==================== ahb_interconnect_n
--- src/rtl/ahb_interconnect_n_pkg.sv ---
// Shared definitions for the single-master AHB-style interconnect:
// response codes, data-phase state encoding and the default-slave index.
package ahb_interconnect_n_pkg;

  localparam logic [1:0] RESP_OKAY  = 2'b00;
  localparam logic [1:0] RESP_ERROR = 2'b01;
  localparam logic [1:0] RESP_RETRY = 2'b10;
  localparam logic [1:0] RESP_SPLIT = 2'b11;

  typedef enum logic [1:0] {
    ST_IDLE = 2'd0,
    ST_DATA = 2'd1,
    ST_ERR1 = 2'd2,
    ST_ERR2 = 2'd3
  } state_e;

  // The default slave index is all-ones of the decode field; modules slice
  // this constant down to their IDX_W (decode fields wider than 8 bits are
  // not supported).
  localparam int unsigned   MAX_IDX_W = 8;
  localparam logic [MAX_IDX_W-1:0] DEF_ALL = '1;

endpackage

--- src/rtl/ahb_interconnect_n_decode.sv ---
// Address-field decoder: field value f in 1..N_SLV selects slave f-1,
// anything else selects the built-in default slave.
import ahb_interconnect_n_pkg::*;

module addr_decode_n #(
  parameter int N_SLV = 3,
  parameter int IDX_W = 3
) (
  input  logic [IDX_W-1:0] field_i,
  input  logic             trans_i,
  output logic [N_SLV-1:0] sel_o,
  output logic [IDX_W-1:0] idx_o,
  output logic             def_o
);

  localparam logic [IDX_W-1:0] DEF_IDX = DEF_ALL[IDX_W-1:0];

  // One-hot select (gated by trans_i) plus registered-phase index.
  always_comb begin
    sel_o = '0;
    idx_o = DEF_IDX;
    def_o = 1'b1;
    for (int k = 0; k < N_SLV; k++) begin
      if (field_i == IDX_W'(k + 1)) begin
        sel_o[k] = trans_i;
        idx_o    = IDX_W'(k);
        def_o    = 1'b0;
      end
    end
  end

endmodule

--- src/rtl/ahb_interconnect_n.sv ---
// Single-master, N-slave interconnect: address decode, data-phase slave
// tracking, response mux, default-slave ERROR and wait-state timeout.
import ahb_interconnect_n_pkg::*;

module ahb_interconnect_n #(
  parameter int ADDR_W  = 16,
  parameter int DATA_W  = 32,
  parameter int N_SLV   = 3,
  parameter int IDX_W   = 3,
  parameter int TIMEOUT = 16
) (
  input  logic                    clk,
  input  logic                    rst,
  input  logic                    m_trans,
  input  logic [ADDR_W-1:0]       m_addr,
  input  logic                    m_write,
  input  logic [DATA_W-1:0]       m_wdata,
  output logic [DATA_W-1:0]       m_rdata,
  output logic                    m_ready,
  output logic [1:0]              m_resp,
  output logic [N_SLV-1:0]        s_sel,
  output logic [ADDR_W-1:0]       s_addr,
  output logic                    s_write,
  output logic [DATA_W-1:0]       s_wdata,
  output logic                    s_readyin,
  input  logic [N_SLV*DATA_W-1:0] s_rdata,
  input  logic [N_SLV-1:0]        s_ready,
  input  logic [2*N_SLV-1:0]      s_resp,
  output logic                    timeout_evt
);

  localparam int               CNT_W   = $clog2(TIMEOUT);
  localparam logic [CNT_W-1:0] TO_LAST = CNT_W'(TIMEOUT - 1);
  localparam logic [IDX_W-1:0] DEF_IDX = DEF_ALL[IDX_W-1:0];

  state_e             state_q, state_d;
  logic [IDX_W-1:0]   dp_idx_q, dp_idx_d;
  logic [CNT_W-1:0]   wcnt_q, wcnt_d;

  logic [IDX_W-1:0]   dec_idx;
  logic               dec_def;
  logic [IDX_W-1:0]   new_idx;
  logic [DATA_W-1:0]  slv_rdata;
  logic               slv_ready;
  logic [1:0]         slv_resp;

  // Select is forced low while in reset so slaves see no request.
  addr_decode_n #(
    .N_SLV (N_SLV),
    .IDX_W (IDX_W)
  ) u_dec (
    .field_i (m_addr[ADDR_W-1 -: IDX_W]),
    .trans_i (m_trans & ~rst),
    .sel_o   (s_sel),
    .idx_o   (dec_idx),
    .def_o   (dec_def)
  );

  assign new_idx   = dec_def ? DEF_IDX : dec_idx;
  assign s_addr    = m_addr;
  assign s_write   = m_write;
  assign s_wdata   = m_wdata;
  assign s_readyin = m_ready;

  // Pick the data-phase slave's rdata/ready/resp out of the flattened buses.
  always_comb begin
    slv_rdata = '0;
    slv_ready = 1'b0;
    slv_resp  = RESP_OKAY;
    for (int k = 0; k < N_SLV; k++) begin
      if (dp_idx_q == IDX_W'(k)) begin
        slv_rdata = s_rdata[k*DATA_W +: DATA_W];
        slv_ready = s_ready[k];
        slv_resp  = s_resp[2*k +: 2];
      end
    end
  end

  // Next-state, wait counter and master-side outputs.
  always_comb begin
    state_d     = state_q;
    dp_idx_d    = dp_idx_q;
    wcnt_d      = '0;
    m_ready     = 1'b1;
    m_resp      = RESP_OKAY;
    m_rdata     = '0;
    timeout_evt = 1'b0;
    case (state_q)
      ST_IDLE: begin
        if (m_trans) begin
          state_d  = ST_DATA;
          dp_idx_d = new_idx;
        end
      end
      ST_DATA: begin
        if (dp_idx_q == DEF_IDX) begin
          m_ready = 1'b0;
          m_resp  = RESP_ERROR;
          state_d = ST_ERR1;
        end else begin
          m_ready = slv_ready;
          m_resp  = slv_resp;
          m_rdata = slv_rdata;
          if (slv_ready) begin
            if (m_trans) dp_idx_d = new_idx;
            else         state_d  = ST_IDLE;
          end else if (wcnt_q == TO_LAST) begin
            // Hung slave: abandon it and finish with a two-cycle ERROR.
            timeout_evt = 1'b1;
            state_d     = ST_ERR1;
          end else begin
            wcnt_d = wcnt_q + CNT_W'(1);
          end
        end
      end
      ST_ERR1: begin
        m_ready = 1'b0;
        m_resp  = RESP_ERROR;
        state_d = ST_ERR2;
      end
      ST_ERR2: begin
        m_resp = RESP_ERROR;
        if (m_trans) begin
          state_d  = ST_DATA;
          dp_idx_d = new_idx;
        end else begin
          state_d = ST_IDLE;
        end
      end
      default: state_d = ST_IDLE;
    endcase
  end

  // State, data-phase slave index and wait counter registers.
  always_ff @(posedge clk or posedge rst) begin
    if (rst) begin
      state_q  <= ST_IDLE;
      dp_idx_q <= '0;
      wcnt_q   <= '0;
    end else begin
      state_q  <= state_d;
      dp_idx_q <= dp_idx_d;
      wcnt_q   <= wcnt_d;
    end
  end

endmodule

--- config.mk ---
export PLATFORM = sky130hd
export DESIGN_NAME = ahb_interconnect_n
export DESIGN_NICKNAME = d
export VERILOG_FILES = /design/src/rtl/ahb_interconnect_n_pkg.sv /design/src/rtl/ahb_interconnect_n_decode.sv /design/src/rtl/ahb_interconnect_n.sv
export SDC_FILE = /design/constraint.sdc
export NUM_CORES = 1
export LEC_CHECK = 0
export CAP_MARGIN = 20
export CORE_MARGIN = 5
export CORE_UTILIZATION = 21
export CTS_CLUSTER_SIZE = 30
export DETAILED_ROUTE_END_ITERATION = 7
export GPL_ROUTABILITY_DRIVEN = 0
export PLACE_DENSITY_LB_ADDON = 0.08
export SYNTH_ARGS = -nofsm -noshare
export SYNTH_HDL_FRONTEND = slang
export SYNTH_SLANG_ARGS = --single-unit
--- constraint.sdc ---
create_clock -name clk -period 2.25 [get_ports clk]
set_clock_uncertainty 0.1 [all_clocks]
set_input_delay 0.675 -clock clk [delete_from_list [all_inputs] [get_ports clk]]
set_output_delay 0.675 -clock clk [all_outputs]
set_load 0.1 [all_outputs]
==================== video_timing_gen
$ cat src/rtl/video_timing_gen.sv
// video_timing_gen
//   Parametrised raster timing generator for the HDMI/TMDS output path.
//   Produces zero-latency pixel-request coordinates for the pixel pipeline,
//   plus de/hsync/vsync delayed by PIPE_LAT cycles so they line up with that
//   pipeline's output. Start/stop control drains the current frame before
//   going idle; a frame counter and line/frame strobes are provided.
// Ports
//   clk, rst_n          pixel clock, asynchronous active-low reset
//   enable              level; 1 = generate frames
//   req_x, req_y        current pixel column / line
//   req_de              request-side active-video flag
//   line_start          strobe at x == 0 while not idle
//   frame_start         strobe at (0,0) while not idle
//   de, hsync, vsync    PIPE_LAT-delayed video timing (sync polarity per *_POL)
//   frame_count         completed frames, wraps silently
//   busy                generator not idle
module video_timing_gen #(
    parameter int unsigned H_ACTIVE = 640,
    parameter int unsigned H_FP     = 16,
    parameter int unsigned H_SYNC   = 96,
    parameter int unsigned H_BP     = 48,
    parameter int unsigned V_ACTIVE = 480,
    parameter int unsigned V_FP     = 10,
    parameter int unsigned V_SYNC   = 2,
    parameter int unsigned V_BP     = 33,
    parameter bit          HS_POL   = 1'b1,
    parameter bit          VS_POL   = 1'b1,
    parameter int unsigned PIPE_LAT = 1,
    parameter int unsigned CW       = 10,
    parameter int unsigned FC_W     = 16
) (
    input  logic            clk,
    input  logic            rst_n,
    input  logic            enable,
    output logic [CW-1:0]   req_x,
    output logic [CW-1:0]   req_y,
    output logic            req_de,
    output logic            line_start,
    output logic            frame_start,
    output logic            de,
    output logic            hsync,
    output logic            vsync,
    output logic [FC_W-1:0] frame_count,
    output logic            busy
);

    localparam int unsigned H_TOTAL = H_ACTIVE + H_FP + H_SYNC + H_BP;
    localparam int unsigned V_TOTAL = V_ACTIVE + V_FP + V_SYNC + V_BP;

    if (((H_TOTAL - 1) >> CW) != 0 || ((V_TOTAL - 1) >> CW) != 0) begin : g_cw_check
        $error("video_timing_gen: H_TOTAL-1 or V_TOTAL-1 does not fit in CW bits");
    end
    if (PIPE_LAT == 0 || PIPE_LAT > 16) begin : g_lat_check
        $error("video_timing_gen: PIPE_LAT must be in 1..16");
    end

    localparam logic [CW-1:0]   X_LAST = CW'(H_TOTAL - 1);
    localparam logic [CW-1:0]   Y_LAST = CW'(V_TOTAL - 1);
    localparam logic [CW-1:0]   CNT_ONE = CW'(1);
    localparam logic [FC_W-1:0] FC_ONE  = FC_W'(1);
    // Window bounds carry one extra bit so an end bound equal to 2^CW stays exact.
    localparam logic [CW:0] X_ACT    = (CW+1)'(H_ACTIVE);
    localparam logic [CW:0] Y_ACT    = (CW+1)'(V_ACTIVE);
    localparam logic [CW:0] HS_BEGIN = (CW+1)'(H_ACTIVE + H_FP);
    localparam logic [CW:0] HS_END   = (CW+1)'(H_ACTIVE + H_FP + H_SYNC);
    localparam logic [CW:0] VS_BEGIN = (CW+1)'(V_ACTIVE + V_FP);
    localparam logic [CW:0] VS_END   = (CW+1)'(V_ACTIVE + V_FP + V_SYNC);

    typedef enum logic [1:0] {
        S_IDLE,
        S_RUN,
        S_DRAIN
    } state_e;

    state_e          state_q, state_d;
    logic [CW-1:0]   x_q, x_d, y_q, y_d;
    logic [FC_W-1:0] fc_q, fc_d;

    // Each pipe stage holds {vsync_active, hsync_active, de}.
    logic [PIPE_LAT-1:0][2:0] pipe_q, pipe_d;
    logic [2:0]               stage_in;

    logic          active, last_x, last_y;
    logic [CW:0]   x_ext, y_ext;
    logic          hs_win, vs_win;

    assign active = (state_q != S_IDLE);
    assign last_x = (x_q == X_LAST);
    assign last_y = (y_q == Y_LAST);
    assign x_ext  = {1'b0, x_q};
    assign y_ext  = {1'b0, y_q};
    assign hs_win = (x_ext >= HS_BEGIN) && (x_ext < HS_END);
    assign vs_win = (y_ext >= VS_BEGIN) && (y_ext < VS_END);

    assign req_x       = x_q;
    assign req_y       = y_q;
    assign req_de      = active && (x_ext < X_ACT) && (y_ext < Y_ACT);
    assign line_start  = active && (x_q == '0);
    assign frame_start = active && (x_q == '0) && (y_q == '0);
    assign busy        = active;
    assign frame_count = fc_q;

    // Idle feeds inactive values so the delayed outputs fall PIPE_LAT cycles later.
    assign stage_in = {active && vs_win, active && hs_win, req_de};

    if (PIPE_LAT == 1) begin : g_pipe1
        assign pipe_d[0] = stage_in;
    end else begin : g_pipeN
        assign pipe_d = {pipe_q[PIPE_LAT-2:0], stage_in};
    end

    assign de    = pipe_q[PIPE_LAT-1][0];
    assign hsync = pipe_q[PIPE_LAT-1][1] ^ ~HS_POL;
    assign vsync = pipe_q[PIPE_LAT-1][2] ^ ~VS_POL;

    always_comb begin
        state_d = state_q;
        x_d     = x_q;
        y_d     = y_q;
        fc_d    = fc_q;
        if (state_q == S_IDLE) begin
            x_d = '0;
            y_d = '0;
            if (enable) begin
                state_d = S_RUN;
            end
        end else begin
            if (last_x) begin
                x_d = '0;
                if (last_y) begin
                    y_d  = '0;
                    fc_d = fc_q + FC_ONE;
                end else begin
                    y_d = y_q + CNT_ONE;
                end
            end else begin
                x_d = x_q + CNT_ONE;
            end
            // At the last pixel enable alone picks the next state, so a drain that
            // is re-enabled exactly there continues back-to-back instead of idling.
            if (last_x && last_y) begin
                state_d = enable ? S_RUN : S_IDLE;
            end else begin
                state_d = enable ? S_RUN : S_DRAIN;
            end
        end
    end

    always_ff @(posedge clk or negedge rst_n) begin
        if (!rst_n) begin
            state_q <= S_IDLE;
            x_q     <= '0;
            y_q     <= '0;
            fc_q    <= '0;
            pipe_q  <= '0;
        end else begin
            state_q <= state_d;
            x_q     <= x_d;
            y_q     <= y_d;
            fc_q    <= fc_d;
            pipe_q  <= pipe_d;
        end
    end

endmodule

$ cat config.mk
export PLATFORM = sky130hd
export DESIGN_NAME = video_timing_gen
export DESIGN_NICKNAME = d
export VERILOG_FILES = /design/src/rtl/video_timing_gen.sv
export SDC_FILE = /design/constraint.sdc
export NUM_CORES = 1
export LEC_CHECK = 0
export ABC_AREA = 1
export CAP_MARGIN = 20
export CORE_ASPECT_RATIO = 0.6
export CORE_MARGIN = 4
export CORE_UTILIZATION = 47
export DETAILED_ROUTE_END_ITERATION = 8
export PLACE_DENSITY = 0.76
export SLEW_MARGIN = 20
export SYNTH_ARGS = -nofsm -noshare
export SYNTH_HDL_FRONTEND = slang
export SYNTH_SLANG_ARGS = --single-unit
$ cat constraint.sdc
create_clock -name clk -period 1.5 [get_ports clk]
set_input_delay 0.3 -clock clk [delete_from_list [all_inputs] [get_ports clk]]
set_output_delay 0.3 -clock clk [all_outputs]
set_load 0.03 [all_outputs]
==================== stopwatch_ctrl_flat
==> src/rtl/stopwatch_pkg.sv <==
// Shared types and constants for the stopwatch control block.
package stopwatch_pkg;

  typedef enum logic [1:0] {
    IDLE    = 2'd0,
    RUNNING = 2'd1,
    LAP     = 2'd2,
    PAUSED  = 2'd3
  } sw_state_t;

  localparam int DEBOUNCE_CYCLES_DEFAULT = 1000000;

endpackage

==> src/rtl/stopwatch_ctrl_if.sv <==
// Button, time and display signals between the stopwatch controller and its surroundings.
interface stopwatch_ctrl_if;
  logic        btn_start;
  logic        btn_lap;
  logic [15:0] time_in;
  logic        run;
  logic        clear;
  logic [15:0] display_data;
  logic        lap_active;

  modport master (
    output btn_start, btn_lap, time_in,
    input  run, clear, display_data, lap_active
  );

  modport slave (
    input  btn_start, btn_lap, time_in,
    output run, clear, display_data, lap_active
  );
endinterface

==> src/rtl/stopwatch_ctrl_debounce.sv <==
// Two-flop synchronizer, consecutive-sample debouncer and rising-level press pulse.
import stopwatch_pkg::*;

module button_debounce #(
  parameter int DEBOUNCE_CYCLES = DEBOUNCE_CYCLES_DEFAULT
) (
  input  logic clk,
  input  logic reset,
  input  logic btn,
  output logic press
);
  localparam int CW = $clog2(DEBOUNCE_CYCLES + 1);
  localparam logic [CW-1:0] CNT_LAST = CW'(DEBOUNCE_CYCLES - 1);

  logic [1:0]    sync_reg;
  logic          level_reg;
  logic [CW-1:0] cnt_reg;
  logic          press_reg;

  always_ff @(posedge clk) begin
    if (reset) begin
      sync_reg  <= 2'b00;
      level_reg <= 1'b0;
      cnt_reg   <= '0;
      press_reg <= 1'b0;
    end else begin
      sync_reg  <= {sync_reg[0], btn};
      press_reg <= 1'b0;
      if (sync_reg[1] == level_reg) begin
        cnt_reg <= '0;
      end else if (cnt_reg == CNT_LAST) begin
        // Nth consecutive differing sample: accept the new level.
        level_reg <= sync_reg[1];
        cnt_reg   <= '0;
        press_reg <= sync_reg[1];
      end else begin
        cnt_reg <= cnt_reg + 1'b1;
      end
    end
  end

  assign press = press_reg;
endmodule

==> src/rtl/stopwatch_ctrl.sv <==
// Stopwatch front-panel controller: debounced buttons drive run/lap/clear state machine.
import stopwatch_pkg::*;

module stopwatch_ctrl #(
  parameter int DEBOUNCE_CYCLES = DEBOUNCE_CYCLES_DEFAULT
) (
  input  logic           clk,
  input  logic           reset,
  stopwatch_ctrl_if.slave sw
);
  logic [1:0] btn_raw;
  logic [1:0] press;

  assign btn_raw = {sw.btn_lap, sw.btn_start};

  generate
    for (genvar gi = 0; gi < 2; gi++) begin : g_btn
      button_debounce #(.DEBOUNCE_CYCLES(DEBOUNCE_CYCLES)) u_deb (
        .clk   (clk),
        .reset (reset),
        .btn   (btn_raw[gi]),
        .press (press[gi])
      );
    end
  endgenerate

  logic start_p;
  logic lap_p;
  assign start_p = press[0];
  assign lap_p   = press[1];

  sw_state_t   state_reg, state_next;
  logic        run_reg, lap_active_reg, clear_reg, clear_next, capture;
  logic [15:0] lap_reg;

  // Start is examined first in every state so it wins over a simultaneous lap.
  always_comb begin
    state_next = state_reg;
    clear_next = 1'b0;
    capture    = 1'b0;
    case (state_reg)
      IDLE: begin
        if (start_p)    state_next = RUNNING;
        else if (lap_p) clear_next = 1'b1;
      end
      RUNNING: begin
        if (start_p) begin
          state_next = PAUSED;
        end else if (lap_p) begin
          state_next = LAP;
          capture    = 1'b1;
        end
      end
      LAP: begin
        if (start_p)    state_next = PAUSED;
        else if (lap_p) state_next = RUNNING;
      end
      PAUSED: begin
        if (start_p) begin
          state_next = RUNNING;
        end else if (lap_p) begin
          state_next = IDLE;
          clear_next = 1'b1;
        end
      end
      default: state_next = IDLE;
    endcase
  end

  // Outputs are decoded from the next state so they line up with the state register.
  always_ff @(posedge clk) begin
    if (reset) begin
      state_reg      <= IDLE;
      run_reg        <= 1'b0;
      lap_active_reg <= 1'b0;
      clear_reg      <= 1'b0;
      lap_reg        <= 16'h0000;
    end else begin
      state_reg      <= state_next;
      run_reg        <= (state_next == RUNNING) || (state_next == LAP);
      lap_active_reg <= (state_next == LAP);
      clear_reg      <= clear_next;
      if (capture) lap_reg <= sw.time_in;
    end
  end

  assign sw.run          = run_reg;
  assign sw.lap_active   = lap_active_reg;
  assign sw.clear        = clear_reg;
  assign sw.display_data = lap_active_reg ? lap_reg : sw.time_in;
endmodule

==> src/flat_wrapper.sv <==
// flat-port wrapper written by rule: the top's interface ports become plain ports
module stopwatch_ctrl_flat 
#(
  parameter int DEBOUNCE_CYCLES = DEBOUNCE_CYCLES_DEFAULT
)
  (clk, reset, sw_btn_start, sw_btn_lap, sw_time_in, sw_run, sw_clear, sw_display_data, sw_lap_active);
  stopwatch_ctrl_if sw_i ();
  input  logic clk;
  input  logic reset;
  input wire logic [$bits(sw_i.btn_start)-1:0] sw_btn_start;
  input wire logic [$bits(sw_i.btn_lap)-1:0] sw_btn_lap;
  input wire logic [$bits(sw_i.time_in)-1:0] sw_time_in;
  output wire logic [$bits(sw_i.run)-1:0] sw_run;
  output wire logic [$bits(sw_i.clear)-1:0] sw_clear;
  output wire logic [$bits(sw_i.display_data)-1:0] sw_display_data;
  output wire logic [$bits(sw_i.lap_active)-1:0] sw_lap_active;
  assign sw_i.btn_start = sw_btn_start;
  assign sw_i.btn_lap = sw_btn_lap;
  assign sw_i.time_in = sw_time_in;
  assign sw_run = sw_i.run;
  assign sw_clear = sw_i.clear;
  assign sw_display_data = sw_i.display_data;
  assign sw_lap_active = sw_i.lap_active;
  stopwatch_ctrl #(.DEBOUNCE_CYCLES(DEBOUNCE_CYCLES)) u_core (.clk(clk), .reset(reset), .sw(sw_i));
endmodule
==> config.mk <==
export PLATFORM = sky130hd
export DESIGN_NAME = stopwatch_ctrl_flat
export DESIGN_NICKNAME = d
export VERILOG_FILES = /design/src/rtl/stopwatch_pkg.sv /design/src/rtl/stopwatch_ctrl_if.sv /design/src/rtl/stopwatch_ctrl_debounce.sv /design/src/rtl/stopwatch_ctrl.sv /design/src/flat_wrapper.sv
export SDC_FILE = /design/constraint.sdc
export NUM_CORES = 1
export LEC_CHECK = 0
export CORE_MARGIN = 3
export CORE_UTILIZATION = 50
export DETAILED_ROUTE_END_ITERATION = 8
export DONT_BUFFER_PORTS = 1
export PLACE_DENSITY = 0.64
export SETUP_SLACK_MARGIN = 0.1
export SLEW_MARGIN = 20
export SYNTH_ARGS = -nofsm -noshare
export SYNTH_HDL_FRONTEND = slang
export SYNTH_SLANG_ARGS = --single-unit
==> constraint.sdc <==
create_clock -name clk -period 2.19 [get_ports clk]
set_input_delay 0.438 -clock clk [delete_from_list [all_inputs] [get_ports clk]]
set_output_delay 0.438 -clock clk [all_outputs]
set_load 0.01 [all_outputs]
==================== seq_multiplier
$ cat config.mk
export PLATFORM = sky130hd
export DESIGN_NAME = seq_multiplier
export DESIGN_NICKNAME = d
export VERILOG_FILES = /design/src/rtl/seq_multiplier.sv
export SDC_FILE = /design/constraint.sdc
export NUM_CORES = 1
export LEC_CHECK = 0
export CAP_MARGIN = 20
export CORE_MARGIN = 2
export CORE_UTILIZATION = 50
export CTS_CLUSTER_DIAMETER = 100
export DETAILED_ROUTE_END_ITERATION = 8
export MAX_ROUTING_LAYER = met4
export PLACE_DENSITY_LB_ADDON = 0.3
export SYNTH_ARGS = -nofsm -noshare
export SYNTH_HDL_FRONTEND = slang
export SYNTH_SLANG_ARGS = --single-unit
export TNS_END_PERCENT = 10
$ cat constraint.sdc
create_clock -name iClk -period 5.5 [get_ports iClk]
set_input_delay 0.55 -clock iClk [delete_from_list [all_inputs] [get_ports iClk]]
set_output_delay 0.55 -clock iClk [all_outputs]
set_load 0.05 [all_outputs]
$ cat src/rtl/seq_multiplier.sv
`timescale 1ns/1ps
// Iterative shift-add multiplier, one partial product per clock, signed/unsigned at runtime.
// Latency BITWIDTH cycles from acceptance; result holds in DONE until downstream takes it.
module seq_multiplier #(
  parameter int BITWIDTH = 32
) (
  input  logic                    iClk,
  input  logic                    iRst,
  input  logic                    iEn,
  input  logic                    iClr,
  input  logic                    iValid,
  output logic                    oReady,
  input  logic [BITWIDTH-1:0]     iData0,
  input  logic [BITWIDTH-1:0]     iData1,
  input  logic                    iSigned,
  output logic                    oValid,
  input  logic                    iReady,
  output logic [2*BITWIDTH-1:0]   oData,
  output logic                    oBusy
);

  localparam int CW = $clog2(BITWIDTH + 1);

  typedef enum logic [1:0] {S_IDLE, S_CALC, S_DONE} state_t;

  state_t                state_q, state_d;
  logic [CW-1:0]         cnt_q, cnt_d;
  logic [BITWIDTH-1:0]   mcand_q, mcand_d;
  logic [BITWIDTH-1:0]   acc_hi_q, acc_hi_d;
  logic [BITWIDTH-1:0]   acc_lo_q, acc_lo_d;
  logic                  neg_q, neg_d;
  logic [2*BITWIDTH-1:0] data_q, data_d;

  logic                  accept;
  logic                  load;
  logic [BITWIDTH-1:0]   mag0, mag1;
  logic [BITWIDTH:0]     sum;
  logic [2*BITWIDTH-1:0] prod;

  always_comb begin
    oReady = 1'b0;
    if (!iRst) begin
      case (state_q)
        S_IDLE:  oReady = iEn;
        S_DONE:  oReady = iEn & iReady;
        default: oReady = 1'b0;
      endcase
    end
  end

  assign accept = iValid & oReady;
  assign oValid = (state_q == S_DONE);
  assign oBusy  = (state_q == S_CALC);
  assign oData  = data_q;

  // Magnitude of the most negative value wraps to 2^(BITWIDTH-1), which is correct as unsigned.
  assign mag0 = (iSigned && iData0[BITWIDTH-1]) ? -iData0 : iData0;
  assign mag1 = (iSigned && iData1[BITWIDTH-1]) ? -iData1 : iData1;

  assign sum  = {1'b0, acc_hi_q} + (acc_lo_q[0] ? {1'b0, mcand_q} : {(BITWIDTH+1){1'b0}});
  assign prod = {sum, acc_lo_q[BITWIDTH-1:1]};

  always_comb begin
    state_d  = state_q;
    cnt_d    = cnt_q;
    mcand_d  = mcand_q;
    acc_hi_d = acc_hi_q;
    acc_lo_d = acc_lo_q;
    neg_d    = neg_q;
    data_d   = data_q;
    load     = 1'b0;

    if (iClr) begin
      state_d = S_IDLE;
      cnt_d   = '0;
      data_d  = '0;
    end else if (iEn) begin
      case (state_q)
        S_IDLE: load = accept;
        S_CALC: begin
          acc_hi_d = sum[BITWIDTH:1];
          acc_lo_d = {sum[0], acc_lo_q[BITWIDTH-1:1]};
          cnt_d    = cnt_q - CW'(1);
          if (cnt_q == CW'(1)) begin
            data_d  = neg_q ? -prod : prod;
            state_d = S_DONE;
          end
        end
        S_DONE: begin
          if (iReady) begin
            state_d = S_IDLE;
            load    = accept;
          end
        end
        default: state_d = S_IDLE;
      endcase

      if (load) begin
        mcand_d  = mag0;
        acc_lo_d = mag1;
        acc_hi_d = '0;
        neg_d    = iSigned & (iData0[BITWIDTH-1] ^ iData1[BITWIDTH-1]);
        cnt_d    = CW'(BITWIDTH);
        state_d  = S_CALC;
      end
    end
  end

  always_ff @(posedge iClk or posedge iRst) begin
    if (iRst) begin
      state_q  <= S_IDLE;
      cnt_q    <= '0;
      mcand_q  <= '0;
      acc_hi_q <= '0;
      acc_lo_q <= '0;
      neg_q    <= 1'b0;
      data_q   <= '0;
    end else begin
      state_q  <= state_d;
      cnt_q    <= cnt_d;
      mcand_q  <= mcand_d;
      acc_hi_q <= acc_hi_d;
      acc_lo_q <= acc_lo_d;
      neg_q    <= neg_d;
      data_q   <= data_d;
    end
  end

endmodule
Fig. 1: video_timing_gen, PDN straps and rails
Scale: 4 px per um. Pins as bars on the die edge.
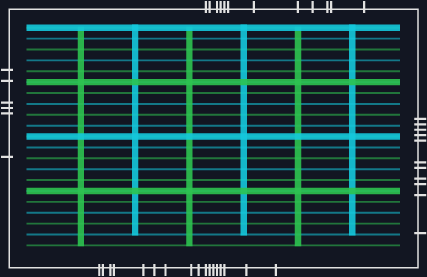
color	net
green	VSS
cyan	VDD
signal pins	46
rows	20
Max IR drop VDD: 0.000451 V
core area: 5080 sq um
Die W: 102 um

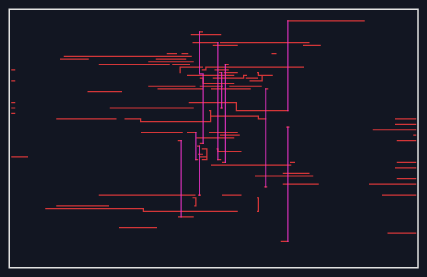
Fig. 2. Signal wires by layer (video_timing_gen).
Scale: 4 px per um. Only two layers are drawn.
color	layer	wire length
magenta	metal 4	205 um
red	metal 3	672 um

==> flow_metrics.py, video_timing_gen <==
# Synthesis and PnR figures
metrics = {
    "final_layout": {
        "lay_top_count": "nand2_1",
        "final_core_util_pct": 76.1,
    },
    "detailed_routing": {
        "met1Wirelength_um": 3620,
        "drc": 0,
        "wl_met3_um": 672,
    },
    "outcome": {
        "violations": "negative setup slack",
        "status": "finished with violations",
    },
    "clock_network": {
        "cts.sinks": 41,
        "clk_latency_ns": 0.30,
        "numCtsBuffers": 5,
    },
    "sta": {
        "setup_viol": 28,
        "fmax_mhz": 532,
        "setup_slack_ns": -0.379,
        "fin_setup_tns_ns": -1.85,
        "skew_ns": 0.00911,
    },
    "power": {
        "p_comb_share_pct": 19.3,
        "p_seq_share_pct": 42.0,
        "p_comb_uw": 534,
        "p_leak_uw": 0.00202,
    },
    "grt": {
        "top_usage_layer": "met2",
        "grt_overflow_total": 0,
    },
    "yosys": {
        "edf_count": 0,
        "ys_async_sr_fraction_pct": 100,
        "logic_family": "simple AND/OR/NAND/NOR gates",
        "syn_inst": 345,
        "common_cells": "nand2_1, nor2_1, dfrtp_1",
    },
    "critical_path": {
        "cp-startpoint": "req_x[7]$_DFF_PN0_",
        "critPathCaptureType": "output pin",
        "reg2reg_slack_ns": -0.06,
    },
    "run": {
        "cap_viol_max_count": 0,
    },
    "placed_design": {
        "gp_congestion": 0.882,
    },
}
-- video_timing_gen: what timing repair did --
| action | CTS | global route |
|---|---|---|
| buffers inserted | 16 | 11 |
| endpoints found under the hold margin | 15 | 0 |
| cloned | 2 | 0 |
| setup endpoints to repair | 69 | 37 |
| gates resized | 98 | 38 |
| pin swaps | 41 | 28 |
| hold buffers | 1 | 0 |
-- video_timing_gen: state kept, by name, summed over array words and instances (netlist names) --
register / flops
frame_count: 16
req_y: 10
req_x: 10
pipe_q: 3
state_q: 2
-- video_timing_gen: layout make-up --
type / instances / area [sq um]
well taps: 66 / 82.6
repair buffers: 109 / 917
flip-flops and latches: 41 / 1040
clock inverters: 3 / 65.1
fillers: 339 / 1210
clock buffers: 5 / 68.8
multi-input cells: 264 / 1550
inverters: 37 / 151
-- video_timing_gen: critical path, cell delays in order, from the launching register on --
cell and delay [ns]:
dfrtp_2 0.45, inv_2 0.07, nand4_1 0.16, nor3_4 0.24, nand2_2 0.11, nor2_4 0.10, buf_6 0.13
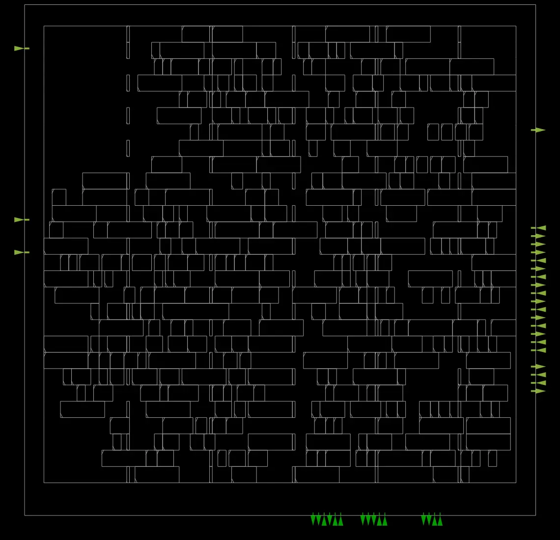
Fig. 3. Cell placement (stopwatch_ctrl_flat).
Finished Layout Cells: 429
Flop Count: 69
Seq area share: 41.0%
core area: 5990 sq um
Tapcells: 75

==> flow_metrics.py, stopwatch_ctrl_flat <==
# Synthesis and PnR figures
metrics = {
    "grt": {
        "grt_max_degree": 33,
        "use_met3_pct": 4.17,
    },
    "final_layout": {
        "lay_top_count": "dfxtp_1",
        "area_dominant_class": "combinational gates",
        "num-nonclk-inverters": 8,
    },
    "sta": {
        "slew_violations": 0,
        "rsz0062_at_grt": "no",
        "relSlewSlack_pct": 58.3,
        "whs_ns": 0.163,
    },
    "outcome": {
        "status": "complete, no violations",
    },
    "yosys": {
        "synth_cell_types": 42,
        "fp_nets": 377,
        "synth_top_area_share_pct": 44.1,
    },
    "floorplan": {
        "ios": 39,
        "fp-utilization_pct": 52.3,
    },
    "clock_network": {
        "clk_latency_ns": 0.34,
        "cts_resized": 0,
        "cts_setup_buffers": 0,
    },
    "critical_path": {
        "worstPathCellList": "buf_4 > mux2_2",
        "critPathCaptureType": "output pin",
    },
    "run": {
        "warning_count": 29,
    },
    "placed_design": {
        "io_buffers": 0,
    },
}
-- stopwatch_ctrl_flat: per-layer routing --
layer | share of wire [%] | wire [um]
met5 | 0 | 0
met4 | 2.6 | 144
met3 | 4.5 | 250
met2 | 44 | 2450
met1 | 49 | 2770
-- stopwatch_ctrl_flat: power by group through the flow --
| stage | Combinational, uW | Sequential (uW) | Clock (uW) |
|---|---|---|---|
| 2_1_floorplan | 42.3 | 1290 | 0 |
| 6_report | 41.3 | 1260 | 972 |
| 4_1_cts | 42.3 | 1260 | 1010 |
| 5_1_grt | 44.8 | 1260 | 1060 |
| 3_3_place_gp | 42.2 | 1290 | 0 |
| 3_5_place_dp | 41.9 | 1290 | 0 |
-- stopwatch_ctrl_flat: logic make-up after synthesis --
group | count (synthesis) | share of synthesized area, %
flip-flops | 69 | 44.1
buffers and inverters | 22 | 3.15
AND/OR/NAND/NOR | 162 | 27.3
multiplexers | 18 | 6.39
XOR/XNOR | 28 | 7.83
adder cells (fa/ha/maj) | 7 | 2.80
AND-OR/OR-AND | 44 | 8.43
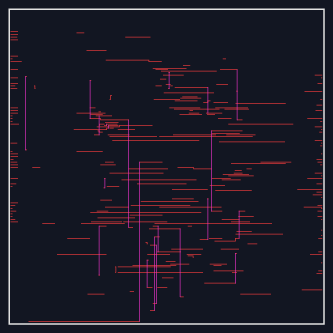
Fig. 4. Signal wires by layer (seq_multiplier).
Scale: 2 px per um. Only two layers are drawn.
color	layer	wire length
magenta	metal 4	492 um
red	metal 3	2,080 um

==> flow_metrics.py, seq_multiplier <==
# Synthesis and PnR figures
metrics = {
    "critical_path": {
        "cp_common_cell": "or4_1",
        "cp-startpoint": "acc_lo_q[0]$_DFFE_PP0P_",
        "criticalPathCategory": "reg -> reg",
    },
    "sta": {
        "slew_violations": 0,
        "relSlewSlack_pct": 35.6,
    },
    "clock_network": {
        "cts_max_path_buffers": 2,
        "cts_hold_buf": 0,
    },
    "outcome": {
        "status": "complete, no violations",
    },
    "final_layout": {
        "syn2layout_area_growth_pct": 19.1,
        "ff_latch_area_sq_um": 4230,
    },
    "floorplan": {
        "ios": 138,
        "die_h_um": 157,
    },
    "grt": {
        "grt_pass1_wl_um": 53100,
    },
    "yosys": {
        "ys_ff": 169,
        "synth_area_leader_cell": "dfrtp_1",
        "ys_sh_simple_pct": 23.1,
        "yosys.area_share.xor_xnor_pct": 10.8,
        "edf_count": 0,
    },
    "power": {
        "p_comb_share_pct": 33.6,
    },
    "detailed_routing": {
        "firstDrtPassIters": 5,
        "met1Wirelength_um": 15500,
    },
    "placed_design": {
        "hpwl_um": 24600,
        "place_inst": 1793,
        "io_buffers": 137,
    },
    "run": {
        "warning_count": 27,
    },
}
## seq_multiplier: power by group through the flow
| stage | Combinational (uW) | Clock (uW) | Sequential (uW) |
|---|---|---|---|
| 2_1_floorplan | 990 | 0 | 1510 |
| 3_3_place_gp | 1360 | 0 | 1560 |
| 3_5_place_dp | 1380 | 0 | 1570 |
| 4_1_cts | 1390 | 1250 | 1550 |
| 5_1_grt | 1540 | 1300 | 1570 |
| 6_report | 1410 | 1240 | 1550 |
## seq_multiplier: through the flow
| stage | hold WS [ns] | area [sq um] |
|---|---|---|
| after CTS | 0.450 | 13800 |
| final | 0.449 | 13900 |
| after detailed placement | 0.469 | 13300 |
| after floorplan | 0.438 | 11700 |
| after global routing | 0.484 | 13900 |
| after global placement | 0.452 | 13300 |
## seq_multiplier: layout make-up
type | count | share of cell area, %
Inverter | 20 | 0.577
Multi-Input combinational cell | 1136 | 50.8
Sequential cell | 169 | 30.5
Clock inverter | 13 | 1.13
Clock buffer | 18 | 3.09
Tap cell | 313 | 2.82
Timing Repair Buffer | 157 | 11.1
## seq_multiplier: sequential cells by signal (all words and copies together) (netlist names)
register,flops
oData,64
acc_hi_q,32
acc_lo_q,32
mcand_q,32
cnt_q,6
state_q,2
neg_q,1
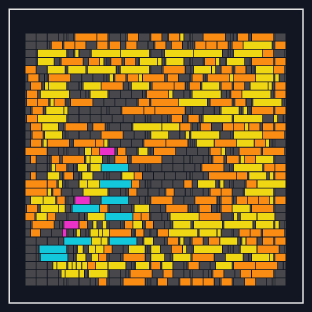
Fig. 5. Cell classes on the final placement (ahb_interconnect_n).
Scale: 3 px per um. Fill, decap, tap and diode cells in gray.
color	class	cells	share of their area
cyan	flops	9	5.0%
yellow	combinational and other logic	154	42%
magenta	clock drivers and dummy loads	4	0.98%
orange	other buffers and delay cells	190	52%

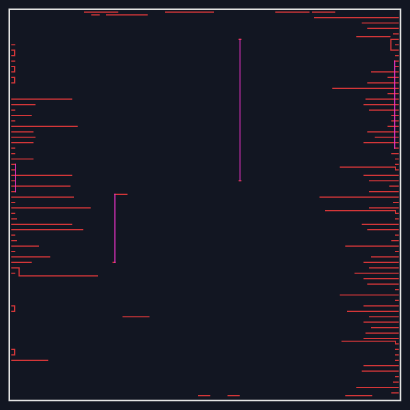
Fig. 6. Signal wires by layer (ahb_interconnect_n).
Scale: 4 px per um. Only two layers are drawn.
color	layer	wire length
red	metal 3	749 um
magenta	metal 4	80.9 um
all-layer global routing usage: 17.1%
Avg WL per Cell: 19.5 um
Final Routed Wirelength: 8890 um
via count: 2,229

==> flow_metrics.py, ahb_interconnect_n <==
# Synthesis and PnR figures
metrics = {
    "outcome": {
        "status": "finished with violations",
        "violations": "negative setup slack",
    },
    "critical_path": {
        "crit_path_start_kind": "flip-flop",
        "cp-endpoint": "m_rdata[16]",
        "rr_startpoint": "dp_idx_q[0]$_DFFE_PP0P_",
        "worstPathCellList": "or3b_4 > buf_16 > o221ai_4 > a21oi_4 > buf_12",
        "cp_top_family": "flip-flops",
        "critPathSlowestCell": "dfrtp_4",
        "worstReg2RegEnd": "dp_idx_q[0]$_DFFE_PP0P_",
        "cp-startpoint": "dp_idx_q[0]$_DFFE_PP0P_",
    },
    "grt": {
        "grt_max_degree": 30,
        "grt_pass1_wl_um": 13400,
    },
    "power": {
        "powerDensity_nw_per_um2": 1190,
        "p_leak_uw": 0.00151,
    },
    "yosys": {
        "ff_type": "dfrtp_1",
        "synth_top_area_share_pct": 23.4,
        "synth_cell_types": 34,
        "ys_seq_share_pct": 14.0,
        "yosys_area_sq_um": 1610,
        "edf_count": 0,
        "syn_inst": 232,
        "fp_nets": 390,
    },
    "final_layout": {
        "nFillCells": 545,
        "final_core_util_pct": 64.5,
        "num-nets-final": 516,
        "syn2layout_area_growth_pct": 195,
        "antenna_cells": 0,
        "final_cell_mix": "clkdlybuf4s50_1, buf_12, nand2_1, a21oi_4, o221ai_4",
    },
    "floorplan": {
        "fp.dieW_um": 97.4,
        "ios": 246,
        "die-area_sq_um": 9490,
    },
    "sta": {
        "period_needed_ns": 2.61,
        "setup_slack_ns": -0.357,
        "whs_ns": 0.334,
        "setup_viol": 37,
    },
    "clock_network": {
        "cts_hold_buf": 0,
        "clk_latency_ns": 0.23,
    },
    "placed_design": {
        "placed_cell_area_sq_um": 4030,
    },
    "min_path": {
        "hp-class": "in -> async",
    },
    "detailed_routing": {
        "firstDrtPassIters": 4,
    },
}
[ahb_interconnect_n: routing by layer]
metal,GRT usage [%],share of wire (%)
met5,0,0
met4,2.56,0.90
met3,5.96,8.4
met2,29.9,51
met1,20.5,39
[ahb_interconnect_n: report_power, final]
part | internal (uW) | switching [uW] | total, uW
registers | 221 | 33.8 | 255
clock network | 124 | 65.0 | 189
logic | 2110 | 3080 | 5190
total | 2460 | 3180 | 5630
[ahb_interconnect_n: logic make-up after synthesis]
group / after synthesis / synth area share, %
AND-OR/OR-AND: 78 / 34.0
buffers and inverters: 75 / 29.6
AND/OR/NAND/NOR: 62 / 17.2
flip-flops: 9 / 14.0
multiplexers: 5 / 3.27
XOR/XNOR: 2 / 1.09
adder cells (fa/ha/maj): 1 / 0.779
[ahb_interconnect_n: final cells by class]
| type | instances | share of cell area [%] |
|---|---|---|
| Timing Repair Buffer | 190 | 50.5 |
| Multi-Input combinational cell | 148 | 40.6 |
| Sequential cell | 9 | 4.84 |
| Tap cell | 99 | 2.62 |
| Clock buffer | 4 | 0.953 |
| Inverter | 6 | 0.476 |

==> gallery <==
Clock wires, drivers and flops.
panel A
Scale: 6 px per um.
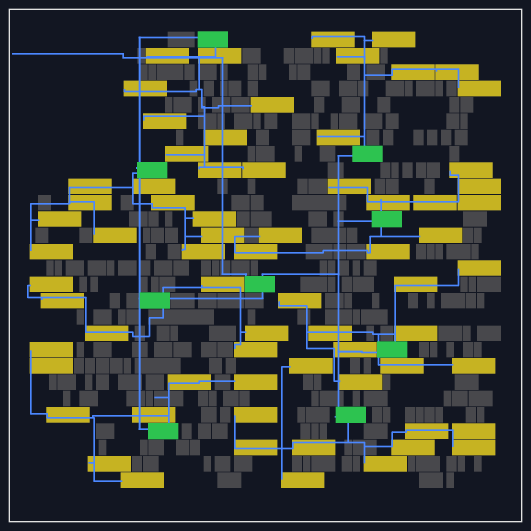
panel B
Scale: 6 px per um.
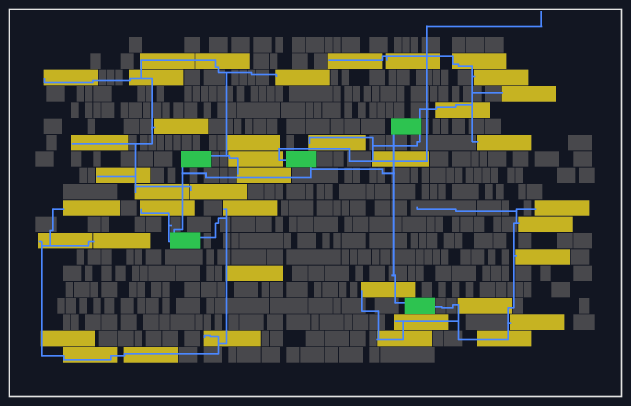
panel C
Scale: 6 px per um.
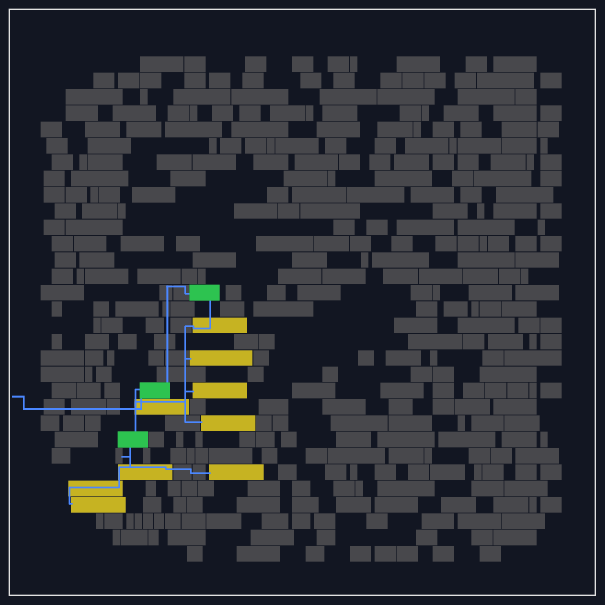
panel D
Scale: 4 px per um.
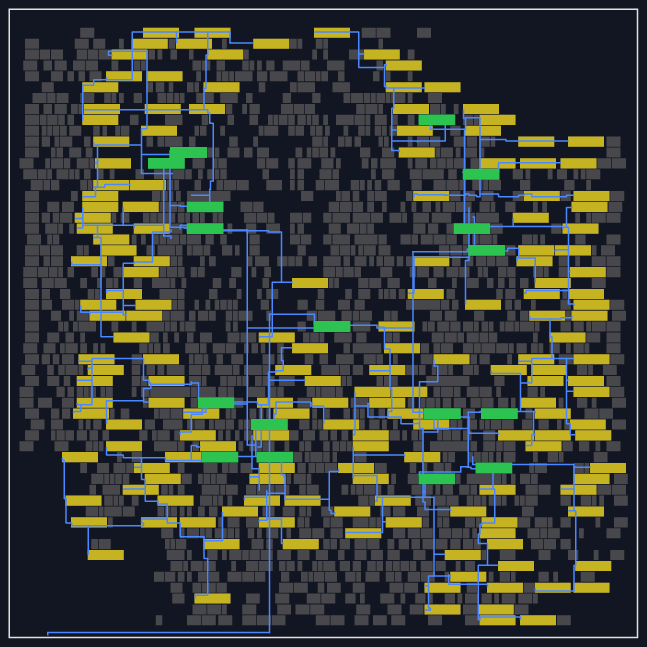
For video_timing_gen, see panel B.
For ahb_interconnect_n, see panel C.
For stopwatch_ctrl_flat, see panel A.
For seq_multiplier, see panel D.
- largest die: panel D
- fewest sequential cells: panel C

Key to panel A:
[green] clock drivers | count: 9
[blue] clock wires | length: 847 um
[yellow] flip-flops | count: 69
flops lie	widely spread
routed clock nets	10


==================== capture_arbiter
Fig. 7: capture_arbiter, cell placement
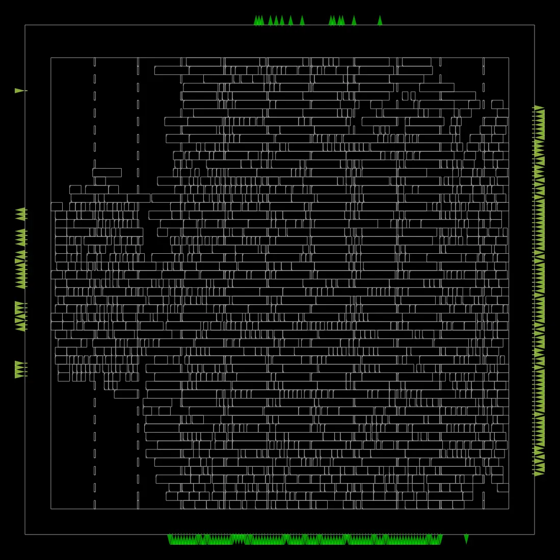

File: src/rtl/capture_arbiter.sv
// capture_arbiter
//   Round-robin arbiter that collects log events from NUM_REQ requesters,
//   filters them against a level threshold and queues the survivors in a
//   small FIFO for a downstream logger.
//   An accepted FATAL event stops new grants, drains the FIFO and then
//   raises halt.
//
// Parameters
//   NUM_REQ    number of requesters (2..16)
//   DATA_W     payload width
//   FIFO_DEPTH output buffer entries (power of two, >= 2)
//   ERR_LIMIT  ERROR/FATAL count that starts a drain when the limit feature is built in
//
// Ports
//   clk, rst_n                   clock, synchronous active-low reset
//   req_valid / req_ready        per-requester handshake (req_ready is one-hot or zero)
//   req_level / req_data         per-requester level (3 bits each) and payload
//   min_level                    forwarding threshold
//   log_valid / log_ready        downstream handshake
//   log_level / log_src /
//   log_data / log_seq           fields of the FIFO head entry
//   err_count                    saturating count of accepted ERROR and FATAL events
//   halt                         set once the drain has completed
//
// Build option
//   CAPTURE_ARBITER_ERR_LIMIT_EN  when defined, err_count reaching ERR_LIMIT
//                                 through an accepted event starts a drain,
//                                 just like FATAL does.
//
// State   | meaning
// --------+------------------------------------------------------------
// RUN     | grants enabled, events buffered and forwarded
// DRAIN   | grants blocked, FIFO keeps emptying toward the logger
// HALTED  | everything stopped, halt=1 until reset
module capture_arbiter #(
    parameter int NUM_REQ    = 4,
    parameter int DATA_W     = 32,
    parameter int FIFO_DEPTH = 4,
    parameter int ERR_LIMIT  = 8
) (
    input  logic                       clk,
    input  logic                       rst_n,
    input  logic [NUM_REQ-1:0]         req_valid,
    output logic [NUM_REQ-1:0]         req_ready,
    input  logic [NUM_REQ*3-1:0]       req_level,
    input  logic [NUM_REQ*DATA_W-1:0]  req_data,
    input  logic [2:0]                 min_level,
    output logic                       log_valid,
    input  logic                       log_ready,
    output logic [2:0]                 log_level,
    output logic [$clog2(NUM_REQ)-1:0] log_src,
    output logic [DATA_W-1:0]          log_data,
    output logic [15:0]                log_seq,
    output logic [15:0]                err_count,
    output logic                       halt
);
    localparam int SRC_W = $clog2(NUM_REQ);
    localparam int AW    = $clog2(FIFO_DEPTH);
    localparam int CNT_W = AW + 1;

    localparam logic [2:0]       LVL_ERROR   = 3'd4;
    localparam logic [2:0]       LVL_FATAL   = 3'd5;
    localparam logic [15:0]      ERR_LIMIT_C = 16'(ERR_LIMIT);
    localparam logic [CNT_W-1:0] DEPTH_C     = CNT_W'(FIFO_DEPTH);

`ifdef CAPTURE_ARBITER_ERR_LIMIT_EN
    localparam bit LIMIT_EN = 1'b1;
`else
    localparam bit LIMIT_EN = 1'b0;
`endif

    typedef enum logic [1:0] {
        ST_RUN    = 2'd0,
        ST_DRAIN  = 2'd1,
        ST_HALTED = 2'd2
    } state_t;

    state_t           state_q, state_d;
    logic [SRC_W-1:0] rr_ptr_q, rr_ptr_d;
    logic [AW-1:0]    wr_ptr_q, wr_ptr_d;
    logic [AW-1:0]    rd_ptr_q, rd_ptr_d;
    logic [CNT_W-1:0] count_q, count_d;
    logic [15:0]      seq_q, seq_d;
    logic [15:0]      err_count_q, err_count_d;
    logic             halt_q, halt_d;

    logic [2:0]        fifo_level_q [FIFO_DEPTH];
    logic [SRC_W-1:0]  fifo_src_q   [FIFO_DEPTH];
    logic [DATA_W-1:0] fifo_data_q  [FIFO_DEPTH];
    logic [15:0]       fifo_seq_q   [FIFO_DEPTH];

    logic              grant_found;
    logic [SRC_W-1:0]  grant_idx;
    int                cand;
    logic              grant_en;
    logic              accept;
    logic              push;
    logic              pop;
    logic              is_fatal;
    logic              err_inc;
    logic              limit_hit;
    logic [2:0]        acc_level_raw;
    logic [2:0]        acc_level;
    logic [DATA_W-1:0] acc_data;

    // Round-robin search starting at rr_ptr, wrapping at NUM_REQ.
    always_comb begin
        grant_found = 1'b0;
        grant_idx   = '0;
        cand        = 0;
        for (int k = 0; k < NUM_REQ; k++) begin
            cand = int'(rr_ptr_q) + k;
            if (cand >= NUM_REQ) begin
                cand = cand - NUM_REQ;
            end
            if (!grant_found && req_valid[SRC_W'(cand)]) begin
                grant_found = 1'b1;
                grant_idx   = SRC_W'(cand);
            end
        end
    end

    always_comb begin
        acc_level_raw = '0;
        acc_data      = '0;
        for (int i = 0; i < NUM_REQ; i++) begin
            if (grant_idx == SRC_W'(i)) begin
                acc_level_raw = req_level[i*3 +: 3];
                acc_data      = req_data[i*DATA_W +: DATA_W];
            end
        end

        // Fullness is judged on the registered count, so a pop in the same
        // cycle never frees a slot for a grant until the next cycle.
        grant_en  = rst_n && (state_q == ST_RUN) && (count_q != DEPTH_C);
        accept    = grant_en && grant_found;
        req_ready = accept ? (NUM_REQ'(1) << grant_idx) : '0;

        // Levels 6 and 7 are folded into FATAL.
        is_fatal  = (acc_level_raw >= LVL_FATAL);
        acc_level = is_fatal ? LVL_FATAL : acc_level_raw;
        push      = accept && (is_fatal || (acc_level >= min_level));
        err_inc   = accept && (acc_level_raw >= LVL_ERROR);

        log_valid = rst_n && (count_q != '0) && (state_q != ST_HALTED);
        pop       = log_valid && log_ready;

        log_level = log_valid ? fifo_level_q[rd_ptr_q] : '0;
        log_src   = log_valid ? fifo_src_q[rd_ptr_q]   : '0;
        log_data  = log_valid ? fifo_data_q[rd_ptr_q]  : '0;
        log_seq   = log_valid ? fifo_seq_q[rd_ptr_q]   : '0;

        err_count_d = err_count_q;
        if (err_inc && (err_count_q != 16'hFFFF)) begin
            err_count_d = err_count_q + 16'd1;
        end
        limit_hit = LIMIT_EN && err_inc && (err_count_d == ERR_LIMIT_C);

        rr_ptr_d = rr_ptr_q;
        if (accept) begin
            rr_ptr_d = (grant_idx == SRC_W'(NUM_REQ - 1)) ? '0 : grant_idx + SRC_W'(1);
        end

        wr_ptr_d = push ? wr_ptr_q + AW'(1) : wr_ptr_q;
        rd_ptr_d = pop  ? rd_ptr_q + AW'(1) : rd_ptr_q;
        seq_d    = push ? seq_q + 16'd1     : seq_q;

        count_d = count_q;
        if (push && !pop) begin
            count_d = count_q + CNT_W'(1);
        end else if (pop && !push) begin
            count_d = count_q - CNT_W'(1);
        end

        state_d = state_q;
        case (state_q)
            ST_RUN: begin
                if (accept && (is_fatal || limit_hit)) begin
                    state_d = ST_DRAIN;
                end
            end
            ST_DRAIN: begin
                if (count_q == '0) begin
                    state_d = ST_HALTED;
                end
            end
            ST_HALTED: state_d = ST_HALTED;
            default:   state_d = ST_RUN;
        endcase
        halt_d = (state_d == ST_HALTED);
    end

    always_ff @(posedge clk) begin
        if (!rst_n) begin
            state_q     <= ST_RUN;
            rr_ptr_q    <= '0;
            wr_ptr_q    <= '0;
            rd_ptr_q    <= '0;
            count_q     <= '0;
            seq_q       <= '0;
            err_count_q <= '0;
            halt_q      <= 1'b0;
        end else begin
            state_q     <= state_d;
            rr_ptr_q    <= rr_ptr_d;
            wr_ptr_q    <= wr_ptr_d;
            rd_ptr_q    <= rd_ptr_d;
            count_q     <= count_d;
            seq_q       <= seq_d;
            err_count_q <= err_count_d;
            halt_q      <= halt_d;
            if (push) begin
                fifo_level_q[wr_ptr_q] <= acc_level;
                fifo_src_q[wr_ptr_q]   <= grant_idx;
                fifo_data_q[wr_ptr_q]  <= acc_data;
                fifo_seq_q[wr_ptr_q]   <= seq_q;
            end
        end
    end

    assign err_count = err_count_q;
    assign halt      = halt_q;

endmodule

File: config.mk
export PLATFORM = sky130hd
export DESIGN_NAME = capture_arbiter
export DESIGN_NICKNAME = d
export VERILOG_FILES = /design/src/rtl/capture_arbiter.sv
export SDC_FILE = /design/constraint.sdc
export NUM_CORES = 1
export LEC_CHECK = 0
export ABC_AREA = 1
export CAP_MARGIN = 20
export CORE_MARGIN = 8
export CORE_UTILIZATION = 56
export DETAILED_ROUTE_END_ITERATION = 12
export GPL_TIMING_DRIVEN = 0
export PLACE_DENSITY = 0.94
export SETUP_SLACK_MARGIN = 0.5
export SYNTH_ARGS = -nofsm -noshare
export SYNTH_HDL_FRONTEND = slang
export SYNTH_SLANG_ARGS = --single-unit
export TNS_END_PERCENT = 20
File: constraint.sdc
create_clock -name clk -period 10.3 [get_ports clk]
set_clock_uncertainty 0.05 [all_clocks]
set_input_delay 1.545 -clock clk [delete_from_list [all_inputs] [get_ports clk]]
set_output_delay 1.545 -clock clk [all_outputs]
set_load 0.02 [all_outputs]
==================== dmem_access_arbiter
`src/rtl/dmem_access_arbiter.sv`:
```
// Two-port (core/debug) arbiter and sequencer in front of the single-port DataMemory RAM.
// Serialises accesses, range-checks word addresses and returns load data with a valid pulse.
module dmem_access_arbiter #(
  parameter int unsigned DEPTH      = 1024,
  parameter int unsigned RD_LAT     = 1,
  parameter bit          FIXED_PRIO = 1'b0
) (
  input  logic        clk,
  input  logic        rst,
  input  logic        c_req,
  input  logic        c_we,
  input  logic [3:0]  c_be,
  input  logic [31:0] c_addr,
  input  logic [31:0] c_wdata,
  output logic        c_gnt,
  output logic        c_err,
  output logic        c_rvalid,
  output logic [31:0] c_rdata,
  input  logic        d_req,
  input  logic        d_we,
  input  logic [3:0]  d_be,
  input  logic [31:0] d_addr,
  input  logic [31:0] d_wdata,
  output logic        d_gnt,
  output logic        d_err,
  output logic        d_rvalid,
  output logic [31:0] d_rdata,
  output logic [3:0]  mem_we,
  output logic [31:0] mem_addr,
  output logic [31:0] mem_din,
  input  logic [31:0] mem_dout,
  output logic        busy
);

  typedef enum logic [1:0] {IDLE, ISSUE, WAIT, RESP} state_t;

  localparam logic [30:0] DEPTH_W = 31'(DEPTH);

  state_t      state, state_n;
  logic        last_d, last_d_n;
  logic        sel_d, sel_d_n;
  logic        is_load, is_load_n;
  logic        ok, ok_n;
  logic [2:0]  cnt, cnt_n;

  logic        c_gnt_n, c_err_n, c_rvalid_n;
  logic        d_gnt_n, d_err_n, d_rvalid_n;
  logic [31:0] c_rdata_n, d_rdata_n;
  logic [3:0]  mem_we_n;
  logic [31:0] mem_addr_n, mem_din_n;
  logic        busy_n;

  logic        pick_d;
  logic        w_we;
  logic [3:0]  w_be;
  logic [29:0] w_addr;
  logic [31:0] w_wdata;
  logic        w_in_range;

  logic        unused_addr_bits;
  assign unused_addr_bits = ^{c_addr[1:0], d_addr[1:0]};

  // D wins only when C is idle, or on a tie when round-robin says C went last.
  assign pick_d     = d_req && (!c_req || (!FIXED_PRIO && !last_d));
  assign w_we       = pick_d ? d_we    : c_we;
  assign w_be       = pick_d ? d_be    : c_be;
  assign w_addr     = pick_d ? d_addr[31:2] : c_addr[31:2];
  assign w_wdata    = pick_d ? d_wdata : c_wdata;
  assign w_in_range = {1'b0, w_addr} < DEPTH_W;

  // Outputs are computed one state ahead so every port comes straight from a flop.
  always_comb begin
    state_n    = state;
    last_d_n   = last_d;
    sel_d_n    = sel_d;
    is_load_n  = is_load;
    ok_n       = ok;
    cnt_n      = cnt;
    c_gnt_n    = 1'b0;
    c_err_n    = 1'b0;
    c_rvalid_n = 1'b0;
    d_gnt_n    = 1'b0;
    d_err_n    = 1'b0;
    d_rvalid_n = 1'b0;
    c_rdata_n  = c_rdata;
    d_rdata_n  = d_rdata;
    mem_we_n   = '0;
    mem_addr_n = mem_addr;
    mem_din_n  = mem_din;
    unique case (state)
      IDLE: begin
        if (c_req || d_req) begin
          state_n   = ISSUE;
          sel_d_n   = pick_d;
          last_d_n  = pick_d;
          is_load_n = !w_we;
          ok_n      = w_in_range;
          c_gnt_n   = !pick_d;
          d_gnt_n   = pick_d;
          c_err_n   = !pick_d && !w_in_range;
          d_err_n   = pick_d && !w_in_range;
          if (w_in_range) begin
            mem_addr_n = {2'b00, w_addr};
            if (w_we) begin
              mem_we_n  = w_be;
              mem_din_n = w_wdata;
            end
          end
        end
      end
      ISSUE: begin
        if (!is_load) begin
          state_n = IDLE;
        end else if (!ok || RD_LAT <= 1) begin
          state_n = RESP;
        end else begin
          state_n = WAIT;
          cnt_n   = 3'(RD_LAT - 2);
        end
      end
      WAIT: begin
        if (cnt == '0) state_n = RESP;
        else           cnt_n   = cnt - 3'd1;
      end
      RESP: begin
        state_n = IDLE;
        if (ok) begin
          if (sel_d) begin
            d_rvalid_n = 1'b1;
            d_rdata_n  = mem_dout;
          end else begin
            c_rvalid_n = 1'b1;
            c_rdata_n  = mem_dout;
          end
        end
      end
      default: state_n = IDLE;
    endcase
    busy_n = (state_n != IDLE);
  end

  always_ff @(posedge clk) begin
    if (rst) begin
      state    <= IDLE;
      last_d   <= 1'b1;
      sel_d    <= 1'b0;
      is_load  <= 1'b0;
      ok       <= 1'b0;
      cnt      <= '0;
      c_gnt    <= 1'b0;
      c_err    <= 1'b0;
      c_rvalid <= 1'b0;
      c_rdata  <= '0;
      d_gnt    <= 1'b0;
      d_err    <= 1'b0;
      d_rvalid <= 1'b0;
      d_rdata  <= '0;
      mem_we   <= '0;
      mem_addr <= '0;
      mem_din  <= '0;
      busy     <= 1'b0;
    end else begin
      state    <= state_n;
      last_d   <= last_d_n;
      sel_d    <= sel_d_n;
      is_load  <= is_load_n;
      ok       <= ok_n;
      cnt      <= cnt_n;
      c_gnt    <= c_gnt_n;
      c_err    <= c_err_n;
      c_rvalid <= c_rvalid_n;
      c_rdata  <= c_rdata_n;
      d_gnt    <= d_gnt_n;
      d_err    <= d_err_n;
      d_rvalid <= d_rvalid_n;
      d_rdata  <= d_rdata_n;
      mem_we   <= mem_we_n;
      mem_addr <= mem_addr_n;
      mem_din  <= mem_din_n;
      busy     <= busy_n;
    end
  end

endmodule
```
`config.mk`:
```
export PLATFORM = sky130hd
export DESIGN_NAME = dmem_access_arbiter
export DESIGN_NICKNAME = d
export VERILOG_FILES = /design/src/rtl/dmem_access_arbiter.sv
export SDC_FILE = /design/constraint.sdc
export NUM_CORES = 1
export LEC_CHECK = 0
export CELL_PAD_IN_SITES_DETAIL_PLACEMENT = 1
export CELL_PAD_IN_SITES_GLOBAL_PLACEMENT = 2
export CORE_MARGIN = 5
export CORE_UTILIZATION = 18
export DETAILED_ROUTE_END_ITERATION = 16
export PLACE_DENSITY = 0.8
export SLEW_MARGIN = 0
export SYNTH_ARGS = -nofsm -noshare
export SYNTH_HDL_FRONTEND = slang
export SYNTH_SLANG_ARGS = --single-unit
```
`constraint.sdc`:
```
create_clock -name clk -period 1.8 [get_ports clk]
set_input_delay 0.36 -clock clk [delete_from_list [all_inputs] [get_ports clk]]
set_output_delay 0.36 -clock clk [all_outputs]
set_load 0.1 [all_outputs]
```
==================== bit_op_pipe_flat
## config.mk

```make
export PLATFORM = sky130hd
export DESIGN_NAME = bit_op_pipe_flat
export DESIGN_NICKNAME = d
export VERILOG_FILES = /design/src/rtl/bit_op_pipe_if.sv /design/src/rtl/bit_op_pipe.sv /design/src/flat_wrapper.sv
export SDC_FILE = /design/constraint.sdc
export NUM_CORES = 1
export LEC_CHECK = 0
export CAP_MARGIN = 10
export CORE_UTILIZATION = 45
export CTS_CLUSTER_DIAMETER = 200
export CTS_CLUSTER_SIZE = 30
export DETAILED_ROUTE_END_ITERATION = 16
export PLACE_DENSITY = 0.7
export RECOVER_POWER = 50
export SLEW_MARGIN = 20
export SYNTH_ARGS = -nofsm -noshare
export SYNTH_HDL_FRONTEND = slang
export SYNTH_SLANG_ARGS = --single-unit
```

## constraint.sdc

```tcl
create_clock -name i_clk -period 7.1 [get_ports i_clk]
set_input_delay 1.42 -clock i_clk [delete_from_list [all_inputs] [get_ports i_clk]]
set_output_delay 1.42 -clock i_clk [all_outputs]
set_load 0.01 [all_outputs]
```

## src/rtl/bit_op_pipe_if.sv

```systemverilog
// Handshake and operand/result bundle for bit_op_pipe.
// The slave modport is the unit's view; the master modport is the source/sink view.
interface bit_op_pipe_if #(
  parameter int WIDTH = 8
);
  localparam int CNT_W = $clog2(WIDTH + 1);

  logic             i_valid;
  logic             o_ready;
  logic [2:0]       i_op;
  logic             i_acc_en;
  logic             i_acc_clr;
  logic [WIDTH-1:0] i_a;
  logic [WIDTH-1:0] i_b;
  logic             o_valid;
  logic             i_ready;
  logic [WIDTH-1:0] o_result;
  logic             o_red_and;
  logic             o_red_or;
  logic             o_red_xor;
  logic [CNT_W-1:0] o_popcnt;

  modport slave (
    input  i_valid, i_op, i_acc_en, i_acc_clr, i_a, i_b, i_ready,
    output o_ready, o_valid, o_result, o_red_and, o_red_or, o_red_xor, o_popcnt
  );

  modport master (
    output i_valid, i_op, i_acc_en, i_acc_clr, i_a, i_b, i_ready,
    input  o_ready, o_valid, o_result, o_red_and, o_red_or, o_red_xor, o_popcnt
  );
endinterface

```

## src/rtl/bit_op_pipe.sv

```systemverilog
// Registered bitwise-logic unit with valid/ready handshake, optional accumulator
// operand, and reduction flags / popcount registered alongside the result.
module bit_op_pipe #(
  parameter int               WIDTH    = 8,
  parameter logic [WIDTH-1:0] ACC_INIT = '0
) (
  input  logic          i_clk,
  input  logic          i_rst_n,
  bit_op_pipe_if.slave  bus
);
  localparam int CNT_W = $clog2(WIDTH + 1);

  typedef enum logic [2:0] {
    OP_NOT  = 3'd0,
    OP_AND  = 3'd1,
    OP_OR   = 3'd2,
    OP_XOR  = 3'd3,
    OP_XNOR = 3'd4,
    OP_NAND = 3'd5,
    OP_NOR  = 3'd6,
    OP_ANDN = 3'd7
  } op_e;

  logic             valid_q, valid_d;
  logic [WIDTH-1:0] result_q, result_d;
  logic             red_and_q, red_and_d;
  logic             red_or_q, red_or_d;
  logic             red_xor_q, red_xor_d;
  logic [CNT_W-1:0] popcnt_q, popcnt_d;
  logic [WIDTH-1:0] acc_q, acc_d;

  logic             ready;
  logic             accept;
  logic [WIDTH-1:0] acc_eff;
  logic [WIDTH-1:0] operand_b;
  logic [WIDTH-1:0] op_res;
  logic [CNT_W-1:0] cnt_chain [WIDTH+1];

  assign ready  = !valid_q || bus.i_ready;
  assign accept = bus.i_valid && ready;

  // A same-cycle clear takes priority, so the operand sees ACC_INIT directly.
  assign acc_eff   = bus.i_acc_clr ? ACC_INIT : acc_q;
  assign operand_b = bus.i_acc_en ? acc_eff : bus.i_b;

  always_comb begin
    op_res = '0;
    case (op_e'(bus.i_op))
      OP_NOT:  op_res = ~bus.i_a;
      OP_AND:  op_res = bus.i_a & operand_b;
      OP_OR:   op_res = bus.i_a | operand_b;
      OP_XOR:  op_res = bus.i_a ^ operand_b;
      OP_XNOR: op_res = ~(bus.i_a ^ operand_b);
      OP_NAND: op_res = ~(bus.i_a & operand_b);
      OP_NOR:  op_res = ~(bus.i_a | operand_b);
      OP_ANDN: op_res = bus.i_a & ~operand_b;
      default: op_res = '0;
    endcase
  end

  assign cnt_chain[0] = '0;
  generate
    for (genvar gi = 0; gi < WIDTH; gi++) begin : g_popcnt
      assign cnt_chain[gi+1] = cnt_chain[gi] + {{(CNT_W-1){1'b0}}, op_res[gi]};
    end
  endgenerate

  always_comb begin
    valid_d   = valid_q;
    result_d  = result_q;
    red_and_d = red_and_q;
    red_or_d  = red_or_q;
    red_xor_d = red_xor_q;
    popcnt_d  = popcnt_q;
    acc_d     = acc_q;

    if (accept) begin
      valid_d   = 1'b1;
      result_d  = op_res;
      red_and_d = &op_res;
      red_or_d  = |op_res;
      red_xor_d = ^op_res;
      popcnt_d  = cnt_chain[WIDTH];
    end else if (bus.i_ready) begin
      valid_d = 1'b0;
    end

    // Write-back wins over a bare clear because op_res already folded the clear in.
    if (accept && bus.i_acc_en) begin
      acc_d = op_res;
    end else if (bus.i_acc_clr) begin
      acc_d = ACC_INIT;
    end
  end

  always_ff @(posedge i_clk or negedge i_rst_n) begin
    if (!i_rst_n) begin
      valid_q   <= 1'b0;
      result_q  <= '0;
      red_and_q <= 1'b0;
      red_or_q  <= 1'b0;
      red_xor_q <= 1'b0;
      popcnt_q  <= '0;
      acc_q     <= ACC_INIT;
    end else begin
      valid_q   <= valid_d;
      result_q  <= result_d;
      red_and_q <= red_and_d;
      red_or_q  <= red_or_d;
      red_xor_q <= red_xor_d;
      popcnt_q  <= popcnt_d;
      acc_q     <= acc_d;
    end
  end

  assign bus.o_ready   = ready;
  assign bus.o_valid   = valid_q;
  assign bus.o_result  = result_q;
  assign bus.o_red_and = red_and_q;
  assign bus.o_red_or  = red_or_q;
  assign bus.o_red_xor = red_xor_q;
  assign bus.o_popcnt  = popcnt_q;

endmodule

```

## src/flat_wrapper.sv

```systemverilog
// flat-port wrapper written by rule: the top's interface ports become plain ports
module bit_op_pipe_flat 
#(
  parameter int               WIDTH    = 8,
  parameter logic [WIDTH-1:0] ACC_INIT = '0
)
  (i_clk, i_rst_n, bus_i_valid, bus_i_op, bus_i_acc_en, bus_i_acc_clr, bus_i_a, bus_i_b, bus_i_ready, bus_o_ready, bus_o_valid, bus_o_result, bus_o_red_and, bus_o_red_or, bus_o_red_xor, bus_o_popcnt);
  bit_op_pipe_if #(.WIDTH(WIDTH)) bus_i ();
  input  logic i_clk;
  input  logic i_rst_n;
  input wire logic [$bits(bus_i.i_valid)-1:0] bus_i_valid;
  input wire logic [$bits(bus_i.i_op)-1:0] bus_i_op;
  input wire logic [$bits(bus_i.i_acc_en)-1:0] bus_i_acc_en;
  input wire logic [$bits(bus_i.i_acc_clr)-1:0] bus_i_acc_clr;
  input wire logic [$bits(bus_i.i_a)-1:0] bus_i_a;
  input wire logic [$bits(bus_i.i_b)-1:0] bus_i_b;
  input wire logic [$bits(bus_i.i_ready)-1:0] bus_i_ready;
  output wire logic [$bits(bus_i.o_ready)-1:0] bus_o_ready;
  output wire logic [$bits(bus_i.o_valid)-1:0] bus_o_valid;
  output wire logic [$bits(bus_i.o_result)-1:0] bus_o_result;
  output wire logic [$bits(bus_i.o_red_and)-1:0] bus_o_red_and;
  output wire logic [$bits(bus_i.o_red_or)-1:0] bus_o_red_or;
  output wire logic [$bits(bus_i.o_red_xor)-1:0] bus_o_red_xor;
  output wire logic [$bits(bus_i.o_popcnt)-1:0] bus_o_popcnt;
  assign bus_i.i_valid = bus_i_valid;
  assign bus_i.i_op = bus_i_op;
  assign bus_i.i_acc_en = bus_i_acc_en;
  assign bus_i.i_acc_clr = bus_i_acc_clr;
  assign bus_i.i_a = bus_i_a;
  assign bus_i.i_b = bus_i_b;
  assign bus_i.i_ready = bus_i_ready;
  assign bus_o_ready = bus_i.o_ready;
  assign bus_o_valid = bus_i.o_valid;
  assign bus_o_result = bus_i.o_result;
  assign bus_o_red_and = bus_i.o_red_and;
  assign bus_o_red_or = bus_i.o_red_or;
  assign bus_o_red_xor = bus_i.o_red_xor;
  assign bus_o_popcnt = bus_i.o_popcnt;
  bit_op_pipe #(.WIDTH(WIDTH), .ACC_INIT(ACC_INIT)) u_core (.i_clk(i_clk), .i_rst_n(i_rst_n), .bus(bus_i));
endmodule
```

==================== serial_adder_flat
## src/rtl/serial_adder_if.sv

```systemverilog
// Request/result bundle for the bit-serial adder/subtractor.
// The master drives operands and start; the slave returns status and the registered result.
interface serial_adder_if #(
    parameter int WIDTH = 8
);
    logic             start;
    logic             sub;
    logic [WIDTH-1:0] a;
    logic [WIDTH-1:0] b;
    logic             cin;
    logic             busy;
    logic             done;
    logic [WIDTH-1:0] sum;
    logic             cout;
    logic             ovf;

    modport master (
        output start, sub, a, b, cin,
        input  busy, done, sum, cout, ovf
    );

    modport slave (
        input  start, sub, a, b, cin,
        output busy, done, sum, cout, ovf
    );
endinterface

```

## src/rtl/serial_adder.sv

```systemverilog
// Bit-serial adder/subtractor: one full-adder slice reused LSB first, one bit per clock.
// Results appear only on completion and hold until the next completion or reset.
module serial_adder #(
    parameter int WIDTH = 8
) (
    input  logic          clk,
    input  logic          rst,
    serial_adder_if.slave bus
);

    localparam int            CW       = (WIDTH > 1) ? $clog2(WIDTH) : 1;
    localparam logic [CW-1:0] LAST_BIT = CW'(WIDTH - 1);

    typedef enum logic [1:0] {
        ST_IDLE = 2'd0,
        ST_RUN  = 2'd1,
        ST_DONE = 2'd2
    } state_e;

    function automatic logic fa_sum(input logic x, input logic y, input logic c);
        return x ^ y ^ c;
    endfunction

    function automatic logic fa_carry(input logic x, input logic y, input logic c);
        return (x & y) | (x & c) | (y & c);
    endfunction

    state_e           state_q, state_d;
    logic [WIDTH-1:0] a_q, a_d;
    logic [WIDTH-1:0] b_q, b_d;
    logic             sub_q, sub_d;
    logic             carry_q, carry_d;
    logic [CW-1:0]    cnt_q, cnt_d;
    logic [WIDTH-1:0] acc_q, acc_d;
    logic [WIDTH-1:0] sum_q, sum_d;
    logic             cout_q, cout_d;
    logic             ovf_q, ovf_d;
    logic             busy_q, busy_d;
    logic             done_q, done_d;

    logic bit_a_s;
    logic bit_b_s;
    logic slice_sum_s;
    logic slice_carry_s;

    // In subtract mode B is inverted per bit; the seed carry was already inverted at accept.
    assign bit_a_s       = a_q[cnt_q];
    assign bit_b_s       = b_q[cnt_q] ^ sub_q;
    assign slice_sum_s   = fa_sum(bit_a_s, bit_b_s, carry_q);
    assign slice_carry_s = fa_carry(bit_a_s, bit_b_s, carry_q);

    // Next-state, datapath and status decode.
    always_comb begin
        state_d = state_q;
        a_d     = a_q;
        b_d     = b_q;
        sub_d   = sub_q;
        carry_d = carry_q;
        cnt_d   = cnt_q;
        acc_d   = acc_q;
        sum_d   = sum_q;
        cout_d  = cout_q;
        ovf_d   = ovf_q;

        case (state_q)
            ST_IDLE, ST_DONE: begin
                if (bus.start) begin
                    a_d     = bus.a;
                    b_d     = bus.b;
                    sub_d   = bus.sub;
                    carry_d = bus.cin ^ bus.sub;
                    cnt_d   = '0;
                    acc_d   = '0;
                    state_d = ST_RUN;
                end else begin
                    state_d = ST_IDLE;
                end
            end
            ST_RUN: begin
                acc_d[cnt_q] = slice_sum_s;
                carry_d      = slice_carry_s;
                if (cnt_q == LAST_BIT) begin
                    sum_d   = acc_d;
                    cout_d  = slice_carry_s;
                    // carry_q is the carry into the MSB slice at this edge
                    ovf_d   = carry_q ^ slice_carry_s;
                    state_d = ST_DONE;
                end else begin
                    cnt_d   = cnt_q + CW'(1);
                end
            end
            default: begin
                state_d = ST_IDLE;
            end
        endcase

        busy_d = (state_d == ST_RUN);
        done_d = (state_d == ST_DONE);
    end

    // State and datapath registers with synchronous reset.
    always_ff @(posedge clk) begin
        if (rst) begin
            state_q <= ST_IDLE;
            a_q     <= '0;
            b_q     <= '0;
            sub_q   <= 1'b0;
            carry_q <= 1'b0;
            cnt_q   <= '0;
            acc_q   <= '0;
            sum_q   <= '0;
            cout_q  <= 1'b0;
            ovf_q   <= 1'b0;
            busy_q  <= 1'b0;
            done_q  <= 1'b0;
        end else begin
            state_q <= state_d;
            a_q     <= a_d;
            b_q     <= b_d;
            sub_q   <= sub_d;
            carry_q <= carry_d;
            cnt_q   <= cnt_d;
            acc_q   <= acc_d;
            sum_q   <= sum_d;
            cout_q  <= cout_d;
            ovf_q   <= ovf_d;
            busy_q  <= busy_d;
            done_q  <= done_d;
        end
    end

    assign bus.busy = busy_q;
    assign bus.done = done_q;
    assign bus.sum  = sum_q;
    assign bus.cout = cout_q;
    assign bus.ovf  = ovf_q;

endmodule

```

## src/flat_wrapper.sv

```systemverilog
// flat-port wrapper written by rule: the top's interface ports become plain ports
module serial_adder_flat 
#(
    parameter int WIDTH = 8
)
  (clk, rst, bus_start, bus_sub, bus_a, bus_b, bus_cin, bus_busy, bus_done, bus_sum, bus_cout, bus_ovf);
  serial_adder_if #(.WIDTH(WIDTH)) bus_i ();
  input  logic clk;
  input  logic rst;
  input wire logic [$bits(bus_i.start)-1:0] bus_start;
  input wire logic [$bits(bus_i.sub)-1:0] bus_sub;
  input wire logic [$bits(bus_i.a)-1:0] bus_a;
  input wire logic [$bits(bus_i.b)-1:0] bus_b;
  input wire logic [$bits(bus_i.cin)-1:0] bus_cin;
  output wire logic [$bits(bus_i.busy)-1:0] bus_busy;
  output wire logic [$bits(bus_i.done)-1:0] bus_done;
  output wire logic [$bits(bus_i.sum)-1:0] bus_sum;
  output wire logic [$bits(bus_i.cout)-1:0] bus_cout;
  output wire logic [$bits(bus_i.ovf)-1:0] bus_ovf;
  assign bus_i.start = bus_start;
  assign bus_i.sub = bus_sub;
  assign bus_i.a = bus_a;
  assign bus_i.b = bus_b;
  assign bus_i.cin = bus_cin;
  assign bus_busy = bus_i.busy;
  assign bus_done = bus_i.done;
  assign bus_sum = bus_i.sum;
  assign bus_cout = bus_i.cout;
  assign bus_ovf = bus_i.ovf;
  serial_adder #(.WIDTH(WIDTH)) u_core (.clk(clk), .rst(rst), .bus(bus_i));
endmodule
```

## config.mk

```make
export PLATFORM = sky130hd
export DESIGN_NAME = serial_adder_flat
export DESIGN_NICKNAME = d
export VERILOG_FILES = /design/src/rtl/serial_adder_if.sv /design/src/rtl/serial_adder.sv /design/src/flat_wrapper.sv
export SDC_FILE = /design/constraint.sdc
export NUM_CORES = 1
export LEC_CHECK = 0
export ABC_AREA = 1
export ABC_CLOCK_PERIOD_IN_PS = 3200
export CAP_MARGIN = 15
export CORE_MARGIN = 8
export CORE_UTILIZATION = 45
export DETAILED_ROUTE_END_ITERATION = 16
export HOLD_SLACK_MARGIN = 0.03
export PLACE_DENSITY = 0.7
export RECOVER_POWER = 50
export SYNTH_ARGS = -nofsm -noshare
export SYNTH_HDL_FRONTEND = slang
export SYNTH_SLANG_ARGS = --single-unit
```

## constraint.sdc

```tcl
create_clock -name clk -period 3.2 [get_ports clk]
set_input_delay 0.8 -clock clk [delete_from_list [all_inputs] [get_ports clk]]
set_output_delay 0.8 -clock clk [all_outputs]
set_load 0.02 [all_outputs]
```

Fig. 8: capture_arbiter, cell classes on the final placement
Scale: 1.5 px per um. Fill, decap, tap and diode cells in gray.
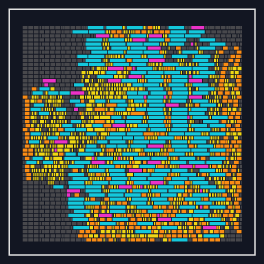
color	class	cells	share of their area
magenta	clock drivers and dummy loads	44	5.2%
cyan	flops	258	48%
yellow	combinational and other logic	888	29%
orange	other buffers and delay cells	299	18%
core area: 21,100 sq um
Seq area share: 46.8%
FP Rows: 53
Util after Layout: 73.9%

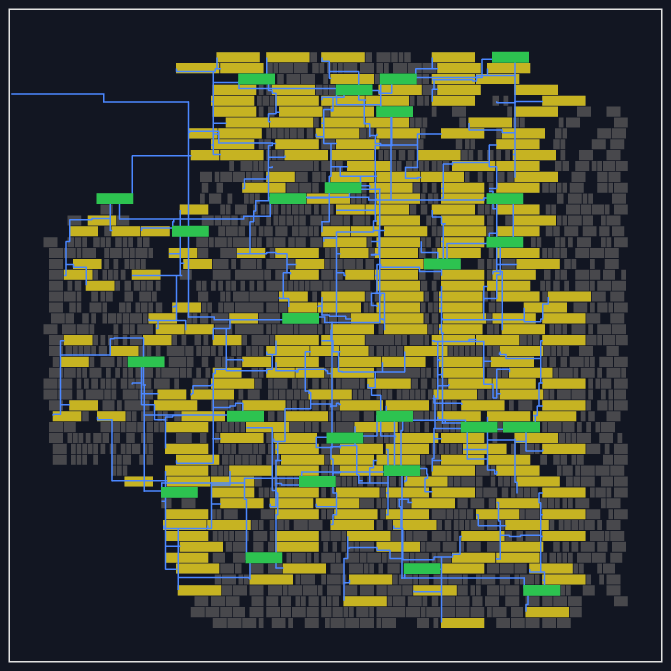
Fig. 9. Clock wires, drivers and flops (capture_arbiter).
Scale: 4 px per um.
[blue] clock wires | length: 2,880 um
[green] clock drivers | count: 25
[yellow] flip-flops | count: 258
routed clock nets	26
clock latency at the later pin of the worst-skew pair: 0.53 ns
Clock Power Share: 16.7%
Power Clock: 914 uW

## Picture notes: Fig. 7
Tapcells: 275
fillers: 1,248
Finished Layout Cells: 1,765
Flop Count: 258

==> flow_metrics.py, capture_arbiter <==
# Synthesis and PnR figures
metrics = {
    "grt": {
        "grt_max_degree": 31,
        "grt_overflow_total": 0,
    },
    "critical_path": {
        "rr_startpoint": "rr_ptr_q[0]$_SDFFE_PN0P_",
        "cp_num_buf_inv": 7,
    },
    "yosys": {
        "ff_type": "edfxtp_1",
        "syn_inst": 1217,
        "mux_share_pct": 0,
        "compound_area_share_pct": 14.0,
        "ys_async_sr_fraction_pct": 0,
        "synth_top_area_share_pct": 52.8,
        "ys_cells": 1217,
        "yosys_area_sq_um": 12100,
        "synth_area_leader_cell": "edfxtp_1",
        "fp_nets": 1382,
    },
    "detailed_routing": {
        "wl_met3_um": 4810,
        "vias_per_cell": 6.23,
        "ant_nets": 0,
    },
    "floorplan": {
        "fp-utilization_pct": 57.2,
    },
    "clock_network": {
        "clkTransAtPathRegs_ns": 0.07,
        "cts_resized": 0,
        "cts_root_buf": "clkbuf_16",
    },
    "sta": {
        "rsz0062_at_grt": "no",
        "setup_viol": 0,
        "finalClockPeriodUsage_pct": 65.5,
    },
    "final_layout": {
        "area_dominant_class": "registers",
        "lay_top_count": "nor2_1",
        "logic_area_sq_um": 4260,
        "comb_area_share_pct": 27.3,
    },
    "placed_design": {
        "io_buffers": 223,
    },
    "power": {
        "p_leak_uw": 0.00545,
        "powerDensity_nw_per_um2": 351,
    },
    "outcome": {
        "status": "complete, no violations",
    },
}
[capture_arbiter: where the power goes]
part           internal (uW)  total (uW)  switching [uW]
combinational            788        2680            1890
sequential              1780        1880            94.2
clock                    520         914             394
total                   3090        5470            2380
[capture_arbiter: cell usage after synthesis, types with 3 or more instances]
| master | number |
|---|---|
| nand2_1 | 142 |
| dfxtp_1 | 46 |
| o21bai_1 | 3 |
| buf_4 | 3 |
| edfxtp_1 | 212 |
| nor2_1 | 292 |
| xor2_1 | 18 |
| o31ai_1 | 32 |
| a21oi_2 | 14 |
| clkbuf_1 | 49 |
| xnor2_1 | 10 |
| a221oi_1 | 32 |
| buf_1 | 11 |
| inv_2 | 5 |
| a21oi_1 | 79 |
| nand2_2 | 12 |
| nand4_1 | 8 |
| buf_6 | 3 |
| nand3_1 | 32 |
| buf_2 | 3 |
| inv_1 | 50 |
| ha_1 | 14 |
| nor3_1 | 9 |
| o21ai_0 | 116 |
[capture_arbiter: per-stage QoR]
step                      area [sq um]  instances
after detailed placement         14800       1720
final                            15600       1765
after CTS                        15600       1764
after floorplan                  12100       1217
after global placement           14600       1715
after global routing             15600       1765
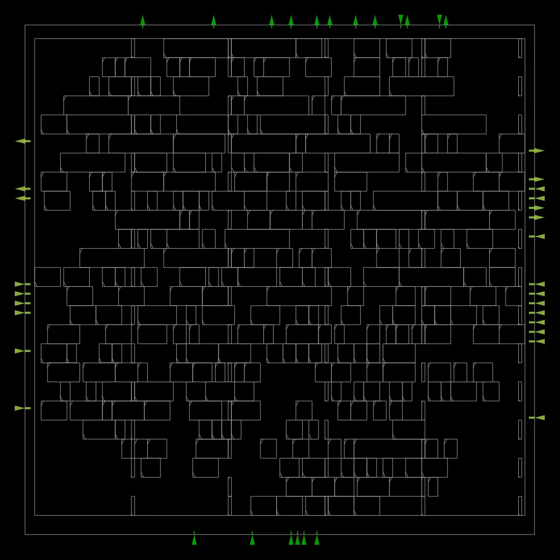
Fig. 10. Cell placement (bit_op_pipe_flat).
Tapcells: 67
Seq area share: 22.2%
Util after Layout: 56.8%

==> flow_metrics.py, bit_op_pipe_flat <==
# Synthesis and PnR figures
metrics = {
    "outcome": {
        "status": "complete, no violations",
    },
    "floorplan": {
        "ios": 42,
        "fp.dieW_um": 72.7,
    },
    "yosys": {
        "synth.cell_area_sq_um": 2250,
        "yosys_area_sq_um": 2250,
        "common_cells": "ha_1, inv_1, nand2_1",
        "synthAdderAreaFrac_pct": 19.2,
        "syn_inst": 259,
        "ys_async_sr_fraction_pct": 100,
        "logic_family": "adder cells",
    },
    "detailed_routing": {
        "wl_per_cell_um": 13.2,
    },
    "critical_path": {
        "slowest_delay_ns": 0.67,
        "crit_path_start_kind": "primary input",
    },
    "placed_design": {
        "place_inst": 355,
        "hpwl_um": 3620,
        "placed_cell_area_sq_um": 2670,
    },
    "final_layout": {
        "n_all_buffers": 42,
        "buf_share_pct": 15.2,
    },
    "clock_network": {
        "cts_root_buf": "clkbuf_8",
        "numCtsBuffers": 3,
        "clk_latency_ns": 0.26,
    },
    "grt": {
        "grt_pass1_vias": 1728,
    },
    "sta": {
        "period_needed_ns": 5.83,
    },
}
==> bit_op_pipe_flat: worst paths after layout <==
path | start | endpoint | slack, ns | cells past startpoint
hold / removal | u_core.bus.o_popcnt[1]$_DFFE_PN0P_ | u_core.bus.o_popcnt[1]$_DFFE_PN0P_ | 0.47 | 2
hold reg to reg | u_core.bus.o_popcnt[1]$_DFFE_PN0P_ | u_core.bus.o_popcnt[1]$_DFFE_PN0P_ | 0.47 | 2
max in group asynchronous | i_rst_n | u_core.bus.o_result[6]$_DFFE_PN0P_ | 4.95 | 1
min in group asynchronous | i_rst_n | u_core.bus.o_result[0]$_DFFE_PN0P_ | 1.41 | 1
setup reg to reg | u_core.acc_q[0]$_DFF_PN0_ | u_core.bus.o_popcnt[2]$_DFFE_PN0P_ | 2.85 | 17
setup / recovery | bus_i_acc_en | u_core.bus.o_popcnt[2]$_DFFE_PN0P_ | 1.27 | 18
==> bit_op_pipe_flat: routing by layer <==
metal,track usage (%),share of wire [%]
met1,27.2,51
met2,31.3,45
met3,2.90,3.9
met4,2.61,0.17
met5,0,0
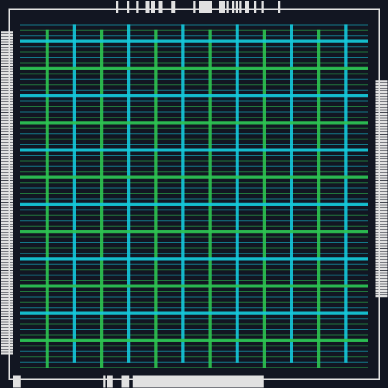
Fig. 11. PDN straps and rails (dmem_access_arbiter).
Scale: 2 px per um. Pins as bars on the die edge.
color	net
cyan	VDD
green	VSS
rows	63
met5 straps	12
met4 straps	12
met1 rails	64
Die W: 184 um
Die H: 184 um

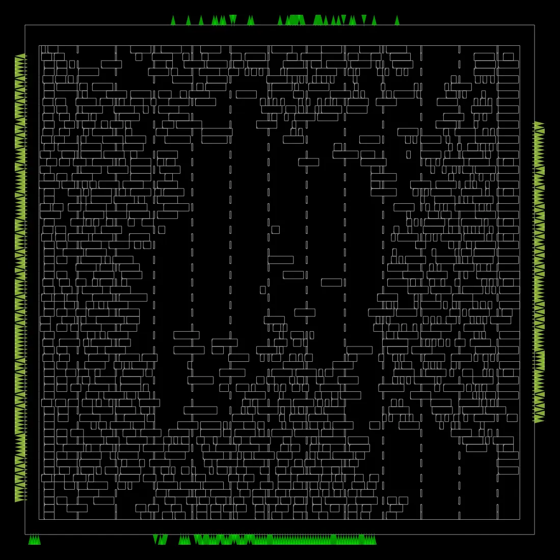
Fig. 12. Cell placement (dmem_access_arbiter).
Flop Count: 146
fillers: 3,255
Finished Layout Cells: 1,332
Seq area share: 25.1%

==> flow_metrics.py, dmem_access_arbiter <==
# Synthesis and PnR figures
metrics = {
    "outcome": {
        "status": "finished with violations",
        "violations": "negative setup slack",
    },
    "clock_network": {
        "htreeDepth": 4,
        "cts_setup_buffers": 7,
    },
    "floorplan": {
        "core_area_sq_um": 29800,
        "fp-utilization_pct": 18.3,
        "ios": 313,
    },
    "detailed_routing": {
        "firstDrtPassIters": 4,
        "dr_total_vias": 5563,
        "maxUsedRoutingLayer": "met4",
        "vias_per_cell": 4.18,
    },
    "yosys": {
        "synth_top_area_share_pct": 53.5,
        "syn_inst": 607,
        "synth.cell_area_sq_um": 5470,
        "edf_count": 0,
        "yosysWarnings": 0,
    },
    "power": {
        "p_leak_uw": 0.00443,
        "p_comb_uw": 879,
        "internal_power_uw": 5840,
        "power.total_uw": 7780,
    },
    "critical_path": {
        "cp_data_arrival_time_ns": 2.18,
        "worstReg2RegEnd": "mem_din[14]$_SDFFE_PP0P_",
        "cp-endpoint": "mem_din[14]$_SDFFE_PP0P_",
        "critPathCaptureType": "flip-flop",
        "cp-startpoint": "c_addr[24]",
    },
    "placed_design": {
        "dp_slack_ns": -0.755,
    },
    "sta": {
        "setup_viol": 54,
        "setup_slack_ns": -0.0870,
        "finalClockPeriodUsage_pct": 105,
        "slew_violations": 0,
        "finalHoldViolCount": 0,
    },
    "grt": {
        "grt_antenna_before_repair": 0,
    },
    "min_path": {
        "hold_end": "sel_d$_SDFFE_PP0P_",
    },
}
-- dmem_access_arbiter: layout by cell type, fill, tap and decap left out, drive strengths merged, types with 6 or more instances in the layout --
cell type,count
buf,183
dfxtp,146
clkdlybuf4s50,132
nand2,128
a21oi,100
mux2i,46
a211oi,44
dlygate4sd2,26
nor2,25
and2,21
clkbuf,19
nor4,10
dlymetal6s2s,9
inv,9
nor3,6
-- dmem_access_arbiter: final cells by class --
cell class	instances	area (sq um)
Inverter	5	18.8
Multi-Input combinational cell	407	2600
Sequential cell	146	2930
Timing Repair Buffer	352	5030
Tap cell	390	488
Clock buffer	19	443
Fill cell	3255	18100
Clock inverter	13	151
-- dmem_access_arbiter: cell families (layout without fill, tap and decap cells) --
| logic type | Yosys count | count (layout) | synth area share (%) |
|---|---|---|---|
| muxes | 47 | 47 | 8.63 |
| DFF | 146 | 146 | 53.5 |
| and+or+nand+nor | 203 | 203 | 16.0 |
| buffers and inverters | 55 | 389 | 4.46 |
| other | 1 | 2 | 0.0686 |
| AOI/OAI and AO/OA | 152 | 152 | 16.7 |
| xor gates and xnor gates | 1 | 1 | 0.160 |
| adders and majority gates | 2 | 2 | 0.458 |
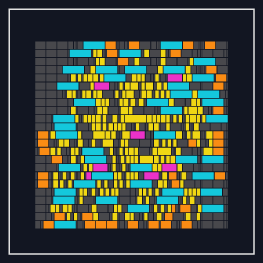
Fig. 13. Cell classes on the final placement (serial_adder_flat).
Scale: 3 px per um. Fill, decap, tap and diode cells in gray.
color	class	cells	share of their area
orange	other buffers and delay cells	37	15%
yellow	combinational and other logic	216	43%
cyan	flops	43	38%
magenta	clock drivers and dummy loads	7	3.8%
Util after Layout: 58.4%
core area: 4030 sq um
final instance area: 2350 sq um
Seq area share: 36.6%
FP Rows: 23

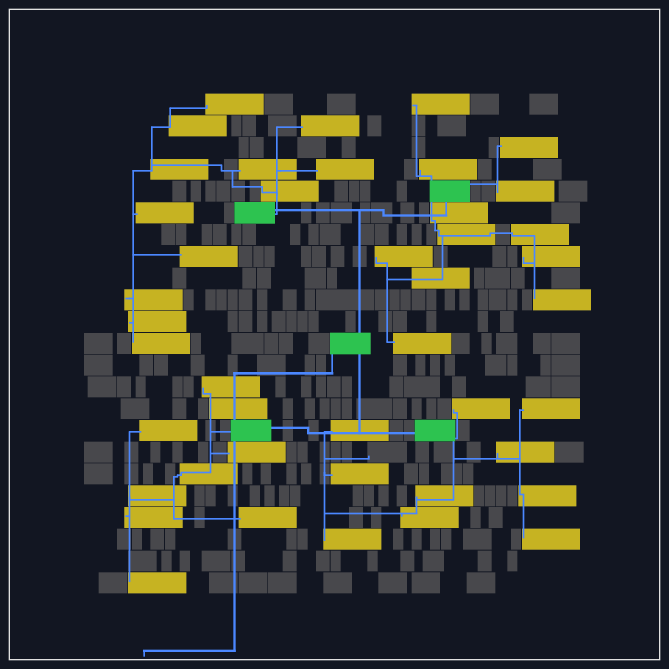
Fig. 14. Clock wires, drivers and flops (serial_adder_flat).
Scale: 8 px per um.
[yellow] flip-flops | count: 43
[blue] clock wires | length: 462 um
[green] clock drivers | count: 5
routed clock nets	6

==> flow_metrics.py, serial_adder_flat <==
# Synthesis and PnR figures
metrics = {
    "outcome": {
        "status": "complete, no violations",
    },
    "power": {
        "powerDensity_nw_per_um2": 457,
    },
    "final_layout": {
        "layout-drive-gt1-share_pct": 5.94,
        "num-nonclk-inverters": 29,
        "comb_area_share_pct": 37.4,
        "syn2layout_area_growth_pct": 23.3,
        "clock_area_share_pct": 3.72,
        "buf_share_pct": 15.0,
        "logic_gate_count": 187,
    },
    "sta": {
        "finalHoldViolCount": 0,
        "worst_pin_slew_ns": 0.616,
        "period_needed_ns": 2.60,
        "fmax_mhz": 385,
    },
    "clock_network": {
        "htreeDepth": 2,
        "cts_resized": 0,
        "cts_hold_buf": 0,
        "clk_latency_ns": 0.29,
    },
    "yosys": {
        "ys_sh_simple_pct": 28.3,
        "ys_seq_share_pct": 45.1,
        "ff_type": "dfxtp_1",
        "yosysWarnings": 0,
        "synth.cell_area_sq_um": 1910,
        "area_leaders": "dfxtp_1, nand2_1, o21ai_0, nand3_1, nor2_1",
        "synthAdderAreaFrac_pct": 2.36,
    },
    "critical_path": {
        "crit_fanout": 15,
        "reg2reg_depth": 9,
        "worstReg2RegEnd": "u_core.acc_q[0]$_SDFFE_PP0P_",
    },
    "grt": {
        "grt_usage_pct": 13.6,
        "grt_max_degree": 28,
    },
    "detailed_routing": {
        "drt_iter0_drc": 147,
        "wl_per_cell_um": 11.5,
    },
    "min_path": {
        "hold_end": "u_core.acc_q[5]$_SDFFE_PP0P_",
        "hold_start": "u_core.acc_q[5]$_SDFFE_PP0P_",
    },
    "run": {
        "warning_count": 26,
    },
}
[serial_adder_flat: metrics by stage]
step | worst slack [ns] | hold slack (ns)
final | 0.604 | 0.466
after detailed placement | 0.851 | 0.457
after global placement | 0.880 | 0.452
after CTS | 0.843 | 0.469
after floorplan | 1.16 | 0.424
after global routing | 0.377 | 0.482
[serial_adder_flat: where the power goes]
part / total [uW] / internal, uW / switching (uW)
Clock: 336 / 169 / 167
Sequential: 575 / 560 / 14.5
Combinational: 166 / 66.7 / 98.9
Total: 1080 / 796 / 281
[serial_adder_flat: state kept, by name, summed over array words and instances, names as in the netlist]
name	cells
u_core.acc_q	8
u_core.carry_q	1
u_core.cnt_q	3
u_core.bus.done	1
u_core.bus.ovf	1
u_core.bus.busy	1
u_core.bus.cout	1
u_core.state_q	2
u_core.sub_q	1
u_core.b_q	8
u_core.a_q	8
u_core.bus.sum	8
[serial_adder_flat: worst max-delay path, cell delays in order]
cell and delay (ns):
dlygate4sd3_1 0.52, clkbuf_1 0.48, inv_1 0.37, nand2_1 0.30, inv_1 0.16, nand3_1 0.10, nand2_1 0.05

==> notes/layouts.md <==
Pictures saved along the way, in no particular order.

Signal wires by layer.
shot_01.png
Scale: 4 px per um. Only two layers are drawn.
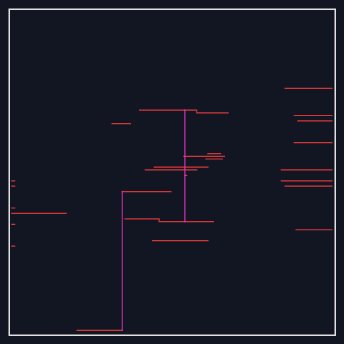
shot_02.png
Scale: 2 px per um. Only two layers are drawn.
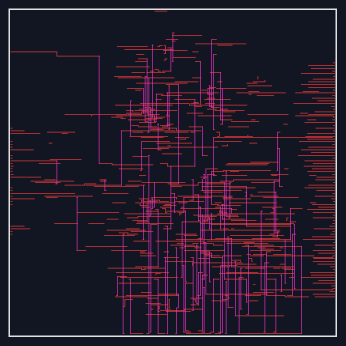
shot_03.png
Scale: 2 px per um. Only two layers are drawn.
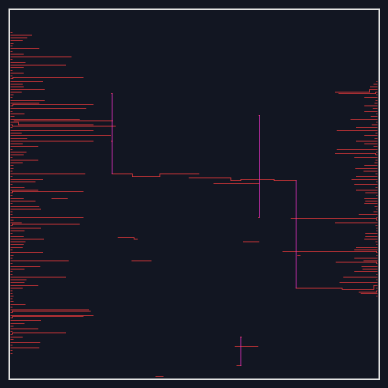
shot_04.png
Scale: 4 px per um. Only two layers are drawn.
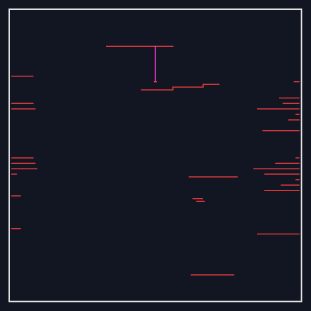
- serial_adder_flat = shot_01.png
- dmem_access_arbiter = shot_03.png
- capture_arbiter = shot_02.png
- bit_op_pipe_flat = shot_04.png
The one with the most wire is shot_02.png.
The one with the largest die is shot_03.png.

Key to shot_01.png:
color	layer	wire length
red	metal 3	233 um
magenta	metal 4	62.6 um


==================== alu_pipe_disp
Fig. 15: alu_pipe_disp, cell placement
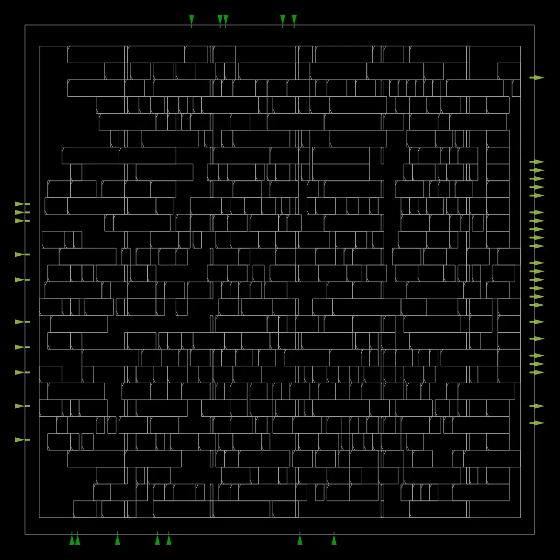

===== config.mk =====
export PLATFORM = sky130hd
export DESIGN_NAME = alu_pipe_disp
export DESIGN_NICKNAME = d
export VERILOG_FILES = /design/src/rtl/alu_pipe_disp.sv
export SDC_FILE = /design/constraint.sdc
export NUM_CORES = 1
export LEC_CHECK = 0
export CORE_MARGIN = 2
export CORE_UTILIZATION = 60
export CTS_BUF_LIST = sky130_fd_sc_hd__clkbuf_8
export DETAILED_ROUTE_END_ITERATION = 7
export PLACE_DENSITY = 0.84
export REMOVE_ABC_BUFFERS = 1
export SLEW_MARGIN = 20
export SYNTH_ARGS = -nofsm -noshare
export SYNTH_HDL_FRONTEND = slang
export SYNTH_SLANG_ARGS = --single-unit

===== constraint.sdc =====
create_clock -name clk -period 5.2 [get_ports clk]
set_input_delay 0.78 -clock clk [delete_from_list [all_inputs] [get_ports clk]]
set_output_delay 0.78 -clock clk [all_outputs]
set_load 0.01 [all_outputs]

===== src/rtl/alu_pipe_disp.sv =====
// alu_pipe_disp: single-cycle ALU with optional shift-add multiplier (ALU_MUL_EN) and a multiplexed hex display of the result
module alu_pipe_disp #(
  parameter int W            = 8,
  parameter int REFRESH_BITS = 18
) (
  input  logic             clk,
  input  logic             reset,
  input  logic             in_valid,
  output logic             in_ready,
  input  logic [W-1:0]     a,
  input  logic [W-1:0]     b,
  input  logic [2:0]       op,
  output logic             out_valid,
  output logic [W-1:0]     result,
  output logic [3:0]       flags,
  output logic [6:0]       seg,
  output logic             dp,
  output logic [W/4-1:0]   an
);
  localparam int ND = W / 4;
  localparam int DB = $clog2(ND);
  localparam int SB = $clog2(W);

  logic             w_acc_ok, w_is_mul, w_done, w_mc;
  logic [W-1:0]     w_mres;
  logic             r_v;
  logic [W-1:0]     r_a, r_b;
  logic [2:0]       r_op;
  logic [W-1:0]     w_res, w_bb;
  logic             w_c, w_v;
  logic [W:0]       w_sum, w_shl;
  logic [SB-1:0]    w_sh;
  logic [REFRESH_BITS-1:0] r_ref;
  logic [DB-1:0]    w_idx;
  logic [3:0]       w_nib;

  assign w_acc_ok = in_valid && in_ready;

`ifdef ALU_MUL_EN
  typedef enum logic {S_IDLE, S_MUL} state_t;
  state_t            r_state, w_next;
  logic [2*W-1:0]    r_mcand, r_acc;
  logic [W-1:0]      r_mplier;
  logic [SB:0]       r_cnt;

  assign w_is_mul = op == 3'b111;
  assign w_done   = r_state == S_MUL && r_cnt == '0;
  assign w_mres   = r_acc[W-1:0];
  assign w_mc     = |r_acc[2*W-1:W];

  // MUL FSM state register
  always_ff @(posedge clk or posedge reset)
    if (reset) r_state <= S_IDLE;
    else       r_state <= w_next;

  // Next state: enter MUL on an accepted multiply, leave once all iterations are done
  always_comb begin
    in_ready = r_state == S_IDLE;
    w_next   = r_state == S_IDLE ? (w_acc_ok && w_is_mul ? S_MUL : S_IDLE)
                                 : (r_cnt == '0 ? S_IDLE : S_MUL);
  end

  // Shift-add multiplier: one partial product per cycle
  always_ff @(posedge clk or posedge reset)
    if (reset) begin
      r_mcand  <= '0;
      r_mplier <= '0;
      r_acc    <= '0;
      r_cnt    <= '0;
    end else if (w_acc_ok && w_is_mul) begin
      r_mcand  <= {{W{1'b0}}, a};
      r_mplier <= b;
      r_acc    <= '0;
      r_cnt    <= (SB+1)'(W);
    end else if (r_state == S_MUL && r_cnt != '0) begin
      if (r_mplier[0]) r_acc <= r_acc + r_mcand;
      r_mcand  <= r_mcand << 1;
      r_mplier <= r_mplier >> 1;
      r_cnt    <= r_cnt - 1'b1;
    end
`else
  assign in_ready = 1'b1;
  assign w_is_mul = 1'b0;
  assign w_done   = 1'b0;
  assign w_mres   = '0;
  assign w_mc     = 1'b0;
`endif

  // Capture operands of accepted single-cycle ops; later input changes are ignored
  always_ff @(posedge clk or posedge reset)
    if (reset) begin
      r_v  <= 1'b0;
      r_a  <= '0;
      r_b  <= '0;
      r_op <= '0;
    end else begin
      r_v <= w_acc_ok && !w_is_mul;
      if (w_acc_ok) begin
        r_a  <= a;
        r_b  <= b;
        r_op <= op;
      end
    end

  // Single-cycle ALU on captured operands; op 111 here yields zero (multiplier absent or bypassed)
  always_comb begin
    w_bb  = r_op == 3'b001 ? ~r_b : r_b;
    w_sum = {1'b0, r_a} + {1'b0, w_bb} + {{W{1'b0}}, r_op == 3'b001};
    w_sh  = r_b[SB-1:0];
    w_shl = {1'b0, r_a} << w_sh;
    w_res = '0;
    w_c   = 1'b0;
    w_v   = 1'b0;
    case (r_op)
      3'b000, 3'b001: begin
        w_res = w_sum[W-1:0];
        w_c   = w_sum[W];
        w_v   = (r_a[W-1] == w_bb[W-1]) && (w_sum[W-1] != r_a[W-1]);
      end
      3'b010: w_res = r_a & r_b;
      3'b011: w_res = r_a | r_b;
      3'b100: w_res = r_a ^ r_b;
      3'b101: w_res = {{(W-1){1'b0}}, $signed(r_a) < $signed(r_b)};
      3'b110: begin
        w_res = w_shl[W-1:0];
        w_c   = (w_sh != '0) && w_shl[W];
      end
      default: ;
    endcase
  end

  // Result/flags register with one-cycle completion pulse
  always_ff @(posedge clk or posedge reset)
    if (reset) begin
      out_valid <= 1'b0;
      result    <= '0;
      flags     <= '0;
    end else begin
      out_valid <= r_v || w_done;
      if (w_done) begin
        result <= w_mres;
        flags  <= {w_mres[W-1], w_mres == '0, w_mc, 1'b0};
      end else if (r_v) begin
        result <= w_res;
        flags  <= {w_res[W-1], w_res == '0, w_c, w_v};
      end
    end

  // Free-running refresh counter; its top bits pick the displayed digit
  always_ff @(posedge clk or posedge reset)
    if (reset) r_ref <= '0;
    else       r_ref <= r_ref + 1'b1;

  // Digit select, hex glyph and decimal point (lit on the top digit when negative)
  always_comb begin
    w_idx = r_ref[REFRESH_BITS-1 -: DB];
    w_nib = result[w_idx*4 +: 4];
    an    = ~(ND'(1) << w_idx);
    dp    = !(w_idx == DB'(ND-1) && flags[3]);
    case (w_nib)
      4'h0: seg = 7'b0000001;
      4'h1: seg = 7'b1001111;
      4'h2: seg = 7'b0010010;
      4'h3: seg = 7'b0000110;
      4'h4: seg = 7'b1001100;
      4'h5: seg = 7'b0100100;
      4'h6: seg = 7'b0100000;
      4'h7: seg = 7'b0001111;
      4'h8: seg = 7'b0000000;
      4'h9: seg = 7'b0001100;
      4'hA: seg = 7'b0001000;
      4'hB: seg = 7'b1100000;
      4'hC: seg = 7'b0110001;
      4'hD: seg = 7'b1000010;
      4'hE: seg = 7'b0110000;
      default: seg = 7'b0111000;
    endcase
  end
endmodule


==================== updown_count_tracker
<file path="src/rtl/updown_count_tracker.sv">
// Observes an up/down counter's value and recovers its direction, flagging wraps,
// reversals, stalls and illegal steps; keeps a saturating count of illegal steps.
module updown_count_tracker #(
    parameter int WIDTH = 5,
    parameter int ERR_W = 8
) (
    input  logic             clk,
    input  logic             reset,
    input  logic [WIDTH-1:0] count_in,
    input  logic             sample,
    output logic             dir_up,
    output logic             dir_valid,
    output logic             wrap_up,
    output logic             wrap_down,
    output logic             reversal,
    output logic             stall,
    output logic             step_err,
    output logic [ERR_W-1:0] err_cnt
);

    localparam logic [1:0] ST_INIT = 2'd0;
    localparam logic [1:0] ST_ACQ  = 2'd1;
    localparam logic [1:0] ST_UP   = 2'd2;
    localparam logic [1:0] ST_DOWN = 2'd3;

    localparam logic [WIDTH-1:0] CNT_MAX = {WIDTH{1'b1}};
    localparam logic [WIDTH-1:0] CNT_ONE = WIDTH'(1);
    localparam logic [ERR_W-1:0] ERR_MAX = {ERR_W{1'b1}};

    logic [1:0]       state_q, state_d;
    logic [WIDTH-1:0] prev_q, prev_d;
    logic             dir_up_q, dir_up_d;
    logic             dir_valid_q, dir_valid_d;
    logic             wrap_up_q, wrap_up_d;
    logic             wrap_down_q, wrap_down_d;
    logic             reversal_q, reversal_d;
    logic             stall_q, stall_d;
    logic             step_err_q, step_err_d;
    logic [ERR_W-1:0] err_cnt_q, err_cnt_d;
    logic [WIDTH-1:0] delta;

    // Modular difference: +1 and -1 wrap naturally at the counter boundary.
    assign delta = count_in - prev_q;

    always_comb begin
        state_d     = state_q;
        prev_d      = prev_q;
        dir_up_d    = dir_up_q;
        dir_valid_d = dir_valid_q;
        err_cnt_d   = err_cnt_q;
        wrap_up_d   = 1'b0;
        wrap_down_d = 1'b0;
        reversal_d  = 1'b0;
        stall_d     = 1'b0;
        step_err_d  = 1'b0;

        if (sample) begin
            prev_d = count_in;
            if (state_q == ST_INIT) begin
                state_d = ST_ACQ;
            end else if (delta == CNT_ONE) begin
                state_d     = ST_UP;
                dir_up_d    = 1'b1;
                dir_valid_d = 1'b1;
                wrap_up_d   = (prev_q == CNT_MAX) && (count_in == '0);
                reversal_d  = (state_q == ST_DOWN);
            end else if (delta == CNT_MAX) begin
                state_d     = ST_DOWN;
                dir_up_d    = 1'b0;
                dir_valid_d = 1'b1;
                wrap_down_d = (prev_q == '0) && (count_in == CNT_MAX);
                reversal_d  = (state_q == ST_UP);
            end else if (delta == '0) begin
                stall_d = 1'b1;
            end else begin
                // Illegal step: drop back to acquisition but keep the last known direction.
                step_err_d  = 1'b1;
                state_d     = ST_ACQ;
                dir_valid_d = 1'b0;
                if (err_cnt_q != ERR_MAX) begin
                    err_cnt_d = err_cnt_q + ERR_W'(1);
                end
            end
        end
    end

    always_ff @(posedge clk) begin
        if (reset) begin
            state_q     <= ST_INIT;
            prev_q      <= '0;
            dir_up_q    <= 1'b0;
            dir_valid_q <= 1'b0;
            wrap_up_q   <= 1'b0;
            wrap_down_q <= 1'b0;
            reversal_q  <= 1'b0;
            stall_q     <= 1'b0;
            step_err_q  <= 1'b0;
            err_cnt_q   <= '0;
        end else begin
            state_q     <= state_d;
            prev_q      <= prev_d;
            dir_up_q    <= dir_up_d;
            dir_valid_q <= dir_valid_d;
            wrap_up_q   <= wrap_up_d;
            wrap_down_q <= wrap_down_d;
            reversal_q  <= reversal_d;
            stall_q     <= stall_d;
            step_err_q  <= step_err_d;
            err_cnt_q   <= err_cnt_d;
        end
    end

    assign dir_up    = dir_up_q;
    assign dir_valid = dir_valid_q;
    assign wrap_up   = wrap_up_q;
    assign wrap_down = wrap_down_q;
    assign reversal  = reversal_q;
    assign stall     = stall_q;
    assign step_err  = step_err_q;
    assign err_cnt   = err_cnt_q;

endmodule

</file>
<file path="config.mk">
export PLATFORM = sky130hd
export DESIGN_NAME = updown_count_tracker
export DESIGN_NICKNAME = d
export VERILOG_FILES = /design/src/rtl/updown_count_tracker.sv
export SDC_FILE = /design/constraint.sdc
export NUM_CORES = 1
export LEC_CHECK = 0
export CORE_AREA = 2 2 55 57
export DETAILED_ROUTE_END_ITERATION = 16
export DIE_AREA = 0 0 57 59
export PLACE_DENSITY = 0.71
export SLEW_MARGIN = 20
export SYNTH_ARGS = -nofsm -noshare
export SYNTH_HDL_FRONTEND = slang
export SYNTH_SLANG_ARGS = --single-unit
</file>
<file path="constraint.sdc">
create_clock -name clk -period 2.4 [get_ports clk]
set_input_delay 0.48 -clock clk [delete_from_list [all_inputs] [get_ports clk]]
set_output_delay 0.48 -clock clk [all_outputs]
set_load 0.005 [all_outputs]
</file>
Fig. 16: alu_pipe_disp, cell classes on the final placement
Scale: 3 px per um. Fill, decap, tap and diode cells in gray.
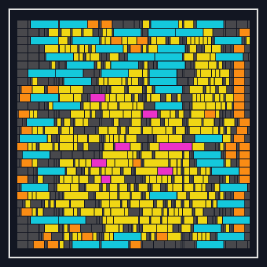
color	class	cells	share of their area
cyan	flops	50	30%
yellow	combinational and other logic	330	56%
magenta	clock drivers and dummy loads	7	2.6%
orange	other buffers and delay cells	46	11%
final instance area: 4230 sq um
Util after Layout: 71.4%

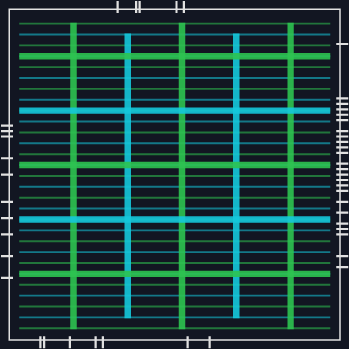
Fig. 17. PDN straps and rails (alu_pipe_disp).
Scale: 4 px per um. Pins as bars on the die edge.
color	net
cyan	VDD
green	VSS
met4 straps	5
rows	28
met5 straps	5
signal pins	46
met1 rails	29

About Fig. 15:
Seq area share: 29.6%
fillers: 462
Flop Count: 50
core area: 5920 sq um

==> flow_metrics.py, alu_pipe_disp <==
# Synthesis and PnR figures
metrics = {
    "outcome": {
        "status": "complete, no violations",
    },
    "placed_design": {
        "io_buffers": 44,
        "hpwl_um": 6510,
    },
    "detailed_routing": {
        "met1Wirelength_um": 3670,
    },
    "final_layout": {
        "final_cells": 508,
        "layout-drive-gt1-share_pct": 5.77,
        "final_cell_mix": "dfrtp_1, nand2_1, clkdlybuf4s50_1",
    },
    "sta": {
        "slew_violations": 0,
        "fmax_mhz": 287,
        "setup_slack_ns": 1.72,
    },
    "clock_network": {
        "cts_hold_buf": 0,
    },
    "floorplan": {
        "fp.dieW_um": 82.3,
        "die-area_sq_um": 6770,
    },
    "power": {
        "power.total_uw": 1240,
        "powerDensity_nw_per_um2": 294,
        "p_leak_uw": 0.00187,
    },
    "critical_path": {
        "cp_top_family": "buffers and inverters",
    },
    "yosys": {
        "ys_async_sr_fraction_pct": 100,
        "syn_inst": 399,
        "ys_ff": 50,
        "ys_cells": 399,
        "yosysWarnings": 0,
        "logic_family": "AND-OR/OR-AND gates",
        "synth_cell_types": 62,
    },
    "grt": {
        "top_usage_layer": "met2",
        "grt_max_degree": 51,
    },
    "min_path": {
        "hp-class": "reg -> reg",
    },
}
-- alu_pipe_disp: how the worst max path moves through the flow --
stage | from | endpoint | depth (start not counted)
after detailed placement | r_op[0]$_DFFE_PP0P_ | flags[2]$_DFFE_PP0P_ | 11
after CTS | r_ref[17]$_DFF_PP0_ | seg[3] | 6
after global routing | r_ref[17]$_DFF_PP0_ | seg[0] | 7
after floorplan | r_op[0]$_DFFE_PP0P_ | flags[2]$_DFFE_PP0P_ | 9
final | r_ref[17]$_DFF_PP0_ | seg[3] | 6
after global placement | r_ref[17]$_DFF_PP0_ | seg[3] | 6
-- alu_pipe_disp: state kept, by name, summed over array words and instances, names as in the netlist --
name / flops
r_ref: 18
r_a: 8
r_b: 8
result: 8
flags: 3
r_op: 3
out_valid: 1
r_v: 1
-- alu_pipe_disp: where the power goes --
part           internal, uW  switching [uW]  leakage, uW
clock network           142             130    0.0000542
logic                   238             256      0.00119
registers               420            56.3     0.000625
total                   800             442      0.00187
-- alu_pipe_disp: layout make-up --
cell class	instances	share of cell area, %
flip-flops and latches	50	29.6
clock inverters	2	0.917
multi-input cells	303	52.4
well taps	75	2.22
inverters	27	2.43
clock buffers	5	1.63
repair buffers	46	10.8
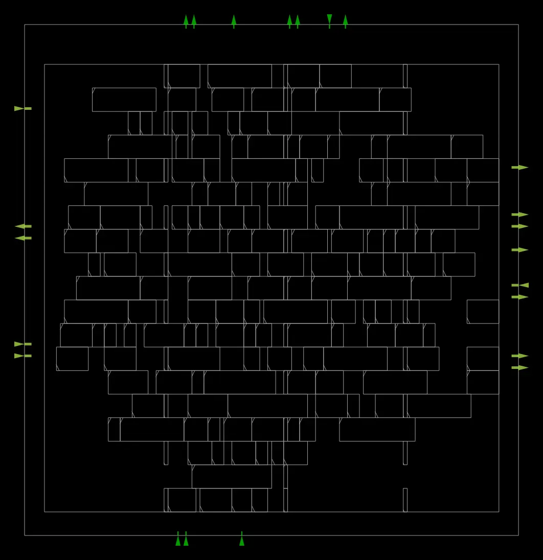
Fig. 18. Cell placement (updown_count_tracker).
FP Rows: 19
Finished Layout Cells: 195

==> flow_metrics.py, updown_count_tracker <==
# Synthesis and PnR figures
metrics = {
    "clock_network": {
        "cts_hold_buf": 0,
        "cts_resized": 8,
    },
    "final_layout": {
        "sh_seq_area_pct": 27.7,
        "final_core_util_pct": 59.1,
        "syn2layout_area_growth_pct": 35.3,
        "num-nets-final": 179,
    },
    "placed_design": {
        "hpwl_um": 1940,
    },
    "yosys": {
        "logic_family": "simple AND/OR/NAND/NOR gates",
        "synth_top_area_share_pct": 37.2,
        "ys_seq_share_pct": 37.2,
        "ys_sh_simple_pct": 28.3,
        "ys_ff": 22,
    },
    "detailed_routing": {
        "ant_nets": 0,
    },
    "grt": {
        "grt_max_degree": 16,
    },
    "floorplan": {
        "fp-utilization_pct": 43.7,
        "die-area_sq_um": 3360,
    },
    "power": {
        "p_sw_share_pct": 27.9,
        "p_seq_share_pct": 50.5,
    },
    "min_path": {
        "hold_start": "dir_up$_SDFFE_PP0P_",
    },
    "sta": {
        "worst_pin_slew_ns": 0.627,
    },
    "outcome": {
        "status": "complete, no violations",
    },
    "critical_path": {
        "criticalPathCategory": "in -> reg",
    },
}
==> updown_count_tracker: metal layers <==
metal  vias to the layer above  wire length [um]  GRT usage [%]
met2                        23              1210           27.4
met1                       500              1270           22.5
li1                        528                 -              -
met4                         0                43           7.31
met3                         5                98           3.28
met5                         -                 0              0
==> updown_count_tracker: power groups by stage <==
stage          clock, uW  combinational (uW)  sequential (uW)
3_3_place_gp           0                 150              395
6_report             211                 171              389
4_1_cts              212                 158              389
3_5_place_dp           0                 153              396
5_1_grt              234                 189              391
2_1_floorplan          0                 102              394
==> updown_count_tracker: worst max path at each step <==
stage,startpoint,endpoint,cells past startpoint
CTS,count_in[2],err_cnt[5]$_SDFFE_PP0P_,10
floorplan,count_in[0],err_cnt[2]$_SDFFE_PP0P_,11
global placement,count_in[0],err_cnt[6]$_SDFFE_PP0P_,11
detailed placement,count_in[0],state_q[0]$_SDFFE_PP0P_,12
global route,prev_q[0]$_SDFFE_PP0P_,err_cnt[5]$_SDFFE_PP0P_,10
finish,count_in[2],err_cnt[5]$_SDFFE_PP0P_,10
==> updown_count_tracker: worst min-delay path: stages, from the launching register on <==
cell and delay [ns]:
dfxtp_1 0.33, o21ai_0 0.07, a21oi_1 0.06

==================== dist4_reg
==> config.mk <==
export PLATFORM = sky130hd
export DESIGN_NAME = dist4_reg
export DESIGN_NICKNAME = d
export VERILOG_FILES = /design/src/rtl/dist4_pkg.sv /design/src/rtl/dist_slot.sv /design/src/rtl/dist4_reg.sv
export SDC_FILE = /design/constraint.sdc
export NUM_CORES = 1
export LEC_CHECK = 0
export CORE_UTILIZATION = 41
export CTS_CLUSTER_DIAMETER = 60
export CTS_CLUSTER_SIZE = 10
export DETAILED_ROUTE_END_ITERATION = 6
export PLACE_DENSITY = 0.76
export SLEW_MARGIN = 20
export SYNTH_ARGS = -nofsm -noshare
export SYNTH_HDL_FRONTEND = slang
export SYNTH_SLANG_ARGS = --single-unit
export TNS_END_PERCENT = 1
==> constraint.sdc <==
create_clock -name CLK -period 3.3 [get_ports CLK]
set_clock_uncertainty 0.2 [all_clocks]
set_input_delay 0.66 -clock CLK [delete_from_list [all_inputs] [get_ports CLK]]
set_output_delay 0.66 -clock CLK [all_outputs]
set_load 0.01 [all_outputs]
==> src/rtl/dist4_pkg.sv <==
// Shared definitions for the dist4_reg 1-to-4 registered distributor.
package dist4_pkg;

  localparam int unsigned NUM_SLOTS = 4;
  localparam int unsigned SEL_W     = 2;

  typedef logic [SEL_W-1:0] slot_idx_t;

  function automatic logic [NUM_SLOTS-1:0] sel_decode(input slot_idx_t sel);
    logic [NUM_SLOTS-1:0] onehot;
    onehot      = '0;
    onehot[sel] = 1'b1;
    return onehot;
  endfunction

endpackage

==> src/rtl/dist_slot.sv <==
// Single-entry output slot: one register stage with valid/ready handshake.
module dist_slot #(
  parameter int unsigned N = 8
) (
  input  logic         clk,
  input  logic         rst_n,
  input  logic         load,
  input  logic [N-1:0] data_in,
  input  logic         ready,
  output logic         valid,
  output logic [N-1:0] data,
  output logic         free
);

  logic         valid_d, valid_q;
  logic [N-1:0] data_d,  data_q;

  // Load wins over drain, so a slot drained this cycle can be refilled without a bubble.
  always_comb begin
    valid_d = valid_q;
    data_d  = data_q;
    if (load) begin
      valid_d = 1'b1;
      data_d  = data_in;
    end else if (valid_q && ready) begin
      valid_d = 1'b0;
    end
  end

  always_ff @(posedge clk or negedge rst_n) begin
    if (!rst_n) begin
      valid_q <= 1'b0;
      data_q  <= '0;
    end else begin
      valid_q <= valid_d;
      data_q  <= data_d;
    end
  end

  assign valid = valid_q;
  assign data  = data_q;
  assign free  = !valid_q || ready;

endmodule

==> src/rtl/dist4_reg.sv <==
// Registered 1-to-4 distributor: steers each accepted word into one of four slots.
// Optional broadcast to all slots is enabled by defining DIST4_BCAST_EN.
module dist4_reg
  import dist4_pkg::*;
#(
  parameter int unsigned N      = 8,
  parameter int unsigned DPFLAG = 0,
  parameter string       GROUP  = "std"
) (
  input  logic                   CLK,
  input  logic                   RSTN,
  input  logic                   IN_VALID,
  output logic                   IN_READY,
  input  logic [N-1:0]           IN_DATA,
  input  logic [SEL_W-1:0]       IN_SEL,
  input  logic                   IN_BCAST,
  output logic [NUM_SLOTS-1:0]   OUT_VALID,
  input  logic [NUM_SLOTS-1:0]   OUT_READY,
  output logic [NUM_SLOTS*N-1:0] OUT_DATA
);

  logic [NUM_SLOTS-1:0] free;
  logic [NUM_SLOTS-1:0] load;
  logic                 bcast;
  logic                 in_ready;

`ifndef DIST4_BCAST_EN
  logic unused_bcast;
  assign unused_bcast = IN_BCAST;
`endif

  always_comb begin
    bcast = 1'b0;
`ifdef DIST4_BCAST_EN
    bcast = IN_BCAST;
`endif
    in_ready = bcast ? (&free) : free[IN_SEL];
    load     = '0;
    if (IN_VALID && in_ready) begin
      load = bcast ? '1 : sel_decode(slot_idx_t'(IN_SEL));
    end
  end

  assign IN_READY = in_ready;

  for (genvar k = 0; k < NUM_SLOTS; k++) begin : g_slot
    dist_slot #(.N(N)) u_slot (
      .clk     (CLK),
      .rst_n   (RSTN),
      .load    (load[k]),
      .data_in (IN_DATA),
      .ready   (OUT_READY[k]),
      .valid   (OUT_VALID[k]),
      .data    (OUT_DATA[k*N +: N]),
      .free    (free[k])
    );
  end

  if (DPFLAG != 0) begin : g_dp_warn
    $warning("(WARNING) The instance %m of type dist4_reg can't be implemented as a data-path cell");
  end

endmodule

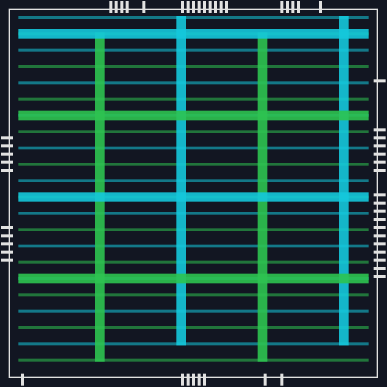
Fig. 19. PDN straps and rails (dist4_reg).
Scale: 6 px per um. Pins as bars on the die edge.
color	net
green	VSS
cyan	VDD
met5 straps	4
signal pins	55
Max IR drop VDD: 0.000455 V
Die H: 61.1 um
Die W: 61.1 um
core area: 3340 sq um

==> flow_metrics.py <==
# Synthesis and PnR figures
metrics = {
    "yosys": {
        "ys_sh_simple_pct": 6.82,
        "synth_cell_types": 13,
        "logic_family": "multiplexers",
        "edf_count": 0,
        "yosys.area_share.xor_xnor_pct": 0,
        "avgSynthCellArea_sq_um": 15.6,
    },
    "clock_network": {
        "clk_latency_ns": 0.34,
        "cts_setup_buffers": 0,
        "numCtsBuffers": 5,
    },
    "sta": {
        "setup_viol": 0,
        "rsz0062_at_grt": "no",
        "period_needed_ns": 3.04,
        "finalClockPeriodUsage_pct": 92.0,
    },
    "placed_design": {
        "placed_cell_area_sq_um": 2000,
    },
    "floorplan": {
        "rows": 21,
        "fp-utilization_pct": 42.9,
    },
    "final_layout": {
        "antenna_cells": 0,
    },
    "critical_path": {
        "crit_path_start_kind": "primary input",
        "critical_path_depth": 4,
        "cp_data_arrival_time_ns": 2.18,
        "worstReg2RegEnd": "g_slot[3].u_slot.data[0]$_DFFE_PN0P_",
        "cp_top_family": "buffers and inverters",
        "crit_fanout": 3,
    },
    "min_path": {
        "hold_start": "g_slot[2].u_slot.data[7]$_DFFE_PN0P_",
    },
    "power": {
        "power.total_uw": 1230,
    },
    "outcome": {
        "status": "complete, no violations",
    },
    "run": {
        "warning_count": 27,
    },
    "detailed_routing": {
        "firstDrtPassIters": 6,
        "vias_per_cell": 4.73,
    },
}
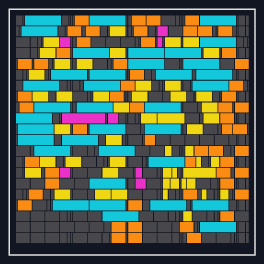
Fig. 20. Cell classes on the final placement (dist4_reg).
Scale: 4 px per um. Fill, decap, tap and diode cells in gray.
color	class	cells	share of their area
magenta	clock drivers and dummy loads	8	3.8%
yellow	combinational and other logic	49	24%
cyan	flops	36	45%
orange	other buffers and delay cells	56	27%

## sequential cells by signal, summed over array words and instances (netlist names)
name / cells
g_slot.u_slot.data: 32
g_slot.u_slot.valid: 4
## metal layers
metal	vias up	routed length, um	GRT usage [%]
li1	426	-	-
met3	5	203	7.35
met1	456	1220	20.3
met2	35	1490	27.5
met5	-	0	0
met4	0	63	7.79
## through the flow
step / worst slack [ns] / std cells
floorplan: 1.08 / 92
global placement: 0.258 / 187
detailed placement: 0.263 / 187
CTS: 0.255 / 195
global route: 0.226 / 195
finish: 0.265 / 195
## layout make-up
class,count,area (sq um)
Fill cell,277,1260
Sequential cell,36,901
Timing Repair Buffer,56,553
Multi-Input combinational cell,49,485
Tap cell,46,57.6
Clock buffer,6,41.3
Clock inverter,2,35.0
## layout by cell type, fill, tap and decap left out, drive strengths merged
cell type and count:
dfrtp 36, nor3b 1, clkdlybuf4s50 53, clkbuf 6
bufinv 1, clkinv 1, nor2b 2, buf 3
o21ai 1, mux2 32, and3 1, nand2b 4
mux4 1, nand2 5, nand3b 1, nand3 1


==> layout pictures side by side <==
Signal wires by layer.
picture 1
Scale: 6 px per um. Only two layers are drawn.
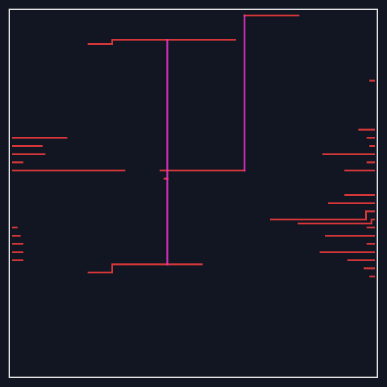
picture 2
Scale: 4 px per um. Only two layers are drawn.
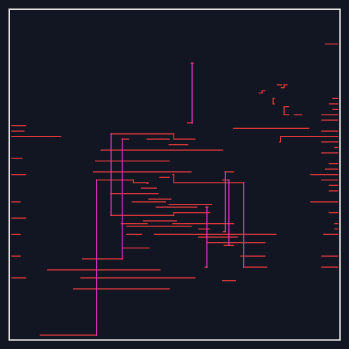
picture 3
Scale: 4 px per um. Only two layers are drawn.
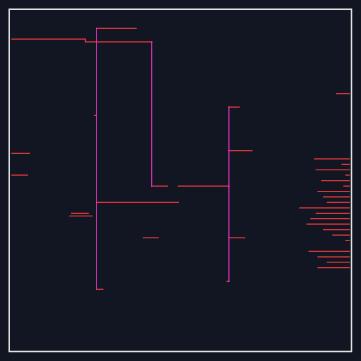
picture 4
Scale: 6 px per um. Only two layers are drawn.
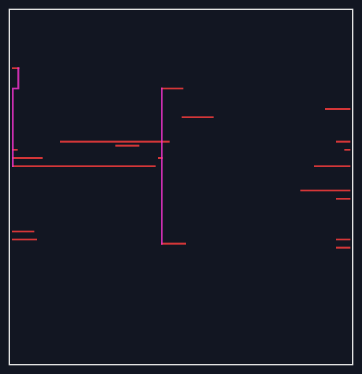
Of these, most wire: picture 2
- picture 2 = alu_pipe_disp
- picture 3 = stopwatch_ctrl_flat
- picture 1 = dist4_reg
- picture 4 = updown_count_tracker

Key to picture 4:
color	layer	wire length
red	metal 3	98.4 um
magenta	metal 4	43.1 um


==> screenshots <==
Cell placement.
(a)
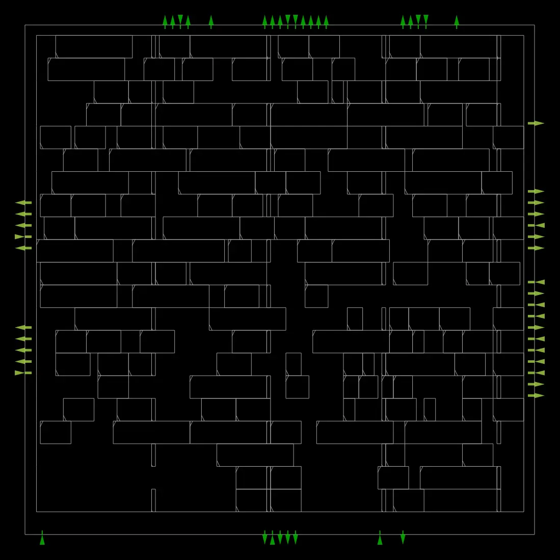
(b)
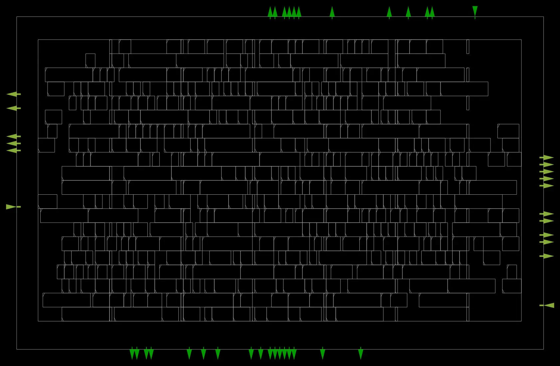
(c)
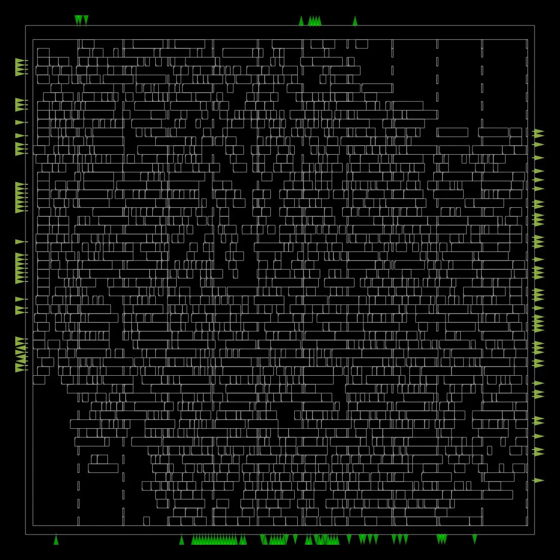
(d)
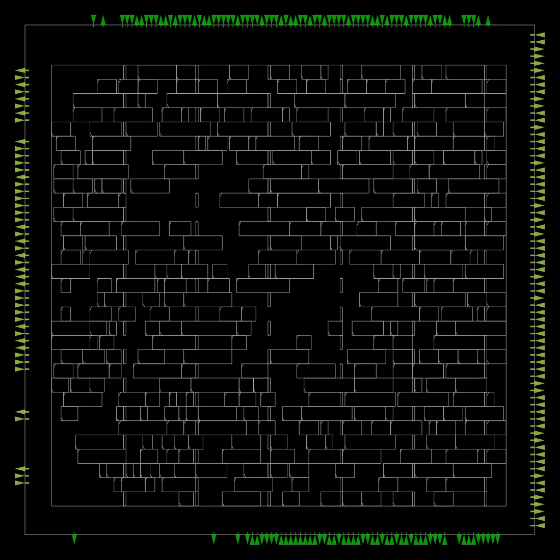
(e)
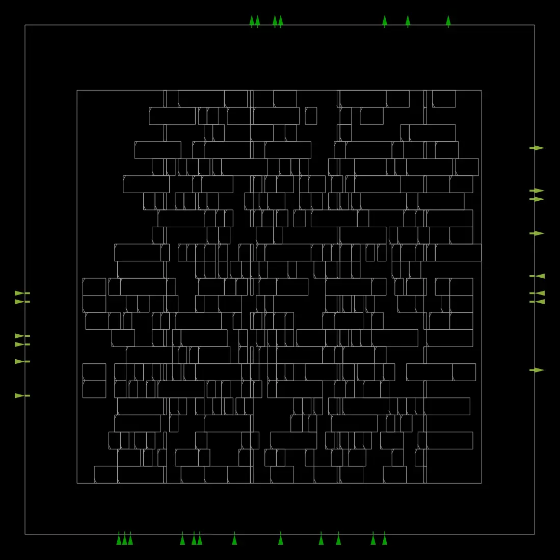
Of these, most cells: (c)
Of these, fewest cells: (a)
(a) comes from dist4_reg.
(b) comes from video_timing_gen.
(d) comes from ahb_interconnect_n.
(c) comes from seq_multiplier.
(e) comes from serial_adder_flat.

Power is estimated from default activity; no workload was simulated.
